# ---- block 1 ----
Block 1, nets reached from selected ports:
Scale: 3 px per um.
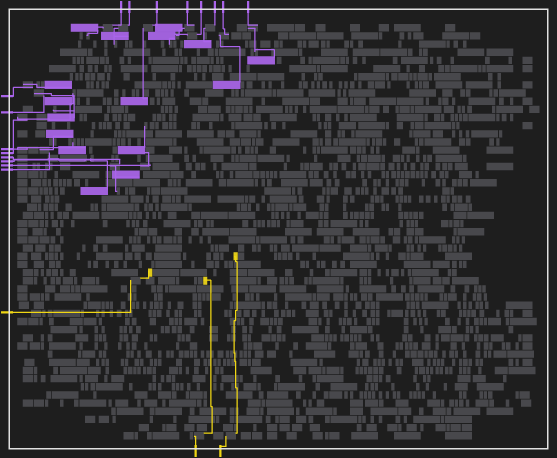

### src/rtl/measure_pkg.sv
// measure_pkg: shared mode encodings, FSM states and timing constants for measure_engine.
package measure_pkg;

    localparam logic [2:0] MODE_OFF    = 3'd0;
    localparam logic [2:0] MODE_TIME   = 3'd1;
    localparam logic [2:0] MODE_VOLT   = 3'd2;
    localparam logic [2:0] MODE_RAW_DX = 3'd3;
    localparam logic [2:0] MODE_RAW_DY = 3'd4;

    typedef enum logic [2:0] {IDLE, CAPTURE, MULT, CLAMP, BCD, DONE} state_t;

    function automatic int maxDisplay(input int digits);
        int m = 1;
        for (int i = 0; i < digits; i++) m = m * 10;
        return m - 1;
    endfunction

    function automatic int latency(input int scaleW, input int resultW);
        return scaleW + resultW + 4;
    endfunction

    localparam int MAX_DISPLAY = maxDisplay(4);
    localparam int LAT = latency(6, 14);

endpackage

### src/rtl/bin2bcd_seq.sv
// bin2bcd_seq: sequential double-dabble, one bit per cycle; done marks the final shift cycle.
module bin2bcd_seq #(
    parameter int RESULT_W   = 14,
    parameter int BCD_DIGITS = 4
) (
    input  logic                    clock,
    input  logic                    reset,
    input  logic                    load,
    input  logic [RESULT_W-1:0]     bin,
    output logic                    done,
    output logic [4*BCD_DIGITS-1:0] bcd
);

    localparam int CNT_W = $clog2(RESULT_W + 1);

    logic [RESULT_W-1:0]     sr;
    logic [CNT_W-1:0]        cnt;
    logic [4*BCD_DIGITS-1:0] adj;

    for (genvar d = 0; d < BCD_DIGITS; d++) begin : g_dig
        assign adj[4*d +: 4] = bcd[4*d +: 4] > 4'd4 ? bcd[4*d +: 4] + 4'd3 : bcd[4*d +: 4];
    end

    // high during the cycle whose closing edge performs the last shift
    assign done = cnt == CNT_W'(1);

    always_ff @(posedge clock or posedge reset) begin
        if (reset) begin
            sr  <= '0;
            cnt <= '0;
            bcd <= '0;
        end else if (load) begin
            sr  <= bin;
            bcd <= '0;
            cnt <= CNT_W'(RESULT_W);
        end else if (cnt != '0) begin
            bcd <= {adj[4*BCD_DIGITS-2:0], sr[RESULT_W-1]};
            sr  <= sr << 1;
            cnt <= cnt - 1'b1;
        end
    end

endmodule

### src/rtl/measure_engine.sv
// measure_engine: cursor delta x per-channel factor, clamped to display range, as binary and packed BCD.
module measure_engine import measure_pkg::*; #(
    parameter int NUM_CH     = 4,
    parameter int COORD_W    = 11,
    parameter int SCALE_W    = 6,
    parameter int BCD_DIGITS = 4,
    parameter int RESULT_W   = 14,
    localparam int SEL_W     = NUM_CH > 1 ? $clog2(NUM_CH) : 1
) (
    input  logic                      clock,
    input  logic                      reset,
    input  logic                      start,
    input  logic [COORD_W-1:0]        cursorX1,
    input  logic [COORD_W-1:0]        cursorX2,
    input  logic [COORD_W-1:0]        cursorY1,
    input  logic [COORD_W-1:0]        cursorY2,
    input  logic [NUM_CH*SCALE_W-1:0] sampleAdjust,
    input  logic [NUM_CH*4-1:0]       shiftDown,
    input  logic [SEL_W-1:0]          waveSel,
    input  logic [2:0]                measurement,
    output logic                      busy,
    output logic                      valid,
    output logic [RESULT_W-1:0]       result,
    output logic [4*BCD_DIGITS-1:0]   bcd,
    output logic                      overflow
);

    localparam int FACT_W  = SCALE_W + 1;
    localparam int PROD_W  = COORD_W + SCALE_W + 1;
    localparam int CNT_W   = $clog2(FACT_W + 1);
    localparam int MAX_DSP = maxDisplay(BCD_DIGITS);

    state_t state, nextState;

    logic [COORD_W-1:0]      x1, x2, y1, y2, dx, dy;
    logic [2:0]              mode;
    logic [SCALE_W-1:0]      adj;
    logic [3:0]              sd;
    logic [SEL_W-1:0]        chan;
    logic [FACT_W-1:0]       fac, factor;
    logic [PROD_W-1:0]       mcand, acc;
    logic [CNT_W-1:0]        cnt;
    logic [RESULT_W-1:0]     value, clampVal;
    logic                    ovf, isOver, useY, bcdLoad, bcdDone;
    logic [4*BCD_DIGITS-1:0] bcdOut;

    assign chan     = 32'(waveSel) < NUM_CH ? waveSel : '0;
    assign dx       = x1 >= x2 ? x1 - x2 : x2 - x1;
    assign dy       = y1 >= y2 ? y1 - y2 : y2 - y1;
    assign useY     = mode == MODE_VOLT || mode == MODE_RAW_DY;
    assign fac      = mode == MODE_TIME ? FACT_W'(adj) + FACT_W'(1) :
                      mode == MODE_VOLT ? FACT_W'(sd) + FACT_W'(1) :
                      (mode == MODE_RAW_DX || mode == MODE_RAW_DY) ? FACT_W'(1) : '0;
    assign isOver   = acc > PROD_W'(MAX_DSP);
    assign clampVal = isOver ? RESULT_W'(MAX_DSP) : RESULT_W'(acc);

    always_ff @(posedge clock or posedge reset) begin
        if (reset) state <= IDLE;
        else       state <= nextState;
    end

    always_comb begin
        nextState = state;
        bcdLoad   = 1'b0;
        unique case (state)
            IDLE:    nextState = start ? CAPTURE : IDLE;
            CAPTURE: nextState = MULT;
            MULT:    nextState = cnt == CNT_W'(SCALE_W) ? CLAMP : MULT;
            CLAMP: begin
                nextState = BCD;
                bcdLoad   = 1'b1;
            end
            BCD:     nextState = bcdDone ? DONE : BCD;
            DONE:    nextState = IDLE;
            default: nextState = IDLE;
        endcase
    end

    always_ff @(posedge clock or posedge reset) begin
        if (reset) begin
            {x1, x2, y1, y2, mode, adj, sd} <= '0;
            {mcand, factor, acc, cnt, value, ovf} <= '0;
            {busy, valid, result, bcd, overflow} <= '0;
        end else begin
            busy  <= nextState != IDLE;
            valid <= state == DONE;
            if (state == IDLE && start) begin
                x1   <= cursorX1;
                x2   <= cursorX2;
                y1   <= cursorY1;
                y2   <= cursorY2;
                mode <= measurement;
                adj  <= sampleAdjust[chan*SCALE_W +: SCALE_W];
                sd   <= shiftDown[chan*4 +: 4];
            end else if (state == CAPTURE) begin
                mcand  <= PROD_W'(useY ? dy : dx);
                factor <= fac;
                acc    <= '0;
                cnt    <= '0;
            end else if (state == MULT) begin
                acc    <= acc + (factor[0] ? mcand : '0);
                mcand  <= mcand << 1;
                factor <= factor >> 1;
                cnt    <= cnt + 1'b1;
            end else if (state == CLAMP) begin
                value <= clampVal;
                ovf   <= isOver;
            end else if (state == DONE) begin
                result   <= value;
                bcd      <= bcdOut;
                overflow <= ovf;
            end
        end
    end

    bin2bcd_seq #(.RESULT_W(RESULT_W), .BCD_DIGITS(BCD_DIGITS)) u_bcd (
        .clock (clock),
        .reset (reset),
        .load  (bcdLoad),
        .bin   (clampVal),
        .done  (bcdDone),
        .bcd   (bcdOut)
    );

endmodule

### config.mk
export PLATFORM = sky130hd
export DESIGN_NAME = measure_engine
export DESIGN_NICKNAME = d
export VERILOG_FILES = /design/src/rtl/measure_pkg.sv /design/src/rtl/bin2bcd_seq.sv /design/src/rtl/measure_engine.sv
export SDC_FILE = /design/constraint.sdc
export NUM_CORES = 1
export LEC_CHECK = 0
export ABC_AREA = 1
export ABC_CLOCK_PERIOD_IN_PS = 6970
export CORE_AREA = 2 2 177 144
export CTS_CLUSTER_DIAMETER = 40
export DETAILED_ROUTE_END_ITERATION = 12
export DIE_AREA = 0 0 179 146
export PLACE_DENSITY_LB_ADDON = 0.15
export SLEW_MARGIN = 15
export SYNTH_ARGS = -nofsm -noshare
export SYNTH_HDL_FRONTEND = slang
export SYNTH_HIERARCHICAL = 1
export SYNTH_SLANG_ARGS = --single-unit
### constraint.sdc
create_clock -name clock -period 6.97 [get_ports clock]
set_input_delay 1.394 -clock clock [delete_from_list [all_inputs] [get_ports clock]]
set_output_delay 1.394 -clock clock [all_outputs]
set_load 0.05 [all_outputs]
# ---- block 2 ----
==> src/rtl/cdb_arbiter.sv <==
`default_nettype none
// ---------------------------------------------------------------------------
// cdb_arbiter : round-robin grant of SS common-data-bus lanes to FU results
// Revision    : 1.0
// ---------------------------------------------------------------------------
module cdb_arbiter #(
  parameter int SS        = 2,
  parameter int FU_COUNT  = 4,
  parameter int ROB_DEPTH = 8,
  parameter int PREG_W    = 6,
  localparam int ROB_IDX_W = $clog2(ROB_DEPTH),
  localparam int FU_IDX_W  = (FU_COUNT > 1) ? $clog2(FU_COUNT) : 1
) (
  input  logic                                 clk,
  input  logic                                 rst,
  input  logic                                 flush_i,
  input  logic [FU_COUNT-1:0]                  fu_valid_i,
  input  logic [FU_COUNT-1:0][ROB_IDX_W-1:0]   fu_rob_id_i,
  input  logic [FU_COUNT-1:0][PREG_W-1:0]      fu_pd_i,
  input  logic [FU_COUNT-1:0][31:0]            fu_rd_v_i,
  output logic [FU_COUNT-1:0]                  fu_ready_o,
  output logic [SS-1:0]                        cdb_valid_o,
  output logic [SS-1:0][ROB_IDX_W-1:0]         cdb_rob_id_o,
  output logic [SS-1:0][PREG_W-1:0]            cdb_pd_o,
  output logic [SS-1:0][31:0]                  cdb_rd_v_o,
  output logic [SS-1:0][FU_IDX_W-1:0]          cdb_fu_idx_o,
  output logic [31:0]                          bcast_count_o
);

  logic [FU_IDX_W-1:0]                 ptr_q, ptr_d;
  logic [SS-1:0]                       cdb_valid_q, cdb_valid_d;
  logic [SS-1:0][ROB_IDX_W-1:0]        cdb_rob_id_q;
  logic [SS-1:0][PREG_W-1:0]           cdb_pd_q;
  logic [SS-1:0][31:0]                 cdb_rd_v_q;
  logic [SS-1:0][FU_IDX_W-1:0]         cdb_fu_idx_q;
  logic [31:0]                         bcast_count_q, bcast_count_d;

  logic [FU_COUNT-1:0]                 grant;
  logic [SS-1:0][FU_IDX_W-1:0]         lane_src;
  logic [FU_IDX_W-1:0]                 scan_idx;
  logic [FU_IDX_W-1:0]                 last_idx;
  int                                  ngrant;

  // Scan from ptr with wrap; the k-th valid FU found takes lane k.
  always_comb begin
    grant       = '0;
    lane_src    = '0;
    cdb_valid_d = '0;
    scan_idx    = '0;
    last_idx    = '0;
    ngrant      = 0;
    for (int i = 0; i < FU_COUNT; i++) begin
      scan_idx = FU_IDX_W'((int'(ptr_q) + i) % FU_COUNT);
      if (!rst && !flush_i && fu_valid_i[scan_idx] && (ngrant < SS)) begin
        grant[scan_idx]     = 1'b1;
        cdb_valid_d[ngrant] = 1'b1;
        lane_src[ngrant]    = scan_idx;
        last_idx            = scan_idx;
        ngrant              = ngrant + 1;
      end
    end
  end

  always_comb begin
    ptr_d         = ptr_q;
    bcast_count_d = bcast_count_q + 32'(ngrant);
    if (ngrant != 0) begin
      ptr_d = FU_IDX_W'((int'(last_idx) + 1) % FU_COUNT);
    end
  end

  always_ff @(posedge clk or posedge rst) begin
    if (rst) begin
      ptr_q         <= '0;
      cdb_valid_q   <= '0;
      cdb_rob_id_q  <= '0;
      cdb_pd_q      <= '0;
      cdb_rd_v_q    <= '0;
      cdb_fu_idx_q  <= '0;
      bcast_count_q <= '0;
    end else begin
      ptr_q         <= ptr_d;
      cdb_valid_q   <= cdb_valid_d;
      bcast_count_q <= bcast_count_d;
      // Idle lanes keep their last payload.
      for (int k = 0; k < SS; k++) begin
        if (cdb_valid_d[k]) begin
          cdb_rob_id_q[k] <= fu_rob_id_i[lane_src[k]];
          cdb_pd_q[k]     <= fu_pd_i[lane_src[k]];
          cdb_rd_v_q[k]   <= fu_rd_v_i[lane_src[k]];
          cdb_fu_idx_q[k] <= lane_src[k];
        end
      end
    end
  end

  assign fu_ready_o    = grant;
  assign cdb_valid_o   = cdb_valid_q;
  assign cdb_rob_id_o  = cdb_rob_id_q;
  assign cdb_pd_o      = cdb_pd_q;
  assign cdb_rd_v_o    = cdb_rd_v_q;
  assign cdb_fu_idx_o  = cdb_fu_idx_q;
  assign bcast_count_o = bcast_count_q;

endmodule
`default_nettype wire

==> config.mk <==
export PLATFORM = sky130hd
export DESIGN_NAME = cdb_arbiter
export DESIGN_NICKNAME = d
export VERILOG_FILES = /design/src/rtl/cdb_arbiter.sv
export SDC_FILE = /design/constraint.sdc
export NUM_CORES = 1
export LEC_CHECK = 0
export CORE_MARGIN = 8
export CORE_UTILIZATION = 52
export DETAILED_ROUTE_END_ITERATION = 16
export PLACE_DENSITY = 0.88
export SLEW_MARGIN = 20
export SYNTH_ARGS = -nofsm -noshare
export SYNTH_HDL_FRONTEND = slang
export SYNTH_SLANG_ARGS = --single-unit
==> constraint.sdc <==
create_clock -name clk -period 16.7 [get_ports clk]
set_input_delay 1.67 -clock clk [delete_from_list [all_inputs] [get_ports clk]]
set_output_delay 1.67 -clock clk [all_outputs]
set_load 0.1 [all_outputs]
Block 2, wiring by layer:
Scale: 2 px per um.
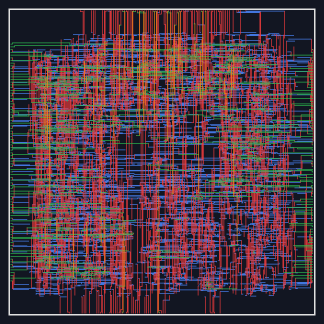
legend:
  red:
    layer: M2
    wire_length: 18,900 um
  orange:
    layer: M4
    wire_length: 1,580 um
  blue:
    layer: M1
    wire_length: 15,300 um
  green:
    layer: M3
    wire_length: 4,550 um

==> impl_metrics.yaml, block 2 <==
# synthesis and place-and-route metrics
clocking:
  cts_max_level: 4
  post_cts_resize_count: 0
  post_cts_buffers: 0
  tritoncts: "yes"
synthesis:
  synth_cell_types: 69
  yosysTopAreaCell: "dfrtp_1"
  syn_area_um2: 9630
  yosys-top-cells-count: "dfrtp_1, nor2_1, nand2_1"
  ys.flop_type: "dfrtp_1"
  syn_area_per_cell_um2: 8.81
  synth-adder-area-share_pct: 2.37
  mux_area_share_pct: 1.42
  logic_family: "AND-OR/OR-AND gates"
  ys_sh_xor_pct: 2.91
layout:
  final_cells: 1567
  seq_share_pct: 23.3
  layout.cells.most_common: "clkdlybuf4s50_1"
  inverters_excl_clock: 26
  nNetsFinal: 1513
  num-nonclk-buffers: 314
  finalInstanceArea_um2: 13100
  utilization_pct: 72.5
critical_path:
  crit_path_end: "fu_ready_o[2]"
  worst-path-buf-inv: 3
  crit_start: "rst"
  cp_slowest_cell: "clkdlybuf4s50_1"
  cp_max_fo: 9
min_path:
  hold_start: "bcast_count_o[25]"
drt:
  vias_per_cell: 7.18
  dr_wl_met2_mm: 18.9
  vias: 11200
  antenna_left: 0
run:
  openroad.warnings: 33
  drv_cap: 0
grt:
  grt_pass1_vias: 10900
  antenna_found_initial: 2
  gr-max-usage-layer: "met2"
  grt_overflow: 0
  grt_max_degree: 64
power:
  irDropWorstVdd_mv: 0.185
  seqPwrFrac_pct: 16.4
placed_design:
  globalplace.congestion: 0.890
timing:
  finalCritPeriodShare_pct: 52.0
  rsz0062_at_grt: "no"
  setup_viol: 0
  fin_crit_ps: 8680
  finalMaxSlewViolations: 0
  setup_tns_ps: 0
floorplan:
  die_area_um2: 23100
  fp_util_pct: 53.2
  row_count: 49
run_status:
  status: "complete, no violations"
## block 2: power by group through the flow
stage / sequential [mW] / combinational, mW / clock (mW)
final: 0.508 / 2.25 / 0.334
after global routing: 0.521 / 2.34 / 0.348
after CTS: 0.505 / 2.23 / 0.334
after detailed placement: 0.507 / 2.22 / 0
after global placement: 0.506 / 2.19 / 0
after floorplan: 1.33 / 0.815 / 0
Block 1, wiring by layer:
Scale: 2 px per um.
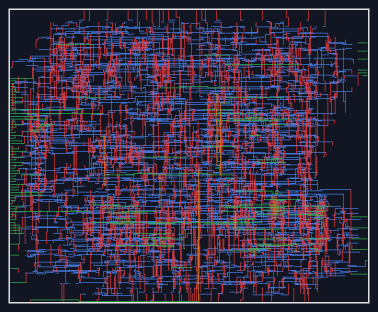
legend:
  orange:
    layer: M4
    wire_length: 259 um
  blue:
    layer: M1
    wire_length: 14,600 um
  green:
    layer: M3
    wire_length: 1,690 um
  red:
    layer: M2
    wire_length: 12,200 um

About 'nets reached from selected ports' of block 1:
legend:
  purple:
    port: `bcd`
    bits: 16
    direction: output
    edge: 8 top, 8 left
    end_cells: 16
    buffers: 16
    wire: 512 um
  yellow:
    port: `measurement`
    bits: 3
    direction: input
    edge: 2 bottom, 1 left
    end_cells: 3
    buffers: 3
    wire: 184 um

==> impl_metrics.yaml, block 1 <==
# synthesis and place-and-route metrics
synthesis:
  synth.area.top_cells: "dfrtp_1, nand2_1, inv_1, ha_1, o21ai_0"
  ys.flop_type: "dfrtp_1"
  edf_count: 0
  ys_chip_area_um2: 12000
  synthArstFlopShare_pct: 100
  synth_cell_types: 55
power:
  irDropWorstVdd_mv: 0.227
layout:
  largestRegisters: "acc: 18 flops, mcand: 18 flops"
  utilization_pct: 58.0
run_status:
  status: "complete, no violations"
min_path:
  worstHoldPathCells: 2
  hold_start: "u_bcd/sr[0]"
drt:
  top_layer_used: "met4"
  vias_per_cell: 5.18
floorplan:
  fp_util_pct: 49.5
clocking:
  post_cts_resize_count: 0
  clkTransAtPathRegs_ps: 80
  post_cts_buffers: 0
critical_path:
  cp_slowest_cell: "nand2_2"
  worst-path-buf-inv: 3
  crit_path_start_kind: "register"
grt:
  grt_pass1_wl_mm: 49.2
run:
  openroad.warnings: 51
  drv_cap: 0
-- block 1: report_power, final --
part	switching (mW)	internal [mW]	total (mW)
sequential	0.324	1.55	1.87
combinational	2.90	1.42	4.32
clock	0.516	0.498	1.01
total	3.74	3.47	7.21
-- block 1: layout by cell type (no fill, tap or decap), drive strengths merged, types with 18 or more instances in the layout --
cell type	n
a21oi	53
clkdlybuf4s50	124
dfrtp	188
ha	70
inv	248
nand2	524
nand3	134
nand4	18
nor2	106
o21ai	152
o22ai	20

==> screenshots <==
Gate families picked out.
Scale: 2 px per um.
panel A
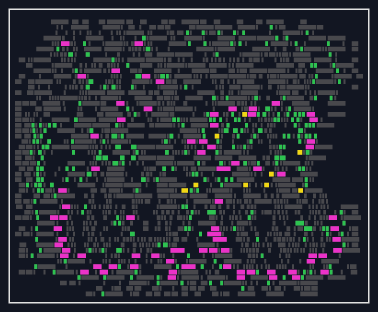
panel B
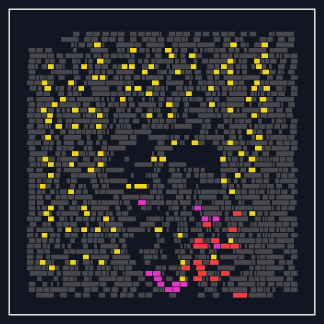
block 2 -> panel B
block 1 -> panel A
Of these, most cells: panel A


# ---- block 3 ----
--- config.mk ---
export PLATFORM = sky130hd
export DESIGN_NAME = scan_select_ctrl
export DESIGN_NICKNAME = d
export VERILOG_FILES = /design/src/rtl/scan_pkg.sv /design/src/rtl/next_chan_pick.sv /design/src/rtl/scan_select_ctrl.sv
export SDC_FILE = /design/constraint.sdc
export NUM_CORES = 1
export LEC_CHECK = 0
export CORE_MARGIN = 5
export CORE_UTILIZATION = 52
export CTS_CLUSTER_DIAMETER = 40
export DETAILED_ROUTE_END_ITERATION = 10
export GPL_TIMING_DRIVEN = 0
export PLACE_DENSITY = 0.77
export SLEW_MARGIN = 10
export SYNTH_ARGS = -nofsm -noshare
export SYNTH_HDL_FRONTEND = slang
export SYNTH_SLANG_ARGS = --single-unit
--- constraint.sdc ---
create_clock -name clk -period 1.7 [get_ports clk]
set_input_delay 0.51 -clock clk [delete_from_list [all_inputs] [get_ports clk]]
set_output_delay 0.51 -clock clk [all_outputs]
set_load 0.02 [all_outputs]
--- src/rtl/scan_pkg.sv ---
// Shared definitions for the scan select controller: channel count and FSM state encodings.
package scan_pkg;

    localparam int NCH = 4;
    localparam int SW  = $clog2(NCH);

    typedef enum logic [1:0] {
        S_IDLE  = 2'd0,
        S_BLANK = 2'd1,
        S_DRIVE = 2'd2
    } state_t;

endpackage

--- src/rtl/next_chan_pick.sv ---
// Combinational channel picker: next enabled channel in cyclic order after sel,
// a wrap flag when that search passes channel 0, and the lowest enabled channel.
module next_chan_pick
    import scan_pkg::*;
(
    input  logic [SW-1:0]  sel,
    input  logic [NCH-1:0] mask,
    output logic [SW-1:0]  next_sel,
    output logic           wrap,
    output logic [SW-1:0]  first_sel
);

    logic [SW-1:0] idx;

    always_comb begin
        next_sel  = sel;
        first_sel = '0;
        idx       = '0;
        for (int i = NCH - 1; i >= 0; i--) begin
            if (mask[i]) first_sel = SW'(i);
        end
        // Search from farthest to nearest so the closest set bit wins; d=NCH is sel itself.
        for (int d = NCH; d >= 1; d--) begin
            idx = sel + SW'(d);
            if (mask[idx]) next_sel = idx;
        end
        wrap = (next_sel <= sel);
    end

endmodule

--- src/rtl/scan_select_ctrl.sv ---
// Scan controller driving a 2-to-4 decoder's select and active-low enable.
// Define SCAN_BLANK_EN to blank the decoder for BLANK cycles at each slot start.
module scan_select_ctrl
    import scan_pkg::*;
#(
    parameter int DIV   = 1000,
    parameter int BLANK = 8,
    parameter int CW    = $clog2(DIV)
)
(
    input  logic           clk,
    input  logic           rst,
    input  logic           run,
    input  logic [NCH-1:0] mask,
    output logic [SW-1:0]  sel,
    output logic           en_n,
    output logic           frame_done
);

    if (DIV < 2) begin : g_div_chk
        $error("scan_select_ctrl: DIV must be at least 2");
    end

`ifdef SCAN_BLANK_EN
    if (BLANK < 1 || BLANK >= DIV) begin : g_blank_chk
        $error("scan_select_ctrl: BLANK must satisfy 1 <= BLANK < DIV");
    end
    localparam state_t        SLOT_START = S_BLANK;
    localparam logic [CW-1:0] BLANK_LAST = CW'(BLANK - 1);
`else
    localparam state_t        SLOT_START = S_DRIVE;
`endif
    localparam logic [CW-1:0] SLOT_LAST = CW'(DIV - 1);

    state_t        state, state_nx;
    logic [CW-1:0] cnt, cnt_nx;
    logic [SW-1:0] sel_nx, next_sel, first_sel;
    logic          wrap, fd_nx, en_n_nx;

    next_chan_pick u_pick (
        .sel       (sel),
        .mask      (mask),
        .next_sel  (next_sel),
        .wrap      (wrap),
        .first_sel (first_sel)
    );

    always_comb begin
        state_nx = state;
        cnt_nx   = cnt + CW'(1);
        sel_nx   = sel;
        fd_nx    = 1'b0;
        case (state)
            S_IDLE: begin
                cnt_nx = '0;
                if (run && mask != '0) begin
                    sel_nx   = first_sel;
                    state_nx = SLOT_START;
                end
            end
`ifdef SCAN_BLANK_EN
            S_BLANK: begin
                if (!run) begin
                    state_nx = S_IDLE;
                    cnt_nx   = '0;
                end else if (cnt == BLANK_LAST) begin
                    state_nx = S_DRIVE;
                end
            end
`endif
            S_DRIVE: begin
                if (!run) begin
                    state_nx = S_IDLE;
                    cnt_nx   = '0;
                end else if (cnt == SLOT_LAST) begin
                    // Slot boundary: mask is sampled here and only here while running.
                    cnt_nx = '0;
                    if (mask == '0) begin
                        state_nx = S_IDLE;
                    end else begin
                        sel_nx   = next_sel;
                        fd_nx    = wrap;
                        state_nx = SLOT_START;
                    end
                end
            end
            default: begin
                state_nx = S_IDLE;
                cnt_nx   = '0;
            end
        endcase
        en_n_nx = (state_nx != S_DRIVE);
    end

    always_ff @(posedge clk or posedge rst) begin
        if (rst) begin
            state      <= S_IDLE;
            cnt        <= '0;
            sel        <= '0;
            en_n       <= 1'b1;
            frame_done <= 1'b0;
        end else begin
            state      <= state_nx;
            cnt        <= cnt_nx;
            sel        <= sel_nx;
            en_n       <= en_n_nx;
            frame_done <= fd_nx;
        end
    end

endmodule

# ---- block 4 ----
[config.mk]
export PLATFORM = sky130hd
export DESIGN_NAME = serial_add_ctrl
export DESIGN_NICKNAME = d
export VERILOG_FILES = /design/src/rtl/serial_add_ctrl.sv
export SDC_FILE = /design/constraint.sdc
export NUM_CORES = 1
export LEC_CHECK = 0
export ABC_AREA = 1
export CORE_UTILIZATION = 35
export CTS_BUF_LIST = sky130_fd_sc_hd__clkbuf_16
export CTS_CLUSTER_DIAMETER = 80
export DETAILED_ROUTE_END_ITERATION = 10
export GPL_TIMING_DRIVEN = 0
export MAX_ROUTING_LAYER = met4
export SYNTH_ARGS = -nofsm -noshare
export SYNTH_HDL_FRONTEND = slang
export SYNTH_SLANG_ARGS = --single-unit
[constraint.sdc]
create_clock -name clk -period 1.88 [get_ports clk]
set_clock_uncertainty 0.15 [all_clocks]
set_input_delay 0.188 -clock clk [delete_from_list [all_inputs] [get_ports clk]]
set_output_delay 0.188 -clock clk [all_outputs]
set_load 0.005 [all_outputs]
[src/rtl/serial_add_ctrl.sv]
// serial_add_ctrl
// Bit-serial sequencer for one external 1-bit full-adder slice. Operands are
// captured on an accepted start, fed LSB first through the shared adder cell
// one bit per clock, and the WIDTH-bit sum plus final carry are registered
// when the last bit returns.
//
// Build option: define SERIAL_ADD_SUB_EN to add the 'sub' input. With sub=1
// the cell computes a + ~b + 1, i.e. a - b, and Cout=1 means no borrow.
module serial_add_ctrl #(
    parameter int WIDTH = 8
) (
    input  logic             clk,
    input  logic             rst_n,
    input  logic             start,
    input  logic [WIDTH-1:0] a,
    input  logic [WIDTH-1:0] b,
    input  logic             Cin,
`ifdef SERIAL_ADD_SUB_EN
    input  logic             sub,
`endif
    output logic             fa_a,
    output logic             fa_b,
    output logic             fa_cin,
    input  logic             fa_sum,
    input  logic             fa_cout,
    output logic             busy,
    output logic             done,
    output logic [WIDTH-1:0] Sum,
    output logic             Cout
);

    localparam int              CW     = $clog2(WIDTH);
    localparam logic [CW-1:0]   LAST   = CW'(WIDTH - 1);

    localparam logic [1:0]      S_IDLE = 2'd0;
    localparam logic [1:0]      S_RUN  = 2'd1;
    localparam logic [1:0]      S_DONE = 2'd2;

    logic [1:0]       r_state;
    logic [CW-1:0]    r_cnt;
    logic [WIDTH-1:0] r_a_sr;
    logic [WIDTH-1:0] r_b_sr;
    // Holds only the upper WIDTH-1 partial-sum bits: the lowest bit of a full
    // WIDTH-wide shift register would be shifted out before it is ever used.
    logic [WIDTH-2:0] r_s_sr;
    logic             r_carry;
    logic [WIDTH-1:0] r_sum;
    logic             r_cout;

    logic             w_in_run;
    logic             w_accept;
    logic             w_last;
    logic [WIDTH-1:0] w_b_load;
    logic             w_c_load;
    logic [WIDTH-1:0] w_s_next;

    assign w_in_run = (r_state == S_RUN);
    assign w_accept = (r_state == S_IDLE) && start;
    assign w_last   = w_in_run && (r_cnt == LAST);

    // New partial sum once the returning bit is shifted in from the top.
    assign w_s_next = {fa_sum, r_s_sr};

    // Operand B and initial carry as loaded on an accepted start.
    always_comb begin
        // NOTE: every signal driven here gets a default first, so no path
        // through the block leaves it unassigned and no latch is inferred.
        w_b_load = b;
        w_c_load = Cin;
`ifdef SERIAL_ADD_SUB_EN
        if (sub) begin
            w_b_load = ~b;
            w_c_load = 1'b1;
        end
`endif
    end

    // Sequencing FSM: IDLE -> RUN on start, RUN -> DONE after the last bit,
    // DONE -> IDLE unconditionally one cycle later.
    always_ff @(posedge clk or negedge rst_n) begin
        // NOTE: sequential state uses non-blocking assignments only, so every
        // register samples pre-edge values regardless of statement order.
        if (!rst_n) begin
            r_state <= S_IDLE;
        end else begin
            case (r_state)
                S_IDLE:  if (start)  r_state <= S_RUN;
                S_RUN:   if (w_last) r_state <= S_DONE;
                S_DONE:  r_state <= S_IDLE;
                default: r_state <= S_IDLE;
            endcase
        end
    end

    // Bit counter: cleared on accept, advanced each RUN edge, cleared again
    // on the last bit so it never exceeds WIDTH-1.
    always_ff @(posedge clk or negedge rst_n) begin
        if (!rst_n) begin
            r_cnt <= '0;
        end else if (w_accept || w_last) begin
            r_cnt <= '0;
        end else if (w_in_run) begin
            r_cnt <= r_cnt + 1'b1;
        end
    end

    // Operand shift registers and carry flip-flop feeding the adder cell.
    always_ff @(posedge clk or negedge rst_n) begin
        if (!rst_n) begin
            r_a_sr  <= '0;
            r_b_sr  <= '0;
            r_carry <= 1'b0;
        end else if (w_accept) begin
            r_a_sr  <= a;
            r_b_sr  <= w_b_load;
            r_carry <= w_c_load;
        end else if (w_in_run) begin
            r_a_sr  <= {1'b0, r_a_sr[WIDTH-1:1]};
            r_b_sr  <= {1'b0, r_b_sr[WIDTH-1:1]};
            r_carry <= fa_cout;
        end
    end

    // Partial-sum shift register collecting adder sum bits LSB first.
    always_ff @(posedge clk or negedge rst_n) begin
        if (!rst_n) begin
            r_s_sr <= '0;
        end else if (w_in_run) begin
            r_s_sr <= w_s_next[WIDTH-1:1];
        end
    end

    // Result registers: updated only on the last bit, held otherwise so the
    // previous result stays readable through the next operation.
    always_ff @(posedge clk or negedge rst_n) begin
        if (!rst_n) begin
            r_sum  <= '0;
            r_cout <= 1'b0;
        end else if (w_last) begin
            r_sum  <= w_s_next;
            r_cout <= fa_cout;
        end
    end

    // Adder-cell drive is gated to RUN so the cell sees zeros when idle.
    assign fa_a   = w_in_run & r_a_sr[0];
    assign fa_b   = w_in_run & r_b_sr[0];
    assign fa_cin = w_in_run & r_carry;

    assign busy   = w_in_run;
    assign done   = (r_state == S_DONE);
    assign Sum    = r_sum;
    assign Cout   = r_cout;

endmodule


==> notes/layouts.md <==
Pictures saved along the way, in no particular order.

Gate families picked out.
image #1
Scale: 4 px per um.
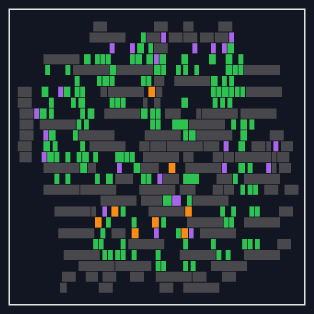
image #2
Scale: 8 px per um.
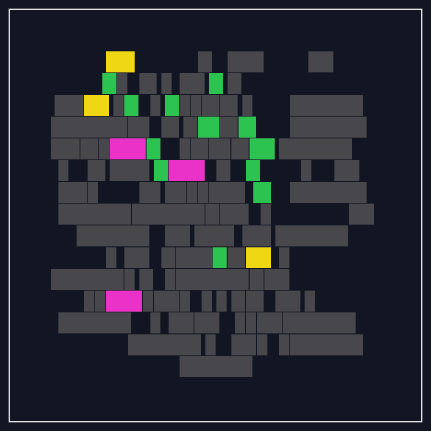
The one with the most cells is image #1.
The one with the largest die is image #1.
Image #1 comes from block 4.
Image #2 comes from block 3.

Key to image #2:
legend:
  magenta:
    family: fa/ha/maj cells
    cells: 3
  green:
    family: aoi and oai cells
    cells: 12
  yellow:
    family: non-inverting ao/oa cells
    cells: 3

Block 3, nets reached from selected ports:
Scale: 10 px per um.
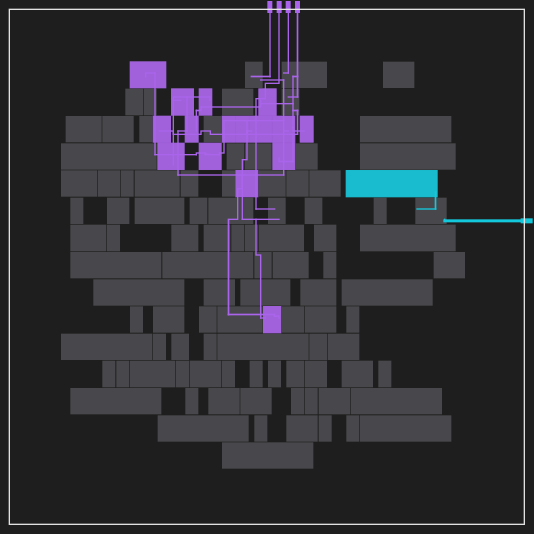
legend:
  purple:
    port: `mask`
    bits: 4
    direction: input
    edge: top
    end_cells: 16
    buffers: 4
    wire: 205 um
  cyan:
    port: `frame_done`
    bits: 1
    direction: output
    edge: right
    end_cells: 1
    buffers: 1
    wire: 11.3 um

Block 3, where the registers sit:
Scale: 6 px per um.
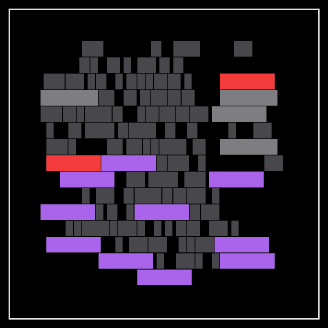
legend:
  red:
    signal: `state`
    flops: 2
  purple:
    signal: `cnt`
    flops: 10
not coloured: 4

==> impl_metrics.yaml, block 3 <==
# synthesis and place-and-route metrics
layout:
  biggestCellCategory: "multi-input combinational cells"
  nNetsFinal: 124
  nFillCells: 146
  inverters_excl_clock: 8
synthesis:
  synthArstFlopShare_pct: 100
  syn_area_um2: 890
  synth_warnings: 0
  syn-num-nets: 109
  ys_cells: 99
  simple_gate_area_share_pct: 27.4
  yosys-top-cells-count: "dfrtp_1, nor2_1, a21oi_1, inv_1, nand2_1"
  ys.flop_type: "dfrtp_1"
  synthCells: 99
critical_path:
  reg2reg_depth: 7
  worst-path-buf-inv: 1
  path_delay_family: "flip-flops"
  path_cells: "dlygate4sd2_1"
  regToRegEndpoint: "frame_done"
  critPathMaxStageDelay_ps: 520
timing:
  fin_crit_ps: 1630
  max_freq_ghz: 0.614
  holdWs_ps: 483
  finalMaxSlewViolations: 0
  setup_tns_ps: 0
  final-hold-violation-count: 0
  rsz0062_at_grt: "yes"
clocking:
  cts_hold_buf: 0
drt:
  vias_per_cell: 5.46
  met1_length_um: 775
  top_layer_used: "met3"
run_status:
  status: "complete, no violations"
grt:
  grt_max_degree: 17
  grt_pass1_vias: 674
  grt_use_met1_pct: 20.4
  grt_use_met3_pct: 2.62
power:
  p_int_mw: 0.611
  seq_power_mw: 0.425
placed_design:
  place_area_um2: 1010
-- block 3: registers in the layout, summed over array words and instances (netlist names) --
| name | count |
|---|---|
| en_n | 1 |
| state | 2 |
| sel | 2 |
| frame_done | 1 |
| cnt | 10 |
-- block 3: kinds of logic (layout without fill, tap and decap cells) --
group           Yosys count  count (layout)
mux                       1               1
fa+ha+maj                 3               3
buf+inv                   8              22
compound gates           15              15
simple gates             47              47
xor+xnor                  8               8
other cells               1               1
flops                    16              16
Block 4, nets reached from selected ports:
Scale: 6 px per um.
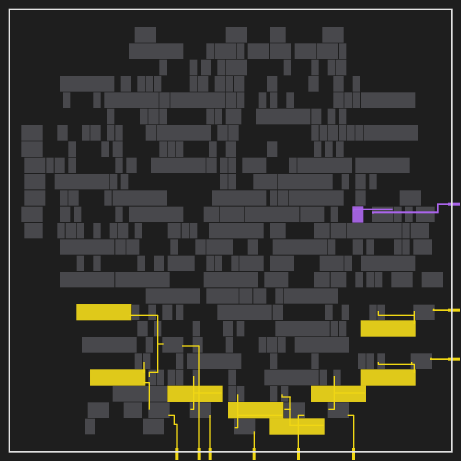
legend:
  purple:
    port: `Cin`
    bits: 1
    direction: input
    edge: right
    end_cells: 1
    buffers: 1
    wire: 21.0 um
  yellow:
    port: `Sum`
    bits: 8
    direction: output
    edge: 6 bottom, 2 right
    end_cells: 8
    buffers: 8
    wire: 143 um

==> impl_metrics.yaml, block 4 <==
# synthesis and place-and-route metrics
layout:
  seq_cells: 38
  nFillCells: 496
  nNetsFinal: 296
  flop_area_um2: 951
  sh_comb_area_pct: 28.4
  drive_above_1_share_pct: 11.4
  num-nonclk-buffers: 51
critical_path:
  cp_num_cells: 5
  reg2reg_depth: 8
  path_delay_family: "buffers and inverters"
  reg2reg_slack_ps: 330
  crit_path_end: "done"
power:
  p_int_mw: 2.35
  irDropWorstVdd_mv: 0.571
  pg_comb_mw: 1.45
run:
  drv_cap: 0
grt:
  grt_max_degree: 39
  grt_use_met3_pct: 5.08
clocking:
  clk_path_buf_depth: 2
  cts_max_level: 2
  tritoncts: "yes"
placed_design:
  place_area_um2: 2210
  placed_cells_incl_taps: 326
  post-place-ws_ps: 67.7
floorplan:
  core_area_um2: 4820
  row_count: 25
timing:
  worst_slack_ps: 73.5
  max_freq_ghz: 0.554
  finalCritPeriodShare_pct: 96.1
run_status:
  status: "complete, no violations"
synthesis:
  yosysTopAreaCell: "dfrtp_1"
  synth_top_area_share_pct: 53.1
  synthCells: 225
drt:
  drtIter0Drc: 58
  antenna_left: 0
  vias: 1531
  vias_per_cell: 4.50
==> block 4: synth_stat cells <==
| cell type | instances |
|---|---|
| buf_2 | 5 |
| buf_4 | 2 |
| buf_6 | 3 |
| clkbuf_1 | 1 |
| dfrtp_1 | 38 |
| ha_1 | 2 |
| inv_1 | 19 |
| inv_2 | 3 |
| nand2_1 | 100 |
| nand2_2 | 2 |
| nand2_4 | 1 |
| nand3_1 | 34 |
| nand4_1 | 1 |
| nor2_1 | 4 |
| nor2_4 | 2 |
| o21ai_1 | 8 |

# ---- block 5 ----
Block 5, wiring by layer:
Scale: 4 px per um.
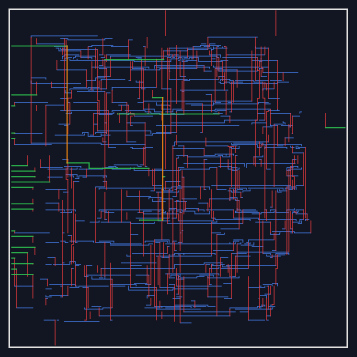

### src/rtl/fsk_div_sched_pkg.sv
// Shared types and helpers for the FSK symbol scheduler and its carrier divider.
package fsk_div_sched_pkg;

    typedef enum logic {
        IDLE = 1'b0,
        RUN  = 1'b1
    } fsk_state_t;

    localparam int DIV_SPACE_DEF = 16;
    localparam int DIV_MARK_DEF  = 8;

    // Even ratio of at least 2, so the carrier half-period is never zero.
    function automatic logic [31:0] sanitise_ratio(input logic [31:0] ratio);
        logic [31:0] r;
        r = {ratio[31:1], 1'b0};
        if (r < 32'd2) begin
            r = 32'd2;
        end
        return r;
    endfunction

endpackage

### src/rtl/fsk_div_sched_if.sv
// Bit-source handshake into the FSK scheduler: one symbol bit per valid/ready transfer.
interface fsk_div_sched_if;
    logic bit_valid;
    logic bit_data;
    logic bit_ready;

    modport master (output bit_valid, output bit_data, input bit_ready);
    modport slave  (input bit_valid, input bit_data, output bit_ready);
endinterface

### src/rtl/fsk_car_div.sv
// Loadable half-period toggle divider: carrier toggles every 'half' cycles while run=1.
// load or !run clears the counter and carrier for the following cycle.
module fsk_car_div #(
    parameter int DIV_W = 8
) (
    input  logic             clk_in,
    input  logic             rst_n,
    input  logic             load,
    input  logic             run,
    input  logic [DIV_W-1:0] half,
    output logic             carrier
);

    logic [DIV_W-1:0] car_cnt;

    always_ff @(posedge clk_in or negedge rst_n) begin
        if (!rst_n) begin
            car_cnt <= '0;
            carrier <= 1'b0;
        end else if (load || !run) begin
            car_cnt <= '0;
            carrier <= 1'b0;
        end else if (car_cnt == half - DIV_W'(1)) begin
            car_cnt <= '0;
            carrier <= ~carrier;
        end else begin
            car_cnt <= car_cnt + DIV_W'(1);
        end
    end

endmodule

### src/rtl/fsk_div_sched.sv
// FSK symbol sequencer: accepts a bit, then runs the selected divided carrier for SYM_CYC cycles.
// sym_start follows acceptance by 1 cycle; bit_ready only in IDLE or the last symbol cycle, gated by en.
module fsk_div_sched
    import fsk_div_sched_pkg::*;
#(
    parameter int DIV_W   = 8,
    parameter int SYM_CYC = 64,
    parameter int SYM_W   = 8
) (
    input  logic             clk_in,
    input  logic             rst_n,
    input  logic             en,
    input  logic [DIV_W-1:0] div_space,
    input  logic [DIV_W-1:0] div_mark,
    fsk_div_sched_if.slave   bit_if,
    output logic             fsk_out,
    output logic             sym_start,
    output logic             busy,
    output logic             underrun
);

    localparam logic [SYM_W-1:0] SYM_LAST = SYM_W'(SYM_CYC - 1);

    fsk_state_t       state, state_nxt;
    logic [SYM_W-1:0] sym_cnt, sym_cnt_nxt;
    logic [DIV_W-1:0] half, half_nxt;
    logic             underrun_q, underrun_nxt;
    logic             ready_arm;
    logic             last, accept, car_run;
    logic [DIV_W-1:0] ratio_sel, acc_half;

    assign last      = (state == RUN) && (sym_cnt == SYM_LAST);
    // ready_arm holds bit_ready low until the first edge after reset release
    assign bit_if.bit_ready = ready_arm && en && ((state == IDLE) || last);
    assign accept    = bit_if.bit_valid && bit_if.bit_ready;
    assign ratio_sel = bit_if.bit_data ? div_mark : div_space;
    assign acc_half  = DIV_W'(sanitise_ratio(32'(ratio_sel)) >> 1);

    always_comb begin
        state_nxt    = state;
        sym_cnt_nxt  = sym_cnt;
        half_nxt     = half;
        underrun_nxt = 1'b0;
        case (state)
            IDLE: begin
                if (accept) begin
                    state_nxt   = RUN;
                    sym_cnt_nxt = '0;
                    half_nxt    = acc_half;
                end
            end
            RUN: begin
                if (last) begin
                    underrun_nxt = en && !accept;
                    sym_cnt_nxt  = '0;
                    if (accept) begin
                        half_nxt = acc_half;
                    end else begin
                        state_nxt = IDLE;
                    end
                end else begin
                    sym_cnt_nxt = sym_cnt + SYM_W'(1);
                end
            end
            default: state_nxt = IDLE;
        endcase
    end

    always_ff @(posedge clk_in or negedge rst_n) begin
        if (!rst_n) begin
            state      <= IDLE;
            sym_cnt    <= '0;
            half       <= '0;
            underrun_q <= 1'b0;
            ready_arm  <= 1'b0;
        end else begin
            state      <= state_nxt;
            sym_cnt    <= sym_cnt_nxt;
            half       <= half_nxt;
            underrun_q <= underrun_nxt;
            ready_arm  <= 1'b1;
        end
    end

    // Carrier keeps counting only while the symbol continues; a restart or return to IDLE zeroes it.
    assign car_run = (state == RUN) && !last;

    fsk_car_div #(.DIV_W(DIV_W)) u_car (
        .clk_in  (clk_in),
        .rst_n   (rst_n),
        .load    (accept),
        .run     (car_run),
        .half    (half),
        .carrier (fsk_out)
    );

    assign busy      = (state == RUN);
    assign sym_start = (state == RUN) && (sym_cnt == '0);
    assign underrun  = underrun_q;

endmodule

### src/flat_wrapper.sv
// flat-port wrapper written by rule: the top's interface ports become plain ports
module fsk_div_sched_flat import fsk_div_sched_pkg::*;
#(
    parameter int DIV_W   = 8,
    parameter int SYM_CYC = 64,
    parameter int SYM_W   = 8
)
  (clk_in, rst_n, en, div_space, div_mark, fsk_out, sym_start, busy, underrun, bit_if_bit_valid, bit_if_bit_data, bit_if_bit_ready);
  fsk_div_sched_if bit_if_i ();
  input  logic clk_in;
  input  logic rst_n;
  input  logic en;
  input  logic [DIV_W-1:0] div_space;
  input  logic [DIV_W-1:0] div_mark;
  output logic fsk_out;
  output logic sym_start;
  output logic busy;
  output logic underrun;
  input wire logic [$bits(bit_if_i.bit_valid)-1:0] bit_if_bit_valid;
  input wire logic [$bits(bit_if_i.bit_data)-1:0] bit_if_bit_data;
  output wire logic [$bits(bit_if_i.bit_ready)-1:0] bit_if_bit_ready;
  assign bit_if_i.bit_valid = bit_if_bit_valid;
  assign bit_if_i.bit_data = bit_if_bit_data;
  assign bit_if_bit_ready = bit_if_i.bit_ready;
  fsk_div_sched #(.DIV_W(DIV_W), .SYM_CYC(SYM_CYC), .SYM_W(SYM_W)) u_core (.clk_in(clk_in), .rst_n(rst_n), .en(en), .div_space(div_space), .div_mark(div_mark), .bit_if(bit_if_i), .fsk_out(fsk_out), .sym_start(sym_start), .busy(busy), .underrun(underrun));
endmodule
### config.mk
export PLATFORM = sky130hd
export DESIGN_NAME = fsk_div_sched_flat
export DESIGN_NICKNAME = d
export VERILOG_FILES = /design/src/rtl/fsk_div_sched_pkg.sv /design/src/rtl/fsk_div_sched_if.sv /design/src/rtl/fsk_car_div.sv /design/src/rtl/fsk_div_sched.sv /design/src/flat_wrapper.sv
export SDC_FILE = /design/constraint.sdc
export NUM_CORES = 1
export LEC_CHECK = 0
export ABC_AREA = 1
export CAP_MARGIN = 20
export CELL_PAD_IN_SITES_DETAIL_PLACEMENT = 0
export CELL_PAD_IN_SITES_GLOBAL_PLACEMENT = 2
export CORE_MARGIN = 4
export CORE_UTILIZATION = 30
export DETAILED_ROUTE_END_ITERATION = 8
export PLACE_DENSITY_LB_ADDON = 0.1
export REMOVE_ABC_BUFFERS = 1
export SLEW_MARGIN = 20
export SYNTH_ARGS = -nofsm -noshare
export SYNTH_HDL_FRONTEND = slang
export SYNTH_SLANG_ARGS = --single-unit
### constraint.sdc
create_clock -name clk_in -period 1.8 [get_ports clk_in]
set_input_delay 0.54 -clock clk_in [delete_from_list [all_inputs] [get_ports clk_in]]
set_output_delay 0.54 -clock clk_in [all_outputs]
set_load 0.05 [all_outputs]
# ---- block 6 ----
==> src/rtl/mult_div_pkg.sv <==
// ============================================================================
// Module      : mult_div_pkg
// Description : Shared state encoding and iteration constants for mult_div_unit
// Revision    : 1.0 - initial release
// ============================================================================
`default_nettype none

package mult_div_pkg;

  typedef enum logic [2:0] {
    S_IDLE = 3'd0,
    S_MULT = 3'd1,
    S_DIV  = 3'd2,
    S_FIX  = 3'd3,
    S_DONE = 3'd4
  } md_state_t;

  localparam int MD_ITER = 32;
  localparam int CNT_W   = 6;

endpackage

`default_nettype wire

==> src/rtl/mult_div_unit_booth_step.sv <==
// ============================================================================
// Module      : booth_step
// Description : One radix-2 Booth iteration on the {upper, multiplier, q-1}
//               accumulator: add/sub/none of the multiplicand, then ASR by 1.
// Revision    : 1.0 - initial release
// ============================================================================
`default_nettype none

module booth_step #(
  parameter int WIDTH = 32
) (
  input  logic [2*WIDTH:0] i_acc,
  input  logic [WIDTH-1:0] i_m,
  output logic [2*WIDTH:0] o_acc
);

  logic [WIDTH:0] w_upper;
  logic [WIDTH:0] w_m;
  logic [WIDTH:0] w_sum;

  // The add is done one bit wider so a most-negative multiplicand cannot
  // overflow the upper word; the extra bit becomes the shifted-in sign.
  assign w_upper = {i_acc[2*WIDTH], i_acc[2*WIDTH:WIDTH+1]};
  assign w_m     = {i_m[WIDTH-1], i_m};

  always_comb begin
    w_sum = w_upper;
    case (i_acc[1:0])
      2'b01:   w_sum = w_upper + w_m;
      2'b10:   w_sum = w_upper - w_m;
      default: w_sum = w_upper;
    endcase
  end

  assign o_acc = {w_sum, i_acc[WIDTH:1]};

endmodule

`default_nettype wire

==> src/rtl/mult_div_unit.sv <==
// ============================================================================
// Module      : mult_div_unit
// Description : Iterative signed Booth multiply / restoring divide with Hi/Lo.
//               Optional macro MULT_DIV_DZERO_EN enables the zero-divisor trap.
// Revision    : 1.0 - initial release
// ============================================================================
`default_nettype none

module mult_div_unit
  import mult_div_pkg::*;
#(
  parameter int WIDTH = 32
) (
  input  logic             clk,
  input  logic             reset,
  input  logic             mult_start,
  input  logic             div_start,
  input  logic [WIDTH-1:0] op_a,
  input  logic [WIDTH-1:0] op_b,
  output logic             busy,
  output logic             done,
  output logic [WIDTH-1:0] hi,
  output logic [WIDTH-1:0] lo,
  output logic             div_zero
);

`ifdef MULT_DIV_DZERO_EN
  localparam bit DZ_EN = 1'b1;
`else
  localparam bit DZ_EN = 1'b0;
`endif

  md_state_t        r_state;
  logic             r_busy;
  logic             r_done;
  logic             r_div_zero;
  logic [WIDTH-1:0] r_hi;
  logic [WIDTH-1:0] r_lo;
  logic [WIDTH-1:0] r_opb;
  logic [2*WIDTH:0] r_acc;
  logic [CNT_W-1:0] r_cnt;
  logic             r_neg_q;
  logic             r_neg_r;

  logic [2*WIDTH:0] w_booth;
  logic [2*WIDTH:0] w_div_next;
  logic [WIDTH:0]   w_rsh;
  logic [WIDTH:0]   w_sub;
  logic [WIDTH-1:0] w_abs_a;
  logic [WIDTH-1:0] w_abs_b;
  logic             w_last;
  logic             w_dz;

  booth_step #(.WIDTH(WIDTH)) u_booth (
    .i_acc (r_acc),
    .i_m   (r_opb),
    .o_acc (w_booth)
  );

  assign w_abs_a = op_a[WIDTH-1] ? -op_a : op_a;
  assign w_abs_b = op_b[WIDTH-1] ? -op_b : op_b;
  assign w_last  = (r_cnt == CNT_W'(MD_ITER - 1));
  assign w_dz    = DZ_EN && (op_b == '0);

  // Divide reuses the accumulator as {0, remainder, quotient/dividend}.
  assign w_rsh      = {r_acc[2*WIDTH-1:WIDTH], r_acc[WIDTH-1]};
  assign w_sub      = w_rsh - {1'b0, r_opb};
  assign w_div_next = w_sub[WIDTH] ? {1'b0, w_rsh[WIDTH-1:0], r_acc[WIDTH-2:0], 1'b0}
                                   : {1'b0, w_sub[WIDTH-1:0], r_acc[WIDTH-2:0], 1'b1};

  always_ff @(posedge clk) begin
    if (reset) begin
      r_state    <= S_IDLE;
      r_busy     <= 1'b0;
      r_done     <= 1'b0;
      r_div_zero <= 1'b0;
      r_hi       <= '0;
      r_lo       <= '0;
      r_opb      <= '0;
      r_acc      <= '0;
      r_cnt      <= '0;
      r_neg_q    <= 1'b0;
      r_neg_r    <= 1'b0;
    end else begin
      case (r_state)
        S_IDLE: begin
          r_cnt <= '0;
          if (mult_start) begin
            r_state <= S_MULT;
            r_busy  <= 1'b1;
            r_acc   <= {WIDTH'(0), op_b, 1'b0};
            r_opb   <= op_a;
          end else if (div_start) begin
            r_div_zero <= w_dz;
            if (w_dz) begin
              r_state <= S_DONE;
              r_done  <= 1'b1;
            end else begin
              r_state <= S_DIV;
              r_busy  <= 1'b1;
              r_acc   <= {1'b0, WIDTH'(0), w_abs_a};
              r_opb   <= w_abs_b;
              r_neg_q <= op_a[WIDTH-1] ^ op_b[WIDTH-1];
              r_neg_r <= op_a[WIDTH-1];
            end
          end
        end
        S_MULT: begin
          r_acc <= w_booth;
          r_cnt <= r_cnt + CNT_W'(1);
          if (w_last) begin
            r_state <= S_DONE;
            r_busy  <= 1'b0;
            r_done  <= 1'b1;
            r_hi    <= w_booth[2*WIDTH:WIDTH+1];
            r_lo    <= w_booth[WIDTH:1];
          end
        end
        S_DIV: begin
          r_acc <= w_div_next;
          r_cnt <= r_cnt + CNT_W'(1);
          if (w_last) r_state <= S_FIX;
        end
        S_FIX: begin
          r_state <= S_DONE;
          r_busy  <= 1'b0;
          r_done  <= 1'b1;
          r_hi    <= r_neg_r ? -r_acc[2*WIDTH-1:WIDTH] : r_acc[2*WIDTH-1:WIDTH];
          r_lo    <= r_neg_q ? -r_acc[WIDTH-1:0] : r_acc[WIDTH-1:0];
        end
        S_DONE: begin
          r_state <= S_IDLE;
          r_done  <= 1'b0;
        end
        default: begin
          r_state <= S_IDLE;
          r_busy  <= 1'b0;
          r_done  <= 1'b0;
        end
      endcase
    end
  end

  assign busy     = r_busy;
  assign done     = r_done;
  assign hi       = r_hi;
  assign lo       = r_lo;
  assign div_zero = r_div_zero;

endmodule

`default_nettype wire

==> config.mk <==
export PLATFORM = sky130hd
export DESIGN_NAME = mult_div_unit
export DESIGN_NICKNAME = d
export VERILOG_FILES = /design/src/rtl/mult_div_pkg.sv /design/src/rtl/mult_div_unit_booth_step.sv /design/src/rtl/mult_div_unit.sv
export SDC_FILE = /design/constraint.sdc
export NUM_CORES = 1
export LEC_CHECK = 0
export CORE_UTILIZATION = 55
export DETAILED_ROUTE_END_ITERATION = 6
export HOLD_SLACK_MARGIN = 0.08
export PLACE_DENSITY_LB_ADDON = 0.1
export SYNTH_ARGS = -nofsm -noshare
export SYNTH_HDL_FRONTEND = slang
export SYNTH_SLANG_ARGS = --single-unit
==> constraint.sdc <==
create_clock -name clk -period 8.5 [get_ports clk]
set_input_delay 1.275 -clock clk [delete_from_list [all_inputs] [get_ports clk]]
set_output_delay 1.275 -clock clk [all_outputs]
set_load 0.005 [all_outputs]

==> gallery <==
Gate families picked out.
picture 1
Scale: 2 px per um.
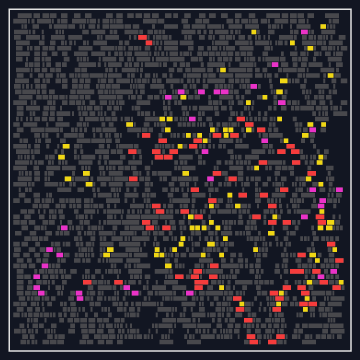
picture 2
Scale: 4 px per um.
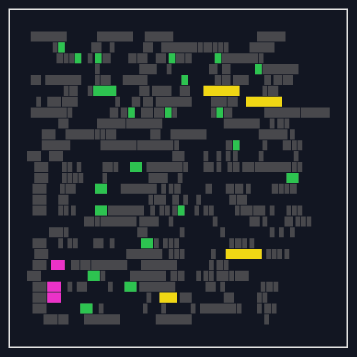
- block 5 = picture 2
- block 6 = picture 1

Key to picture 1:
legend:
  red:
    family: fa/ha/maj cells
    cells: 74
  yellow:
    family: non-inverting ao/oa cells
    cells: 80
  magenta:
    family: mux cells
    cells: 33

Block 5, the clock network:
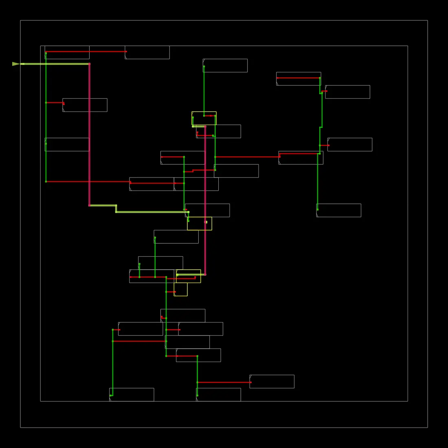
clock-net power: 0.356 mW
Seq cells: 27
Setup Skew: 15.8 ps

About 'wiring by layer' of block 5:
legend:
  red:
    layer: M2
    wire_length: 1,660 um
  green:
    layer: M3
    wire_length: 166 um
  blue:
    layer: M1
    wire_length: 2,160 um
  orange:
    layer: M4
    wire_length: 59.8 um

==> impl_metrics.yaml, block 5 <==
# synthesis and place-and-route metrics
critical_path:
  regToRegEndpoint: "u_core.half[0]"
  crit_path_end: "bit_if_bit_ready"
  crit_path_start_kind: "register"
  reg2reg_slack_ps: 120
  end_kind: "primary output"
  crit_start: "u_core.sym_cnt[0]"
  reg2reg_from: "u_core.sym_cnt[0]"
  cp_num_cells: 8
synthesis:
  ys.flop_type: "dfrtp_1"
  synth_warnings: 0
  syn_area_um2: 1740
clocking:
  cts_hold_buf: 0
floorplan:
  io_pins: 26
  fp.dieH_um: 84.1
  die_area_um2: 7080
timing:
  fin_crit_ps: 2130
  max_freq_ghz: 0.470
  setup_viol: 2
  rsz0062_at_grt: "yes"
  holdWs_ps: 511
  worst_slack_ps: -329
layout:
  finalInstanceArea_um2: 2470
  utilization_pct: 44.4
  area_growth_syn_to_layout_pct: 42.2
  drive_above_1_share_pct: 22.4
  final_cell_mix: "nand2_1, inv_1, nor2_1, buf_4, dfrtp_1"
min_path:
  hold_start: "u_core.u_car.car_cnt[0]"
  holdPathEnd: "u_core.u_car.car_cnt[0]"
power:
  power.leakage_nw: 1.19
  powerDensity_nw_per_um2: 428
run_status:
  status: "complete, but fails checks"
  failed_checks: "setup timing"
placed_design:
  globalplace.congestion: 0.780
grt:
  grt_max_degree: 28
  gr-usage-all-layers_pct: 12.0
drt:
  wl_mm: 4.05
block 5: power breakdown:
part           leakage (nW)  internal (mW)  switching, mW  total [mW]
registers             0.319          0.607       0.000235       0.607
clock network        0.0217          0.157          0.199       0.356
logic                 0.854         0.0582         0.0353      0.0935
block 5: layer usage:
metal / part of all wire [%] / vias to the layer above
met3: 4.1 / 5
met4: 1.5 / 0
met1: 53 / 687
met2: 41 / 29
met5: 0 / -
li1: - / 870
block 5: layout make-up:
cell class	instances	area share, %
tap	72	3.64
sequential	27	27.3
inverter	34	5.47
multi-input combinational	175	39.7
timing repair buffer	55	21.9
clock buffer	3	1.67
clock inverter	1	0.304
Block 6, where the registers sit:
Scale: 1.5 px per um.
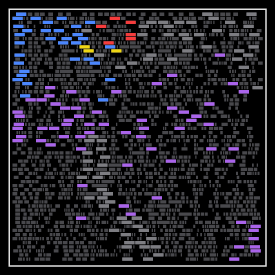
legend:
  red:
    signal: `r_cnt`
    flops: 6
    where: top middle
  purple:
    signal: `r_acc`
    flops: 65
  yellow:
    signal: `r_state`
    flops: 3
  blue:
    signal: `lo`
    flops: 32
    where: top left
not coloured: 68

==> impl_metrics.yaml, block 6 <==
# synthesis and place-and-route metrics
run_status:
  status: "complete, no violations"
critical_path:
  worst-path-buf-inv: 0
  reg2reg_from: "r_opb[0]"
  reg2reg_slack_ps: 3470
  crit_path_end: "r_acc[58]"
  crit_type: "reg2reg"
  arrival_ps: 5320
  cp_slowest_cell: "nor4_1"
  regToRegEndpoint: "r_acc[58]"
  cp_num_cells: 15
  crit_start: "r_opb[0]"
synthesis:
  syn_area_per_cell_um2: 7.24
  synth_warnings: 0
  ys_seq_share_pct: 22.4
  yosysMostFrequentCell: "nand2_1"
  ys_sh_xor_pct: 10.9
  ys_cells: 2147
  logic_family: "AND-OR/OR-AND gates"
  ys_chip_area_um2: 15500
  synth.area.top_cells: "dfxtp_1, a21oi_1, xnor2_1, ha_1, nand2_1"
  synthArstFlopShare_pct: 0
  synthCells: 2147
power:
  swShare_pct: 46.2
  pg_comb_mw: 1.84
  powerDensity_nw_per_um2: 212
  power.leakage_nw: 6.36
  pwr-share-comb_pct: 49.7
  p_int_mw: 1.99
clocking:
  post_cts_resize_count: 0
  clkTransAtPathRegs_ps: 70
min_path:
  holdPathEnd: "lo[7]"
  hp-class: "reg2reg"
  hold_start: "lo[7]"
grt:
  antenna_found_initial: 0
  grt_overflow: 0
  grt_max_degree: 78
  grt_pass1_vias: 15400
  grt_pass1_wl_mm: 88.2
  gr-usage-met2_pct: 64.0
drt:
  vias_per_cell: 6.63
  firstDrtPassIters: 6
  drcViolationCount: 0
  drtIter0Drc: 1816
  dr_wl_met2_mm: 26.0
  wl_per_cell_um: 22.5
  met1_length_mm: 22.5
floorplan:
  die_area_um2: 28900
run:
  openroad.warnings: 27
  drv_cap: 0
timing:
  max_freq_ghz: 0.199
  setup_tns_ps: 0
  worstMarginPinSlew_ps: 1260
  worst_slack_ps: 3470
layout:
  final_cells: 2538
  area_growth_syn_to_layout_pct: 12.5
placed_design:
  post-place-ws_ps: 3640
  place_area_um2: 16900
  placed_cells_incl_taps: 2506
## block 6: area by class of cell
class,instances,area share [%]
clock inverter,13,0.938
tap,378,2.71
sequential,174,19.9
clock buffer,19,2.59
inverter,63,1.35
timing repair buffer,157,8.60
multi-input combinational,1734,63.9
## block 6: worst reg2reg max path, cell delays in order, from the launching register on
cell	delay, ps
dfxtp_1	360
nor4_1	760
nor3b_1	330
and2_1	410
a21oi_1	150
xnor2_1	150
ha_1	400
a211oi_1	270
nor2_1	90
o21a_1	230
nand4bb_1	340
a41oi_1	520
o21bai_1	190
mux2i_1	150
a221oi_1	400
a31oi_1	140

# ---- block 7 ----
Block 7, the clock network:
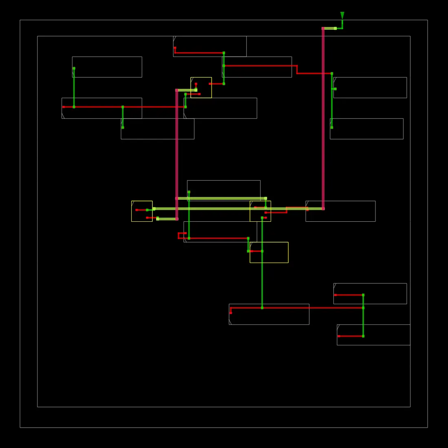

`config.mk`:
```
export PLATFORM = sky130hd
export DESIGN_NAME = rr_grant_ctrl
export DESIGN_NICKNAME = d
export VERILOG_FILES = /design/src/rtl/rr_grant_pkg.sv /design/src/rtl/rr_grant_ctrl_rr_pick.sv /design/src/rtl/rr_grant_ctrl.sv
export SDC_FILE = /design/constraint.sdc
export NUM_CORES = 1
export LEC_CHECK = 0
export CAP_MARGIN = 20
export CORE_MARGIN = 2
export CORE_UTILIZATION = 53
export CTS_CLUSTER_SIZE = 10
export DETAILED_ROUTE_END_ITERATION = 10
export GPL_TIMING_DRIVEN = 0
export HOLD_SLACK_MARGIN = 0.1
export PLACE_DENSITY = 0.8
export SLEW_MARGIN = 5
export SYNTH_ARGS = -nofsm -noshare
export SYNTH_HDL_FRONTEND = slang
export SYNTH_SLANG_ARGS = --single-unit
```
`constraint.sdc`:
```
create_clock -name clk -period 3.3 [get_ports clk]
set_input_delay 0.66 -clock clk [delete_from_list [all_inputs] [get_ports clk]]
set_output_delay 0.66 -clock clk [all_outputs]
set_load 0.1 [all_outputs]
```
`src/rtl/rr_grant_pkg.sv`:
```
// rtl/rr_grant_pkg.sv - shared types and helpers for the round-robin grant controller
package rr_grant_pkg;

    localparam int N_REQ = 4;
    localparam int ID_W  = 2;

    typedef logic [N_REQ-1:0] req_vec_t;

    // Arbitration state is carried entirely by the registered owner_vld flag.
    typedef enum logic {
        ST_IDLE  = 1'b0,
        ST_OWNED = 1'b1
    } arb_state_t;

    // Index of the set bit in a one-hot vector; zero for an all-zero vector.
    function automatic logic [ID_W-1:0] onehot_to_idx(input req_vec_t vec);
        logic [ID_W-1:0] idx;
        idx = '0;
        for (int i = 0; i < N_REQ; i++) begin
            if (vec[i]) begin
                idx = i[ID_W-1:0];
            end
        end
        return idx;
    endfunction

endpackage

```
`src/rtl/rr_grant_ctrl_rr_pick.sv`:
```
// rtl/rr_grant_ctrl_rr_pick.sv - rotate-priority picker: first set bit after the last winner
module rr_pick
    import rr_grant_pkg::*;
(
    input  logic [N_REQ-1:0] mask,
    input  logic [ID_W-1:0]  last,
    output logic [N_REQ-1:0] pick
);

    logic [ID_W-1:0] idx;
    logic            found;

    // Scan last+1, last+2, ... wrapping; the 2-bit add wraps modulo 4 by itself.
    always_comb begin
        pick  = '0;
        found = 1'b0;
        idx   = '0;
        for (int d = 1; d <= N_REQ; d++) begin
            idx = last + d[ID_W-1:0];
            if (!found && mask[idx]) begin
                pick[idx] = 1'b1;
                found     = 1'b1;
            end
        end
    end

endmodule

```
`src/rtl/rr_grant_ctrl.sv`:
```
// rtl/rr_grant_ctrl.sv - four-requester round-robin arbiter with bounded tenure
module rr_grant_ctrl
    import rr_grant_pkg::*;
#(
    parameter int MAX_HOLD = 8,
    parameter int CNT_W    = 8
)(
    input  logic             clk,
    input  logic             rst_n,
    input  logic [3:0]       req,
    output logic [3:0]       gnt,
    output logic             owner_vld,
    output logic [1:0]       owner_id,
    output logic [CNT_W-1:0] tenure,
    output logic             handover
);

    arb_state_t      state;
    logic [ID_W-1:0] ptr;
    req_vec_t        owner_oh;
    req_vec_t        others;
    req_vec_t        pick_mask;
    logic [ID_W-1:0] pick_last;
    req_vec_t        pick_gnt;
    logic            keep;
    logic            expired;
    logic            gnt_any;
    logic [ID_W-1:0] gnt_idx;
    logic            same_owner;

    assign owner_oh   = req_vec_t'(1) << owner_id;
    assign others     = req & ~owner_oh;
    assign expired    = (tenure == CNT_W'(MAX_HOLD - 1));
    assign gnt_any    = |gnt;
    assign gnt_idx    = onehot_to_idx(gnt);
    assign same_owner = owner_vld && (gnt_idx == owner_id);

    // One picker serves both states: the owner is masked out and used as the rotation origin when owned.
    rr_pick u_pick (
        .mask (pick_mask),
        .last (pick_last),
        .pick (pick_gnt)
    );

    // State decode, picker inputs and the combinational grant; reset forces the grant off at once.
    always_comb begin
        state     = owner_vld ? ST_OWNED : ST_IDLE;
        pick_mask = req;
        pick_last = ptr;
        keep      = 1'b0;
        case (state)
            ST_IDLE: begin
                pick_mask = req;
                pick_last = ptr;
            end
            ST_OWNED: begin
                pick_mask = others;
                pick_last = owner_id;
                keep      = req[owner_id] && !(expired && (|others));
            end
            default: begin
                keep = 1'b0;
            end
        endcase
        if (!rst_n) begin
            gnt = '0;
        end else if (keep) begin
            gnt = owner_oh;
        end else begin
            gnt = pick_gnt;
        end
    end

    // Ownership, rotation pointer, saturating tenure and handover pulse.
    always_ff @(posedge clk or negedge rst_n) begin
        if (!rst_n) begin
            owner_vld <= 1'b0;
            owner_id  <= '0;
            ptr       <= 2'd3;
            tenure    <= '0;
            handover  <= 1'b0;
        end else begin
            owner_vld <= gnt_any;
            if (gnt_any) begin
                owner_id <= gnt_idx;
                ptr      <= gnt_idx;
            end
            if (gnt_any && same_owner) begin
                tenure <= expired ? tenure : tenure + CNT_W'(1);
            end else begin
                tenure <= '0;
            end
            handover <= gnt_any && !same_owner;
        end
    end

endmodule

```
# ---- block 8 ----
$ cat config.mk
export PLATFORM = sky130hd
export DESIGN_NAME = mem_access_arbiter
export DESIGN_NICKNAME = d
export VERILOG_FILES = /design/src/rtl/mem_arb_pkg.sv /design/src/rtl/mem_access_arbiter_pick.sv /design/src/rtl/mem_access_arbiter.sv
export SDC_FILE = /design/constraint.sdc
export NUM_CORES = 1
export LEC_CHECK = 0
export CAP_MARGIN = 10
export CELL_PAD_IN_SITES_DETAIL_PLACEMENT = 1
export CELL_PAD_IN_SITES_GLOBAL_PLACEMENT = 1
export CORE_AREA = 10 10 233 235
export DETAILED_ROUTE_END_ITERATION = 12
export DIE_AREA = 0 0 243 245
export PLACE_DENSITY_LB_ADDON = 0.1
export SLEW_MARGIN = 20
export SYNTH_ARGS = -nofsm -noshare
export SYNTH_HDL_FRONTEND = slang
export SYNTH_HIERARCHICAL = 1
export SYNTH_SLANG_ARGS = --single-unit
$ cat constraint.sdc
create_clock -name main_clk -period 6.2 [get_ports main_clk]
set_input_delay 1.55 -clock main_clk [delete_from_list [all_inputs] [get_ports main_clk]]
set_output_delay 1.55 -clock main_clk [all_outputs]
set_load 0.05 [all_outputs]
$ cat src/rtl/mem_arb_pkg.sv
// Shared types and constants for the four-way memory access arbiter.
package mem_arb_pkg;

    localparam int N_REQ      = 4;
    localparam int IDX_W      = 2;
    localparam int DATA_WORDS = 4;

    typedef enum logic [0:0] {
        ARB_IDLE = 1'b0,
        ARB_BUSY = 1'b1
    } arb_state_t;

    // One executer's request, normalised into a single bundle so the granted
    // request can be latched with one assignment.
    typedef struct packed {
        logic                          stack;
        logic                          write;
        logic                          byte_op;
        logic [2:0]                    size;
        logic [15:0]                   stack_addr;
        logic [31:0]                   gen_addr;
        logic [DATA_WORDS-1:0][15:0]   data;
    } mem_req_t;

    // One-hot decode of a requester index.
    function automatic logic [N_REQ-1:0] onehot4(input logic [IDX_W-1:0] idx);
        return N_REQ'(1) << idx;
    endfunction

endpackage

$ cat src/rtl/mem_access_arbiter_pick.sv
// Round-robin priority pick over four requesters: first active index at or
// after rr_ptr, wrapping modulo 4.
module rr_priority_pick4
    import mem_arb_pkg::*;
(
    input  logic [N_REQ-1:0] active,
    input  logic [IDX_W-1:0] rr_ptr,
    output logic             valid,
    output logic [IDX_W-1:0] index
);

    // active vector rotated so that bit 0 is the requester at rr_ptr
    logic [N_REQ-1:0] rotated;

    genvar gi;
    generate
        for (gi = 0; gi < N_REQ; gi++) begin : g_rotate
            assign rotated[gi] = active[IDX_W'(rr_ptr + IDX_W'(gi))];
        end
    endgenerate

    // Lowest rotated offset wins; scan from the top so the last hit is the lowest.
    logic [IDX_W-1:0] offset;
    always_comb begin
        valid  = 1'b0;
        offset = '0;
        for (int k = N_REQ - 1; k >= 0; k--) begin
            if (rotated[k]) begin
                valid  = 1'b1;
                offset = IDX_W'(k);
            end
        end
    end

    assign index = IDX_W'(rr_ptr + offset);

endmodule

$ cat src/rtl/mem_access_arbiter.sv
// Four-executer arbiter in front of a single-port memory system. Grants one
// stack or general request at a time round-robin, holds it on the mem_* port
// until acknowledged and steers the ack pulses back to the granted executer.
module mem_access_arbiter
    import mem_arb_pkg::*;
(
    input  logic                                     main_clk,
    input  logic                                     main_reset,
    input  logic [N_REQ-1:0]                         req_stack_requesting,
    input  logic [N_REQ-1:0]                         req_stack_write,
    input  logic [N_REQ-1:0][2:0]                    req_stack_size,
    input  logic [N_REQ-1:0][15:0]                   req_stack_address,
    input  logic [N_REQ-1:0]                         req_general_requesting,
    input  logic [N_REQ-1:0]                         req_general_write,
    input  logic [N_REQ-1:0]                         req_general_byte,
    input  logic [N_REQ-1:0][31:0]                   req_general_address,
    input  logic [N_REQ-1:0][DATA_WORDS-1:0][15:0]   req_data_in,
    output logic [N_REQ-1:0]                         req_ack_pulse,
    output logic [N_REQ-1:0]                         req_will_ack_pulse,
    output logic                                     mem_stack_requesting,
    output logic                                     mem_stack_write,
    output logic [2:0]                               mem_stack_size,
    output logic [15:0]                              mem_stack_address,
    output logic                                     mem_general_requesting,
    output logic                                     mem_general_write,
    output logic                                     mem_general_byte,
    output logic [31:0]                              mem_general_address,
    output logic [DATA_WORDS-1:0][15:0]              mem_data_in,
    input  logic                                     mem_ack_pulse,
    input  logic                                     mem_will_ack_pulse,
    output logic [IDX_W-1:0]                         grant_index,
    output logic                                     busy
);

    arb_state_t       state_reg, state_next;
    logic [IDX_W-1:0] rr_ptr_reg, rr_ptr_next;
    logic [IDX_W-1:0] grant_reg, grant_next;
    logic [N_REQ-1:0] ack_mask_reg, ack_mask_next;
    mem_req_t         mem_req_reg, mem_req_next;
    logic             stack_req_reg, stack_req_next;
    logic             gen_req_reg, gen_req_next;

    mem_req_t         req_bundle [N_REQ];
    logic [N_REQ-1:0] active;
    logic             pick_valid;
    logic [IDX_W-1:0] pick_index;

    genvar gi;
    generate
        for (gi = 0; gi < N_REQ; gi++) begin : g_req
            // Stack wins when both are raised; general fields are then ignored.
            assign req_bundle[gi].stack      = req_stack_requesting[gi];
            assign req_bundle[gi].write      = req_stack_requesting[gi] ? req_stack_write[gi]
                                                                        : req_general_write[gi];
            assign req_bundle[gi].byte_op    = ~req_stack_requesting[gi] & req_general_byte[gi];
            assign req_bundle[gi].size       = req_stack_size[gi];
            assign req_bundle[gi].stack_addr = req_stack_address[gi];
            assign req_bundle[gi].gen_addr   = req_general_address[gi];
            assign req_bundle[gi].data       = req_data_in[gi];

            // The one-cycle mask hides a request that is still high on the
            // cycle right after its own ack.
            assign active[gi] = (req_stack_requesting[gi] | req_general_requesting[gi])
                                & ~ack_mask_reg[gi];

            // Ack pulses are routed combinationally, only while a grant is live.
            assign req_ack_pulse[gi]      = (state_reg == ARB_BUSY)
                                            && (grant_reg == IDX_W'(gi)) && mem_ack_pulse;
            assign req_will_ack_pulse[gi] = (state_reg == ARB_BUSY)
                                            && (grant_reg == IDX_W'(gi)) && mem_will_ack_pulse;
        end
    endgenerate

    rr_priority_pick4 u_pick (
        .active (active),
        .rr_ptr (rr_ptr_reg),
        .valid  (pick_valid),
        .index  (pick_index)
    );

    // Next-state logic: latch a grant from IDLE, release it on the downstream ack.
    always_comb begin
        state_next     = state_reg;
        rr_ptr_next    = rr_ptr_reg;
        grant_next     = grant_reg;
        ack_mask_next  = '0;
        mem_req_next   = mem_req_reg;
        stack_req_next = stack_req_reg;
        gen_req_next   = gen_req_reg;
        case (state_reg)
            ARB_IDLE: begin
                if (pick_valid) begin
                    grant_next     = pick_index;
                    mem_req_next   = req_bundle[pick_index];
                    stack_req_next = req_bundle[pick_index].stack;
                    gen_req_next   = ~req_bundle[pick_index].stack;
                    state_next     = ARB_BUSY;
                end
            end
            ARB_BUSY: begin
                if (mem_ack_pulse) begin
                    stack_req_next = 1'b0;
                    gen_req_next   = 1'b0;
                    rr_ptr_next    = IDX_W'(grant_reg + 1'b1);
                    ack_mask_next  = onehot4(grant_reg);
                    state_next     = ARB_IDLE;
                end
            end
            default: state_next = ARB_IDLE;
        endcase
    end

    // State register; reset abandons any outstanding transaction.
    always_ff @(posedge main_clk or posedge main_reset) begin
        if (main_reset) begin
            state_reg <= ARB_IDLE;
        end else begin
            state_reg <= state_next;
        end
    end

    // Grant bookkeeping and the held downstream request.
    always_ff @(posedge main_clk or posedge main_reset) begin
        if (main_reset) begin
            rr_ptr_reg    <= '0;
            grant_reg     <= '0;
            ack_mask_reg  <= '0;
            mem_req_reg   <= '0;
            stack_req_reg <= 1'b0;
            gen_req_reg   <= 1'b0;
        end else begin
            rr_ptr_reg    <= rr_ptr_next;
            grant_reg     <= grant_next;
            ack_mask_reg  <= ack_mask_next;
            mem_req_reg   <= mem_req_next;
            stack_req_reg <= stack_req_next;
            gen_req_reg   <= gen_req_next;
        end
    end

    assign mem_stack_requesting   = stack_req_reg;
    assign mem_stack_write        = mem_req_reg.stack & mem_req_reg.write;
    assign mem_stack_size         = mem_req_reg.size;
    assign mem_stack_address      = mem_req_reg.stack_addr;
    assign mem_general_requesting = gen_req_reg;
    assign mem_general_write      = ~mem_req_reg.stack & mem_req_reg.write;
    assign mem_general_byte       = mem_req_reg.byte_op;
    assign mem_general_address    = mem_req_reg.gen_addr;
    assign mem_data_in            = mem_req_reg.data;
    assign grant_index            = grant_reg;
    assign busy                   = (state_reg == ARB_BUSY);

    // An executer must not raise stack and general together.
    a_single_type: assert property (@(posedge main_clk) disable iff (main_reset)
        (req_stack_requesting & req_general_requesting) == '0);

    // The memory system must not acknowledge when nothing is outstanding.
    a_no_idle_ack: assert property (@(posedge main_clk) disable iff (main_reset)
        (state_reg == ARB_IDLE) |-> !(mem_ack_pulse || mem_will_ack_pulse));

    // Acks only ever reach one executer.
    a_ack_onehot: assert property (@(posedge main_clk) disable iff (main_reset)
        $onehot0(req_ack_pulse));

endmodule

## Gallery

Nets reached from selected ports.
Plate I
Scale: 10 px per um.
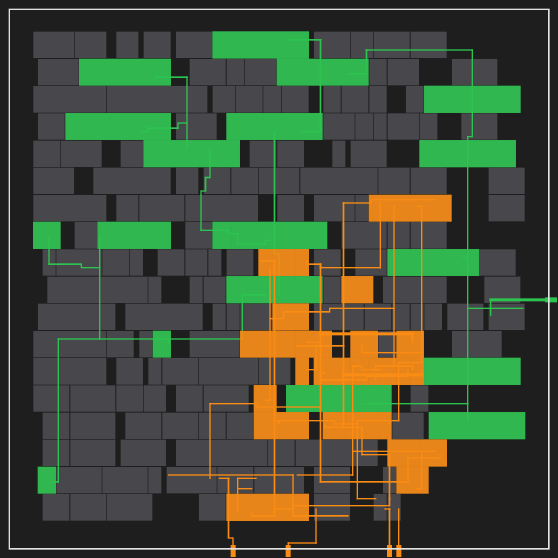
Plate II
Scale: 2 px per um.
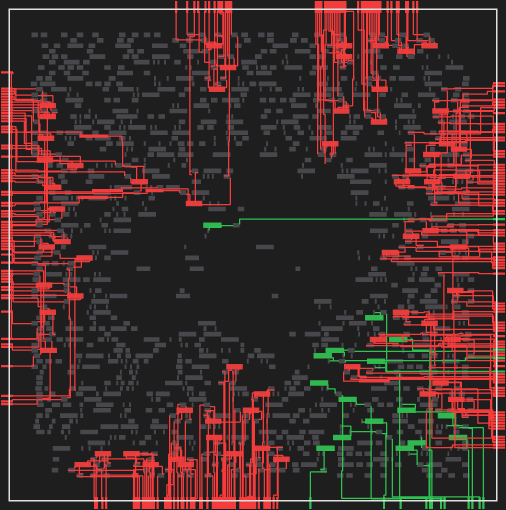
- most cells: Plate II
- largest die: Plate II
For block 7, see Plate I.
For block 8, see Plate II.

Key to Plate II:
legend:
  green:
    port: `mem_stack_address`
    bits: 16
    direction: output
    edge: 12 bottom, 4 right
    end_cells: 16
    buffers: 16
    wire: 1,190 um
  red:
    port: `req_data_in`
    bits: 256
    direction: input
    edge: 84 right, 62 left, 60 bottom, 50 top
    end_cells: 64
    buffers: 256
    wire: 11,200 um

Block 8, gate families picked out:
Scale: 1.5 px per um.
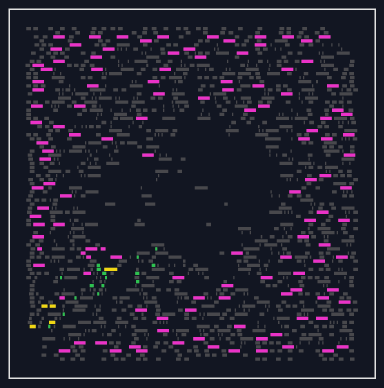
legend:
  green:
    family: aoi and oai cells
    cells: 16
    where: bottom left
  yellow:
    family: fa/ha/maj cells
    cells: 5
    where: bottom left
  magenta:
    family: mux cells
    cells: 123
    where: all over the die

==> impl_metrics.yaml, block 8 <==
# synthesis and place-and-route metrics
timing:
  worst_slack_ps: 1380
  max_slew_margin_pct: 42.5
  finalCritPeriodShare_pct: 77.7
  max_freq_ghz: 0.208
  worstMarginPinSlew_ps: 863
  fin_crit_ps: 4820
  final-hold-violation-count: 0
synthesis:
  syn_area_um2: 8950
  simple_gate_area_share_pct: 17.3
  logic_family: "multiplexers"
  syn_area_per_cell_um2: 10.6
  synthCells: 848
  yosysMostFrequentCell: "nand2_1"
  synth_top_area_share_pct: 36.1
  ys_sh_xor_pct: 0.196
  yosys-top-cells-count: "nand2_1, dfrtp_1, buf_4, mux4_2, clkbuf_1"
clocking:
  tritoncts: "yes"
  cts_hold_buf: 0
placed_design:
  hpwl_mm: 40.3
  numPortBuffers: 614
  post-place-ws_ps: 995
  globalplace.congestion: 0.794
floorplan:
  fp.dieH_um: 245
  die_area_um2: 59500
  fp_util_pct: 18.0
grt:
  gr-usage-all-layers_pct: 16.6
  grt_use_met3_pct: 8.23
critical_path:
  end_kind: "primary output"
  crit_start: "mem_ack_pulse"
  cp_slowest_cell: "clkdlybuf4s50_1"
  reg2reg_from: "ack_mask_reg[0]"
  crit_top_cell: "clkdlybuf4s50_1"
  crit_path_end: "req_ack_pulse[3]"
  reg2reg_slack_ps: 2970
  critPathMaxStageDelay_ps: 840
  regToRegEndpoint: "mem_general_address[13]"
drt:
  wl_per_cell_um: 24.6
  drcViolationCount: 0
  vias_per_cell: 4.10
  vias: 8280
layout:
  layout.cells.most_common: "clkdlybuf4s50_1"
  area_growth_syn_to_layout_pct: 73.9
  drive_above_1_share_pct: 12.7
min_path:
  worstHoldPathCells: 2
run_status:
  status: "complete, no violations"
[block 8: cell type report]
class | instances | area [um^2]
flip-flops and latches | 129 | 3230
fillers | 5623 | 34100
well taps | 672 | 841
inverters | 5 | 23.8
multi-input cells | 543 | 4480
clock inverters | 12 | 164
repair buffers | 629 | 6360
diodes | 8 | 20.0
clock buffers | 20 | 447
[block 8: metrics by stage]
step,hold slack (ps),instance area (um^2),std cells
after floorplan,447,8950,848
after global routing,495,15600,2016
after CTS,478,15500,2010
final,471,15600,2018
after global placement,457,14900,1978
after detailed placement,461,14900,1978
Block 7, gate families picked out:
Scale: 6 px per um.
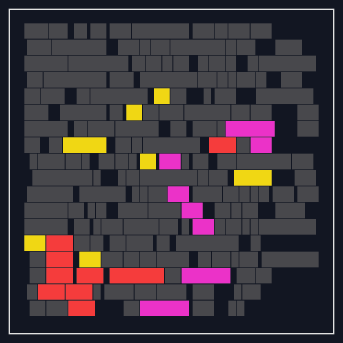
legend:
  magenta:
    family: mux cells
    cells: 8
  yellow:
    family: non-inverting ao/oa cells
    cells: 7
  red:
    family: fa/ha/maj cells
    cells: 9
    where: bottom left

Notes on 'the clock network' of block 7 above:
clkbuf count: 4

==> impl_metrics.yaml, block 7 <==
# synthesis and place-and-route metrics
run_status:
  status: "complete, but fails checks"
  failed_checks: "setup timing"
timing:
  holdWs_ps: 611
  max_slew_margin_pct: 34.7
  worst_slack_ps: -156
  skew_ps: 5.56
  setup_viol: 16
critical_path:
  crit_start: "owner_vld"
  cp_max_fo: 5
  crit_path_start_kind: "register"
  reg2reg_slack_ps: -60
floorplan:
  fp_util_pct: 54.6
  chipWidth_um: 53.8
clocking:
  cts_max_level: 1
  clock-sinks: 14
synthesis:
  ys_cells: 136
  ys_chip_area_um2: 1320
  mux_area_share_pct: 8.94
placed_design:
  post-place-ws_ps: -1320
  hpwl_mm: 2.33
drt:
  drtIter0Drc: 58
layout:
  seq_cells: 14
  seq_share_pct: 18.4
  final_cell_mix: "buf_4, clkdlybuf4s50_1, nor2_1, ha_1"
  nonClkBufAreaFrac_pct: 25.9
run:
  openroad.warnings: 36
grt:
  antenna_found_initial: 0
  grt_use_met3_pct: 4.17
## block 7: per-stage QoR
| step | TNS (ps) | std cells |
|---|---|---|
| 2_1_floorplan | -4600 | 136 |
| 5_1_grt | -3090 | 214 |
| 3_5_place_dp | -10460 | 185 |
| 3_3_place_gp | -9250 | 185 |
| 6_report | -953 | 214 |
| 4_1_cts | -237 | 207 |
## block 7: flip-flops by register name, indices dropped and copies added, names as in the netlist
name / flops
tenure: 8
owner_id: 2
ptr: 2
handover: 1
owner_vld: 1

# ---- block 9 ----
===== config.mk =====
export PLATFORM = sky130hd
export DESIGN_NAME = mux_wr_arb
export DESIGN_NICKNAME = d
export VERILOG_FILES = /design/src/rtl/cpu_pkg.sv /design/src/rtl/rr_pick.sv /design/src/rtl/mux_wr_arb.sv
export SDC_FILE = /design/constraint.sdc
export NUM_CORES = 1
export LEC_CHECK = 0
export CELL_PAD_IN_SITES_DETAIL_PLACEMENT = 0
export CELL_PAD_IN_SITES_GLOBAL_PLACEMENT = 2
export CORE_MARGIN = 2
export CORE_UTILIZATION = 19
export DETAILED_ROUTE_END_ITERATION = 6
export GPL_TIMING_DRIVEN = 0
export PLACE_DENSITY_LB_ADDON = 0.1
export SLEW_MARGIN = 20
export SYNTH_ARGS = -nofsm -noshare
export SYNTH_HDL_FRONTEND = slang
export SYNTH_SLANG_ARGS = --single-unit
export TNS_END_PERCENT = 50

===== constraint.sdc =====
create_clock -name clk -period 5.4 [get_ports clk]
set_clock_uncertainty 0.05 [all_clocks]
set_input_delay 0.81 -clock clk [delete_from_list [all_inputs] [get_ports clk]]
set_output_delay 0.81 -clock clk [all_outputs]
set_load 0.02 [all_outputs]

===== src/rtl/cpu_pkg.sv =====
// Shared encodings for the register-file write-port source multiplexer/arbiter.
package cpu_pkg;

  localparam logic MODE_DIRECT = 1'b0;
  localparam logic MODE_RR     = 1'b1;

  typedef enum logic {
    ST_EMPTY = 1'b0,
    ST_FULL  = 1'b1
  } wr_state_t;

endpackage


===== src/rtl/rr_pick.sv =====
// Round-robin priority search: first valid source at or above ptr, wrapping modulo N_SRC.
module rr_pick #(
  parameter int N_SRC = 7,
  parameter int SEL_W = (N_SRC > 2) ? $clog2(N_SRC) : 1
) (
  input  logic [N_SRC-1:0] valid,
  input  logic [SEL_W-1:0] ptr,
  output logic [SEL_W-1:0] idx,
  output logic             found
);

  // One spare bit keeps ptr+k from overflowing before the modulo fold.
  localparam logic [SEL_W:0] NW = (SEL_W+1)'(N_SRC);

  logic [SEL_W:0] cand;

  always_comb begin
    idx   = '0;
    found = 1'b0;
    cand  = '0;
    for (int k = 0; k < N_SRC; k++) begin
      cand = {1'b0, ptr} + (SEL_W+1)'(k);
      if (cand >= NW) cand = cand - NW;
      if (!found && valid[cand[SEL_W-1:0]]) begin
        found = 1'b1;
        idx   = cand[SEL_W-1:0];
      end
    end
  end

endmodule


===== src/rtl/mux_wr_arb.sv =====
// Register-file write-port source selector: direct index or round-robin arbitration
// into a single output register.
module mux_wr_arb
  import cpu_pkg::*;
#(
  parameter int WIDTH = 32,
  parameter int N_SRC = 7,
  localparam int SEL_W = (N_SRC > 2) ? $clog2(N_SRC) : 1
) (
  input  logic                   clk,
  input  logic                   reset,
  input  logic                   mode,
  input  logic [SEL_W-1:0]       selector,
  input  logic [N_SRC-1:0]       src_valid,
  input  logic [N_SRC*WIDTH-1:0] src_data,
  output logic [N_SRC-1:0]       src_ready,
  output logic                   out_valid,
  input  logic                   out_ready,
  output logic [WIDTH-1:0]       out_data,
  output logic [SEL_W-1:0]       out_src,
  output logic                   sel_err,
  output logic                   dbg_state,
  output logic [SEL_W-1:0]       dbg_rr_ptr
);

  // Handshake: a source transfers when src_valid[i] && src_ready[i] in the same cycle;
  // the output transfers when out_valid && out_ready. src_ready never depends on itself.

  localparam logic [SEL_W:0] NW = (SEL_W+1)'(N_SRC);

  wr_state_t        state;
  logic [SEL_W-1:0] rr_ptr;
  logic [SEL_W-1:0] pick_idx;
  logic             pick_found;
  logic             can_load;
  logic             sel_legal;
  logic             accept;
  logic [SEL_W-1:0] grant;
  logic [WIDTH-1:0] sel_data;
  logic [SEL_W-1:0] next_ptr;

  rr_pick #(
    .N_SRC (N_SRC),
    .SEL_W (SEL_W)
  ) u_rr_pick (
    .valid (src_valid),
    .ptr   (rr_ptr),
    .idx   (pick_idx),
    .found (pick_found)
  );

  always_comb begin
    // Reset gates the load window so no source sees a handshake while reset is low.
    can_load  = reset && ((state == ST_EMPTY) || out_ready);
    sel_legal = ({1'b0, selector} < NW);
    grant     = (mode == MODE_RR) ? pick_idx : selector;
    if (mode == MODE_RR) accept = can_load && pick_found;
    else                 accept = can_load && sel_legal && src_valid[selector];
    src_ready = accept ? ({{(N_SRC-1){1'b0}}, 1'b1} << grant) : '0;
    sel_data  = '0;
    for (int i = 0; i < N_SRC; i++) begin
      if (grant == SEL_W'(i)) sel_data = src_data[i*WIDTH +: WIDTH];
    end
    next_ptr = (pick_idx == SEL_W'(N_SRC-1)) ? '0 : pick_idx + SEL_W'(1);
  end

  always_ff @(posedge clk or negedge reset) begin
    if (!reset) begin
      state    <= ST_EMPTY;
      out_data <= '0;
      out_src  <= '0;
      rr_ptr   <= '0;
      sel_err  <= 1'b0;
    end else begin
      sel_err <= (mode == MODE_DIRECT) && !sel_legal && (|src_valid);
      if (accept) begin
        state    <= ST_FULL;
        out_data <= sel_data;
        out_src  <= grant;
        if (mode == MODE_RR) rr_ptr <= next_ptr;
      end else if (out_ready) begin
        state <= ST_EMPTY;
      end
    end
  end

  assign out_valid  = (state == ST_FULL);
  assign dbg_state  = state;
  assign dbg_rr_ptr = rr_ptr;

endmodule


# ---- block 10 ----
<file path="config.mk">
export PLATFORM = sky130hd
export DESIGN_NAME = divpipe
export DESIGN_NICKNAME = d
export VERILOG_FILES = /design/src/rtl/divpipe_pkg.sv /design/src/rtl/divpipe_stage.sv /design/src/rtl/divpipe.sv
export SDC_FILE = /design/constraint.sdc
export NUM_CORES = 2
export LEC_CHECK = 0
export ABC_AREA = 0
export CAP_MARGIN = 15
export CORE_ASPECT_RATIO = 1.75
export CORE_MARGIN = 5
export CORE_UTILIZATION = 50
export CTS_CLUSTER_DIAMETER = 60
export DETAILED_ROUTE_END_ITERATION = 6
export PLACE_DENSITY = 0.69
export SYNTH_ARGS = -nofsm -noshare
export SYNTH_HDL_FRONTEND = slang
export SYNTH_HIERARCHICAL = 1
export SYNTH_SLANG_ARGS = --single-unit
</file>
<file path="constraint.sdc">
create_clock -name clk -period 26.2 [get_ports clk]
set_input_delay 2.62 -clock clk [delete_from_list [all_inputs] [get_ports clk]]
set_output_delay 2.62 -clock clk [all_outputs]
set_load 0.01 [all_outputs]
</file>
<file path="src/rtl/divpipe_pkg.sv">
// Shared types and the single restoring-division step used by every divpipe stage.
// The stage bundle is sized for the default 64/32 configuration.
package divpipe_pkg;

    localparam int DP_W      = 32;
    localparam int DP_TAGW   = 4;
    localparam int DP_STAGES = 4;
    localparam int DP_MAXW   = 64;

    typedef struct packed {
        logic                 vld;
        logic [DP_W:0]        acc;
        logic [2*DP_W-1:0]    xrem;
        logic [DP_W-1:0]      q;
        logic [DP_W-1:0]      d;
        logic [DP_TAGW-1:0]   tag;
        logic                 ovf;
    } divpipe_bundle_t;

    // Operands are zero-extended to DP_MAXW so one function serves every width up to it.
    // Returns {qbit, acc_next}.
    function automatic logic [DP_MAXW+1:0] divpipe_step(
        input logic [DP_MAXW:0]   acc,
        input logic               xbit,
        input logic [DP_MAXW-1:0] d
    );
        logic [DP_MAXW:0] sh;
        sh = {acc[DP_MAXW-1:0], xbit};
        if (sh >= {1'b0, d}) begin
            return {1'b1, sh - {1'b0, d}};
        end
        return {1'b0, sh};
    endfunction

endpackage

</file>
<file path="src/rtl/divpipe_stage.sv">
// One divpipe pipeline stage: B unrolled restoring-division iterations feeding a register set
// that loads only when the whole pipe advances. Carries ovf only when DIVPIPE_OVF_EN is defined.
module divpipe_stage
    import divpipe_pkg::*;
#(
    parameter int W    = 32,
    parameter int B    = 8,
    parameter int TAGW = 4
) (
    input  logic            clk,
    input  logic            rstn,
    input  logic            adv,
    input  logic            vld_i,
    input  logic [W:0]      acc_i,
    input  logic [2*W-1:0]  xrem_i,
    input  logic [W-1:0]    quo_i,
    input  logic [W-1:0]    d_i,
    input  logic [TAGW-1:0] tag_i,
`ifdef DIVPIPE_OVF_EN
    input  logic            ovf_i,
    output logic            ovf_o,
`endif
    output logic            vld_o,
    output logic [W:0]      acc_o,
    output logic [2*W-1:0]  xrem_o,
    output logic [W-1:0]    quo_o,
    output logic [W-1:0]    d_o,
    output logic [TAGW-1:0] tag_o
);

    logic            vld_q,  vld_d;
    logic [W:0]      acc_q,  acc_d,  acc_c;
    logic [2*W-1:0]  xrem_q, xrem_d, xrem_c;
    logic [W-1:0]    quo_q,  quo_d,  quo_c;
    logic [W-1:0]    dv_q,   dv_d;
    logic [TAGW-1:0] tag_q,  tag_d;
    logic [DP_MAXW:0]   acc_w;
    logic [DP_MAXW-1:0] d_w;
    logic [DP_MAXW+1:0] step;

    always_comb begin
        acc_c  = acc_i;
        xrem_c = xrem_i;
        quo_c  = quo_i;
        acc_w  = '0;
        d_w    = '0;
        step   = '0;
        d_w[W-1:0] = d_i;
        for (int i = 0; i < B; i++) begin
            acc_w      = '0;
            acc_w[W:0] = acc_c;
            step   = divpipe_step(acc_w, xrem_c[2*W-1], d_w);
            xrem_c = {xrem_c[2*W-2:0], 1'b0};
            quo_c  = {quo_c[W-2:0], step[DP_MAXW+1]};
            acc_c  = step[W:0];
        end

        vld_d  = vld_q;
        acc_d  = acc_q;
        xrem_d = xrem_q;
        quo_d  = quo_q;
        dv_d   = dv_q;
        tag_d  = tag_q;
        if (adv) begin
            vld_d  = vld_i;
            acc_d  = acc_c;
            xrem_d = xrem_c;
            quo_d  = quo_c;
            dv_d   = d_i;
            tag_d  = tag_i;
        end
    end

    always_ff @(posedge clk or negedge rstn) begin
        if (!rstn) begin
            vld_q  <= 1'b0;
            acc_q  <= '0;
            xrem_q <= '0;
            quo_q  <= '0;
            dv_q   <= '0;
            tag_q  <= '0;
        end else begin
            vld_q  <= vld_d;
            acc_q  <= acc_d;
            xrem_q <= xrem_d;
            quo_q  <= quo_d;
            dv_q   <= dv_d;
            tag_q  <= tag_d;
        end
    end

`ifdef DIVPIPE_OVF_EN
    logic ovf_q, ovf_d;

    always_comb begin
        ovf_d = adv ? ovf_i : ovf_q;
    end

    always_ff @(posedge clk or negedge rstn) begin
        if (!rstn) ovf_q <= 1'b0;
        else       ovf_q <= ovf_d;
    end

    assign ovf_o = ovf_q;
`endif

    assign vld_o  = vld_q;
    assign acc_o  = acc_q;
    assign xrem_o = xrem_q;
    assign quo_o  = quo_q;
    assign d_o    = dv_q;
    assign tag_o  = tag_q;

endmodule

</file>
<file path="src/rtl/divpipe.sv">
// Fully pipelined restoring unsigned 2W/W divider with valid/ready backpressure and a tag.
// Define DIVPIPE_OVF_EN to add the ovf output (quotient saturates, remainder zeroed).
module divpipe
    import divpipe_pkg::*;
#(
    parameter int W      = 32,
    parameter int STAGES = 4,
    parameter int TAGW   = 4
) (
    input  logic            clk,
    input  logic            rstn,
    input  logic            in_valid,
    output logic            in_ready,
    input  logic [2*W-1:0]  x,
    input  logic [W-1:0]    d,
    input  logic [TAGW-1:0] in_tag,
    output logic            out_valid,
    input  logic            out_ready,
    output logic [W-1:0]    q,
    output logic [W-1:0]    r,
`ifdef DIVPIPE_OVF_EN
    output logic            ovf,
`endif
    output logic [TAGW-1:0] out_tag
);

    localparam int B = W / STAGES;

    logic            adv;
    logic            vld_s  [STAGES+1];
    logic [W:0]      acc_s  [STAGES+1];
    logic [2*W-1:0]  xrem_s [STAGES+1];
    logic [W-1:0]    quo_s  [STAGES+1];
    logic [W-1:0]    d_s    [STAGES+1];
    logic [TAGW-1:0] tag_s  [STAGES+1];
`ifdef DIVPIPE_OVF_EN
    logic            ovf_s  [STAGES+1];
    assign ovf_s[0] = (x[2*W-1:W] >= d);
`endif

    assign vld_s[0]  = in_valid;
    assign acc_s[0]  = {1'b0, x[2*W-1:W]};
    assign xrem_s[0] = {x[W-1:0], {W{1'b0}}};
    assign quo_s[0]  = '0;
    assign d_s[0]    = d;
    assign tag_s[0]  = in_tag;

    for (genvar k = 0; k < STAGES; k++) begin : g_stage
        divpipe_stage #(.W(W), .B(B), .TAGW(TAGW)) u_stage (
            .clk    (clk),
            .rstn   (rstn),
            .adv    (adv),
            .vld_i  (vld_s[k]),
            .acc_i  (acc_s[k]),
            .xrem_i (xrem_s[k]),
            .quo_i  (quo_s[k]),
            .d_i    (d_s[k]),
            .tag_i  (tag_s[k]),
`ifdef DIVPIPE_OVF_EN
            .ovf_i  (ovf_s[k]),
            .ovf_o  (ovf_s[k+1]),
`endif
            .vld_o  (vld_s[k+1]),
            .acc_o  (acc_s[k+1]),
            .xrem_o (xrem_s[k+1]),
            .quo_o  (quo_s[k+1]),
            .d_o    (d_s[k+1]),
            .tag_o  (tag_s[k+1])
        );
    end

    // Whole pipe moves or holds as one; bubbles are held too so a stalled output never slips.
    assign out_valid = vld_s[STAGES];
    assign adv       = !out_valid || out_ready;
    assign in_ready  = adv;
    assign out_tag   = tag_s[STAGES];

    always_comb begin
        q = quo_s[STAGES];
        r = acc_s[STAGES][W-1:0];
`ifdef DIVPIPE_OVF_EN
        if (ovf_s[STAGES]) begin
            q = '1;
            r = '0;
        end
`endif
    end

`ifdef DIVPIPE_OVF_EN
    assign ovf = ovf_s[STAGES];
`endif

endmodule

</file>
# ---- block 11 ----
`config.mk`:
```
export PLATFORM = sky130hd
export DESIGN_NAME = instr_feeder
export DESIGN_NICKNAME = d
export VERILOG_FILES = /design/src/rtl/cpu_pkg.sv /design/src/rtl/feeder_watchdog.sv /design/src/rtl/instr_feeder.sv
export SDC_FILE = /design/constraint.sdc
export NUM_CORES = 1
export LEC_CHECK = 0
export CORE_MARGIN = 5
export CORE_UTILIZATION = 49
export DETAILED_ROUTE_END_ITERATION = 12
export PLACE_DENSITY = 0.81
export REMOVE_ABC_BUFFERS = 1
export SYNTH_ARGS = -nofsm -noshare
export SYNTH_HDL_FRONTEND = slang
export SYNTH_HIERARCHICAL = 1
export SYNTH_SLANG_ARGS = --single-unit
```
`constraint.sdc`:
```
create_clock -name clock -period 3.2 [get_ports clock]
set_input_delay 0.32 -clock clock [delete_from_list [all_inputs] [get_ports clock]]
set_output_delay 0.32 -clock clock [all_outputs]
set_load 0.01 [all_outputs]
```
`src/rtl/cpu_pkg.sv`:
```
// cpu_pkg: opcodes, IR field positions and feeder state encoding shared by the CPU blocks
package cpu_pkg;
  localparam int DATA_W = 9;
  localparam int OP_HI = 8;
  localparam int OP_LO = 6;
  localparam int RX_HI = 5;
  localparam int RX_LO = 3;
  localparam int RY_HI = 2;
  localparam int RY_LO = 0;
  localparam logic [2:0] OP_NOP = 3'b000;
  localparam logic [2:0] OP_MV  = 3'b001;
  localparam logic [2:0] OP_ADD = 3'b010;
  localparam logic [2:0] OP_SUB = 3'b011;
  localparam logic [2:0] OP_MVI = 3'b100;
  localparam logic [2:0] S_IDLE  = 3'd0;
  localparam logic [2:0] S_RD_I  = 3'd1;
  localparam logic [2:0] S_LAT_I = 3'd2;
  localparam logic [2:0] S_RD_D  = 3'd3;
  localparam logic [2:0] S_LAT_D = 3'd4;
  localparam logic [2:0] S_EXEC0 = 3'd5;
  localparam logic [2:0] S_EXEC  = 3'd6;
  function automatic logic [2:0] op_of(input logic [8:0] w);
    return w[OP_HI:OP_LO];
  endfunction
endpackage

```
`src/rtl/feeder_watchdog.sv`:
```
// feeder_watchdog: counts EXEC cycles and flags a timeout when done never arrives
module feeder_watchdog #(
  parameter int TIMEOUT = 8
) (
  input  logic clock,
  input  logic resetn,
  input  logic clr,
  input  logic en,
  output logic timeout
);
  localparam int W = $clog2(TIMEOUT + 1);
  localparam logic [W-1:0] LAST = W'(TIMEOUT - 1);
  localparam logic [W-1:0] ONE = W'(1);
  logic [W-1:0] cnt_q;
  assign timeout = en && cnt_q == LAST;
  // count enabled cycles since the last clear, parking at the timeout value
  always_ff @(posedge clock or negedge resetn)
    if (!resetn) cnt_q <= '0;
    else if (clr) cnt_q <= '0;
    else if (en && !timeout) cnt_q <= cnt_q + ONE;
endmodule

```
`src/rtl/instr_feeder.sv`:
```
// instr_feeder: fetches program words and feeds din/run to the control unit until halt or error
module instr_feeder
  import cpu_pkg::*;
#(
  parameter int ADDR_W = 5,
  parameter int DATA_W = 9,
  parameter int TIMEOUT = 8
) (
  input  logic              clock,
  input  logic              resetn,
  input  logic              start,
  input  logic              stop,
  input  logic [ADDR_W:0]   prog_len,
  output logic [ADDR_W-1:0] mem_addr,
  output logic              mem_rd,
  input  logic [DATA_W-1:0] mem_rdata,
  output logic [DATA_W-1:0] din,
  output logic              run,
  input  logic              done,
  output logic              busy,
  output logic              halted,
  output logic              error,
  output logic [7:0]        instr_count
);
  localparam logic [ADDR_W:0] PC_ONE = 1;
  localparam logic [ADDR_W:0] PC_TWO = 2;
  logic [2:0] st_q, st_d;
  logic [ADDR_W:0] pc_q, pc_d, len_q, len_d, pc_inc, addr_full;
  logic [DATA_W-1:0] ir_q, ir_d, imm_q, imm_d, din_q, din_d;
  logic [ADDR_W-1:0] addr_q, addr_d;
  logic [7:0] cnt_q, cnt_d;
  logic stop_q, stop_d, halted_q, halted_d, error_q, error_d;
  logic run_q, run_d, rd_q, rd_d, is_mvi, timeout;
  logic [2:0] op_rd;
  assign mem_addr = addr_q;
  assign mem_rd = rd_q;
  assign din = din_q;
  assign run = run_q;
  assign busy = st_q != S_IDLE;
  assign halted = halted_q;
  assign error = error_q;
  assign instr_count = cnt_q;
  assign is_mvi = op_of(ir_q) == OP_MVI;
  assign pc_inc = pc_q + (is_mvi ? PC_TWO : PC_ONE);
  assign op_rd = op_of(mem_rdata);
  feeder_watchdog #(.TIMEOUT(TIMEOUT)) u_wd (
    .clock(clock),
    .resetn(resetn),
    .clr(st_q == S_EXEC0),
    .en(st_q == S_EXEC),
    .timeout(timeout)
  );
  // sequencing: fetch, decode, optional immediate fetch, issue and wait for done
  always_comb begin
    st_d = st_q;
    pc_d = pc_q;
    len_d = len_q;
    ir_d = ir_q;
    imm_d = imm_q;
    cnt_d = cnt_q;
    halted_d = halted_q;
    error_d = error_q;
    stop_d = stop_q | (stop & (st_q != S_IDLE));
    case (st_q)
      S_IDLE: if (start) begin
        pc_d = '0;
        len_d = prog_len;
        cnt_d = '0;
        error_d = 1'b0;
        halted_d = prog_len == '0;
        st_d = prog_len == '0 ? S_IDLE : S_RD_I;
      end
      S_RD_I: st_d = S_LAT_I;
      S_LAT_I: begin
        ir_d = mem_rdata;
        error_d = op_rd > OP_MVI || (op_rd == OP_MVI && pc_q + PC_ONE >= len_q);
        st_d = error_d ? S_IDLE : op_rd == OP_MVI ? S_RD_D : S_EXEC0;
      end
      S_RD_D: st_d = S_LAT_D;
      S_LAT_D: begin
        imm_d = mem_rdata;
        st_d = S_EXEC0;
      end
      S_EXEC0: st_d = S_EXEC;
      S_EXEC: if (done) begin
        pc_d = pc_inc;
        cnt_d = cnt_q == 8'd255 ? cnt_q : cnt_q + 8'd1;
        halted_d = pc_inc >= len_q || stop_q || stop;
        st_d = halted_d ? S_IDLE : S_RD_I;
      end else if (timeout) begin
        error_d = 1'b1;
        st_d = S_IDLE;
      end
      default: st_d = S_IDLE;
    endcase
    stop_d = st_d == S_IDLE ? 1'b0 : stop_d;
    run_d = st_d == S_EXEC0 || st_d == S_EXEC;
    din_d = st_d == S_EXEC0 ? ir_d : st_d == S_EXEC ? (is_mvi ? imm_q : ir_q) : '0;
    rd_d = st_d == S_RD_I || st_d == S_RD_D;
    addr_full = st_d == S_RD_D ? pc_d + PC_ONE : pc_d;
    addr_d = addr_full[ADDR_W-1:0];
  end
  // state and registered outputs; reset drops run and din at once
  always_ff @(posedge clock or negedge resetn)
    if (!resetn) begin
      st_q <= S_IDLE;
      pc_q <= '0;
      len_q <= '0;
      ir_q <= '0;
      imm_q <= '0;
      cnt_q <= '0;
      halted_q <= 1'b0;
      error_q <= 1'b0;
      stop_q <= 1'b0;
      run_q <= 1'b0;
      din_q <= '0;
      rd_q <= 1'b0;
      addr_q <= '0;
    end else begin
      st_q <= st_d;
      pc_q <= pc_d;
      len_q <= len_d;
      ir_q <= ir_d;
      imm_q <= imm_d;
      cnt_q <= cnt_d;
      halted_q <= halted_d;
      error_q <= error_d;
      stop_q <= stop_d;
      run_q <= run_d;
      din_q <= din_d;
      rd_q <= rd_d;
      addr_q <= addr_d;
    end
endmodule

```
Block 11, where the registers sit:
Scale: 3 px per um.
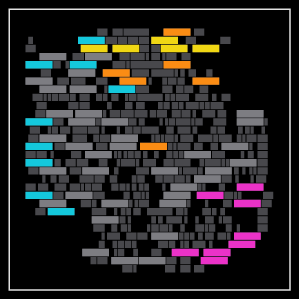
legend:
  cyan:
    signal: `din`
    flops: 9
  orange:
    signal: `pc_q`
    flops: 6
    where: top middle
  magenta:
    signal: `instr_count`
    flops: 8
    where: bottom right
  yellow:
    signal: `mem_addr`
    flops: 5
    where: top middle
not coloured: 36

==> impl_metrics.yaml, block 11 <==
# synthesis and place-and-route metrics
run_status:
  status: "complete, no violations"
drt:
  wl_met3_um: 291
  vias: 2567
  wl_per_cell_um: 16.0
  dr_wl_met2_mm: 3.62
critical_path:
  crit_type: "reg2reg"
  reg2reg_depth: 13
  arrival_ps: 3360
  crit_path_start_kind: "register"
  cp_max_fo: 3
  crit_start: "ir_q[6]"
timing:
  final-hold-violation-count: 0
  max_freq_ghz: 0.319
  finalMaxSlewViolations: 0
  setup_tns_ps: 0
  holdWs_ps: 389
layout:
  drive_above_1_share_pct: 14.0
  nonClkBufAreaFrac_pct: 13.4
  seq_share_pct: 38.1
  final_cell_mix: "dfrtp_1, clkdlybuf4s50_1, nand2_1, inv_1, nor2_1"
  clockBufferCount: 11
  comb_cells: 219
  finalInstanceArea_um2: 4200
  clk_share_pct: 4.71
  sh_comb_area_pct: 39.1
  nNetsFinal: 418
synthesis:
  edf_count: 0
  ys_chip_area_um2: 3380
  syn_area_um2: 3380
  syn_area_per_cell_um2: 10.5
  ys_seq_elements: 64
  synth.area.top_cells: "dfrtp_1, ha_1, mux2i_1, nand2_1, xor2_1"
  yosys-top-cells-count: "dfrtp_1, nand2_1, inv_1"
  synthCells: 321
  synth-adder-area-share_pct: 6.66
  synthAoiAreaFrac_pct: 11.8
  synth_cell_types: 57
  synth_top_area_share_pct: 47.4
grt:
  gr-usage-met2_pct: 29.1
  grt_use_met1_pct: 24.4
  antenna_found_initial: 0
  grt_overflow: 0
run:
  drv_cap: 0
clocking:
  cts_buffers: 9
  tritoncts: "yes"
  post_cts_buffers: 0
  clk_latency_ps: 340
  clk_path_buf_depth: 2
  cts_max_level: 3
  clkTransAtPathRegs_ps: 80
placed_design:
  numPortBuffers: 46
  hpwl_mm: 5.35
floorplan:
  die_area_um2: 8660
block 11: critical path, cell delays in order, from the launching register on:
cell and delay [ps]:
dfrtp_1 400, nor3b_2 210, inv_1 70, ha_1 210
and4bb_4 230, nor3_2 170, nor2_1 90, xor2_1 150
ha_1 340, a2111oi_2 350, o21ai_1 100, or3_1 340
o211a_1 170, o32a_1 180
block 11: final timing paths:
| kind | end | slack [ps] |
|---|---|---|
| min | pc_q[3] | 390 |
| max in group asynchronous | u_wd/cnt_q[3] | 1880 |
| min reg2reg | imm_q[1] | 490 |
| max reg2reg | halted | 60 |
| min in group clock | imm_q[1] | 490 |
| max | halted | 60 |
Block 10, nets reached from selected ports:
Scale: 1 px per um.
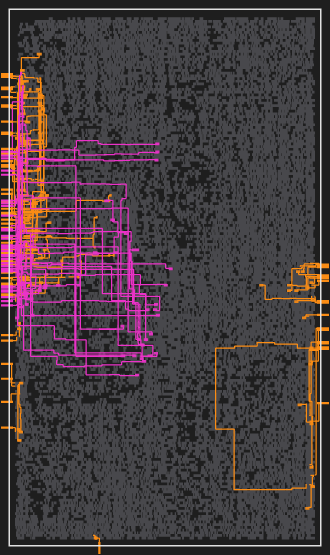
legend:
  magenta:
    port: `d`
    bits: 32
    direction: input
    edge: left
    end_cells: 72
    buffers: 63
    wire: 6,710 um
  orange:
    port: `x`
    bits: 64
    direction: input
    edge: 46 left, 17 right, 1 bottom
    end_cells: 105
    buffers: 91
    wire: 4,880 um

==> impl_metrics.yaml, block 10 <==
# synthesis and place-and-route metrics
timing:
  setup_tns_ps: 0
  max_slew_margin_pct: 23.9
  max_freq_ghz: 0.0392
floorplan:
  io_pins: 174
  chipWidth_um: 310
  fp.dieH_um: 535
  row_count: 192
  fp_util_pct: 50.3
clocking:
  post_cts_buffers: 18
  clkTransAtPathRegs_ps: 70
  cts-root-buf: "clkbuf_16"
drt:
  firstDrtPassIters: 7
  drcViolationCount: 3
  vias: 97100
critical_path:
  crit_type: "reg2reg"
  critPathMaxStageDelay_ps: 470
  regToRegEndpoint: "g_stage[2].u_stage/acc_o[2]"
  worstPathRequired_ps: 26850
min_path:
  hp-class: "reg2reg"
  worstHoldPathCells: 1
placed_design:
  hpwl_mm: 309
layout:
  biggestCellCategory: "multi-input combinational cells"
  logic_area_um2: 68000
  nNetsFinal: 14800
  num-nonclk-buffers: 3702
  utilization_pct: 72.0
  seq_cells: 375
  diodes: 16
grt:
  grt_overflow: 0
  gr-usage-met2_pct: 73.7
  grt_max_degree: 141
  antenna_found_initial: 27
  grt_pass1_vias: 99000
synthesis:
  synth_warnings: 6
  syn_area_per_cell_um2: 7.68
run_status:
  failed_checks: "DRC"
  status: "complete, but fails checks"
block 10: stage by stage:
stage,area (um^2),hold WS [ps]
after floorplan,78900,448
after global placement,108000,465
after detailed placement,108000,483
after CTS,110000,501
after global routing,113000,507
final,113000,488
block 10: critical path: cells and delay by family (launching register included):
family | cells | cell delay, ps
buffers and inverters | 17 | 2770
adder cells (fa/ha/maj) | 8 | 2450
AND-OR/OR-AND | 71 | 14650
multiplexers | 6 | 2090
flip-flops | 1 | 470
AND/OR/NAND/NOR | 19 | 2960
Block 9, where the registers sit:
Scale: 1.5 px per um.
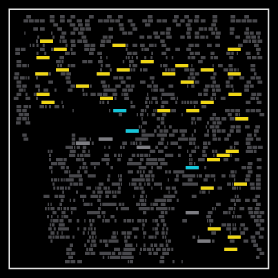
legend:
  cyan:
    signal: `out_src`
    flops: 3
  yellow:
    signal: `out_data`
    flops: 32
not coloured: 5

==> impl_metrics.yaml, block 9 <==
# synthesis and place-and-route metrics
synthesis:
  synthArstFlopShare_pct: 100
  yosysTopAreaCell: "dfrtp_1"
  ys_chip_area_um2: 5350
  synth_top_area_share_pct: 18.7
  ys_cells: 680
clocking:
  cts_hold_buf: 0
  post_cts_resize_count: 120
timing:
  final-hold-violation-count: 0
  finalCritPeriodShare_pct: 97.5
  finalMaxSlewViolations: 0
drt:
  vias: 6949
  wl_per_cell_um: 23.1
critical_path:
  crit_path_start_kind: "register"
  crit_type: "reg2out"
floorplan:
  chipWidth_um: 172
layout:
  logic_area_um2: 4240
  clk_share_pct: 1.85
  diodes: 1
placed_design:
  numPortBuffers: 283
run_status:
  status: "complete, no violations"
grt:
  grt_use_met3_pct: 4.39
-- block 9: cell families after synthesis --
| logic type | count (synthesis) | synth area share, % |
|---|---|---|
| buf+inv | 83 | 7.67 |
| flops | 40 | 18.7 |
| fa+ha+maj | 13 | 3.18 |
| mux | 64 | 13.2 |
| compound gates | 260 | 35.8 |
| xor+xnor | 6 | 1.12 |
| simple gates | 214 | 20.3 |


==> screenshots <==
Wiring by layer.
(a)
Scale: 1.5 px per um.
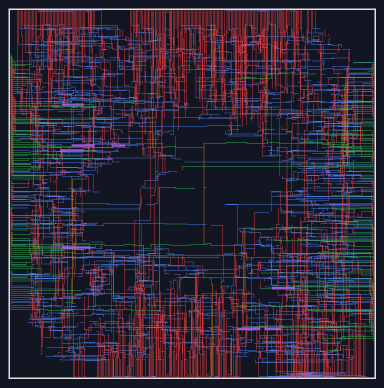
(b)
Scale: 2 px per um.
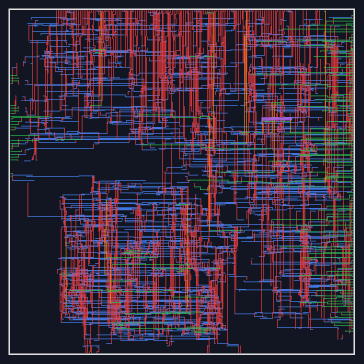
(c)
Scale: 4 px per um.
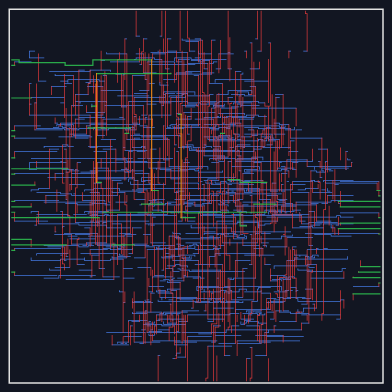
(d)
Scale: 4 px per um.
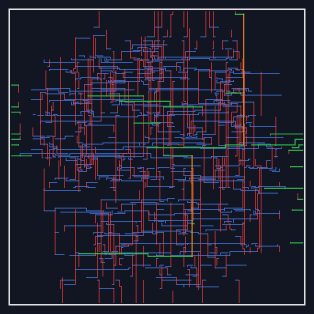
(e)
Scale: 8 px per um.
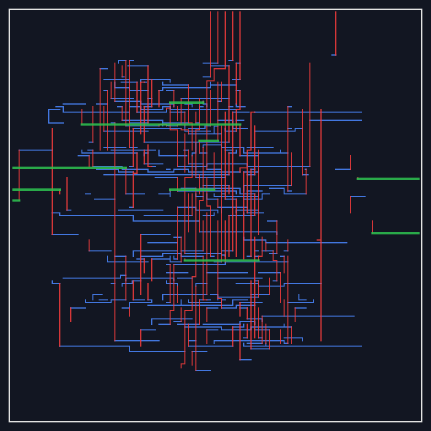
(f)
Scale: 6 px per um.
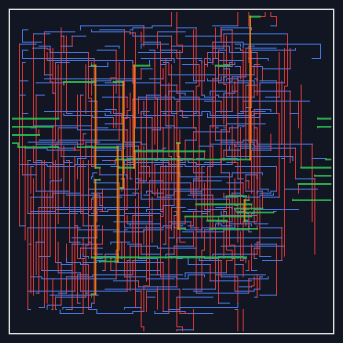
block 7: (f)
block 8: (a)
block 9: (b)
block 4: (d)
block 3: (e)
block 11: (c)
The one with the least wire is (e).
The one with the largest die is (a).

Key to (d):
legend:
  blue:
    layer: M1
    wire_length: 1,810 um
  orange:
    layer: M4
    wire_length: 57.8 um
  red:
    layer: M2
    wire_length: 1,720 um
  green:
    layer: M3
    wire_length: 175 um


==> screenshots <==
The clock network.
shot_01.png
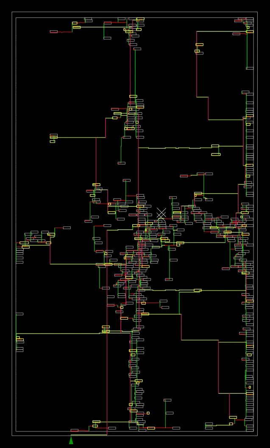
shot_02.png
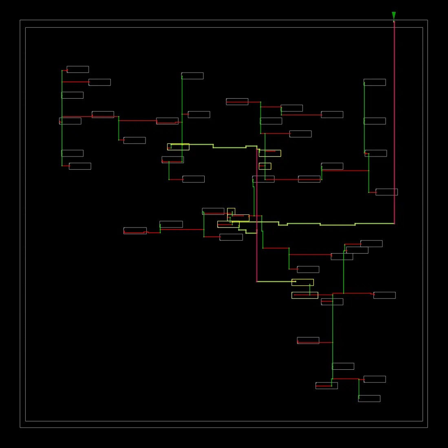
shot_03.png
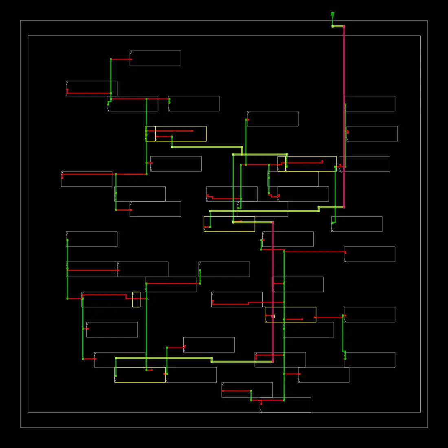
shot_04.png
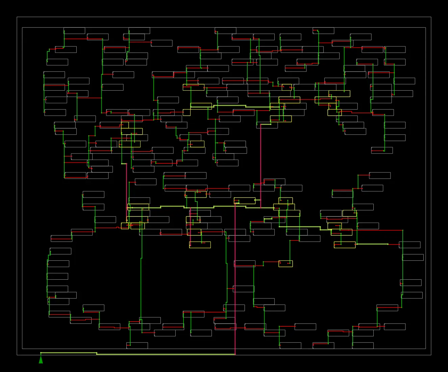
shot_05.png
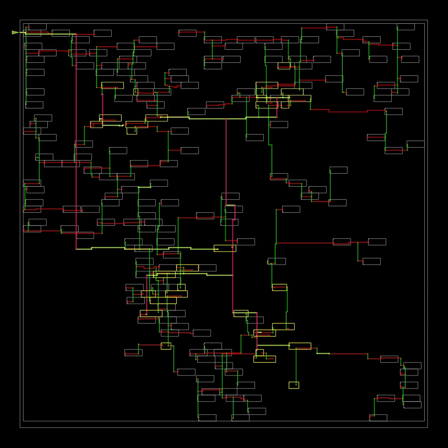
shot_06.png
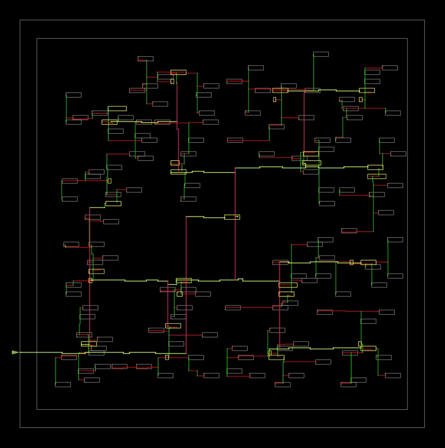
Of these, most sequential cells: shot_01.png
shot_05.png -> block 6
shot_04.png -> block 1
shot_01.png -> block 10
shot_06.png -> block 8
shot_02.png -> block 9
shot_03.png -> block 4

Power figures rest on the tool's default switching activity, not on a simulated workload.
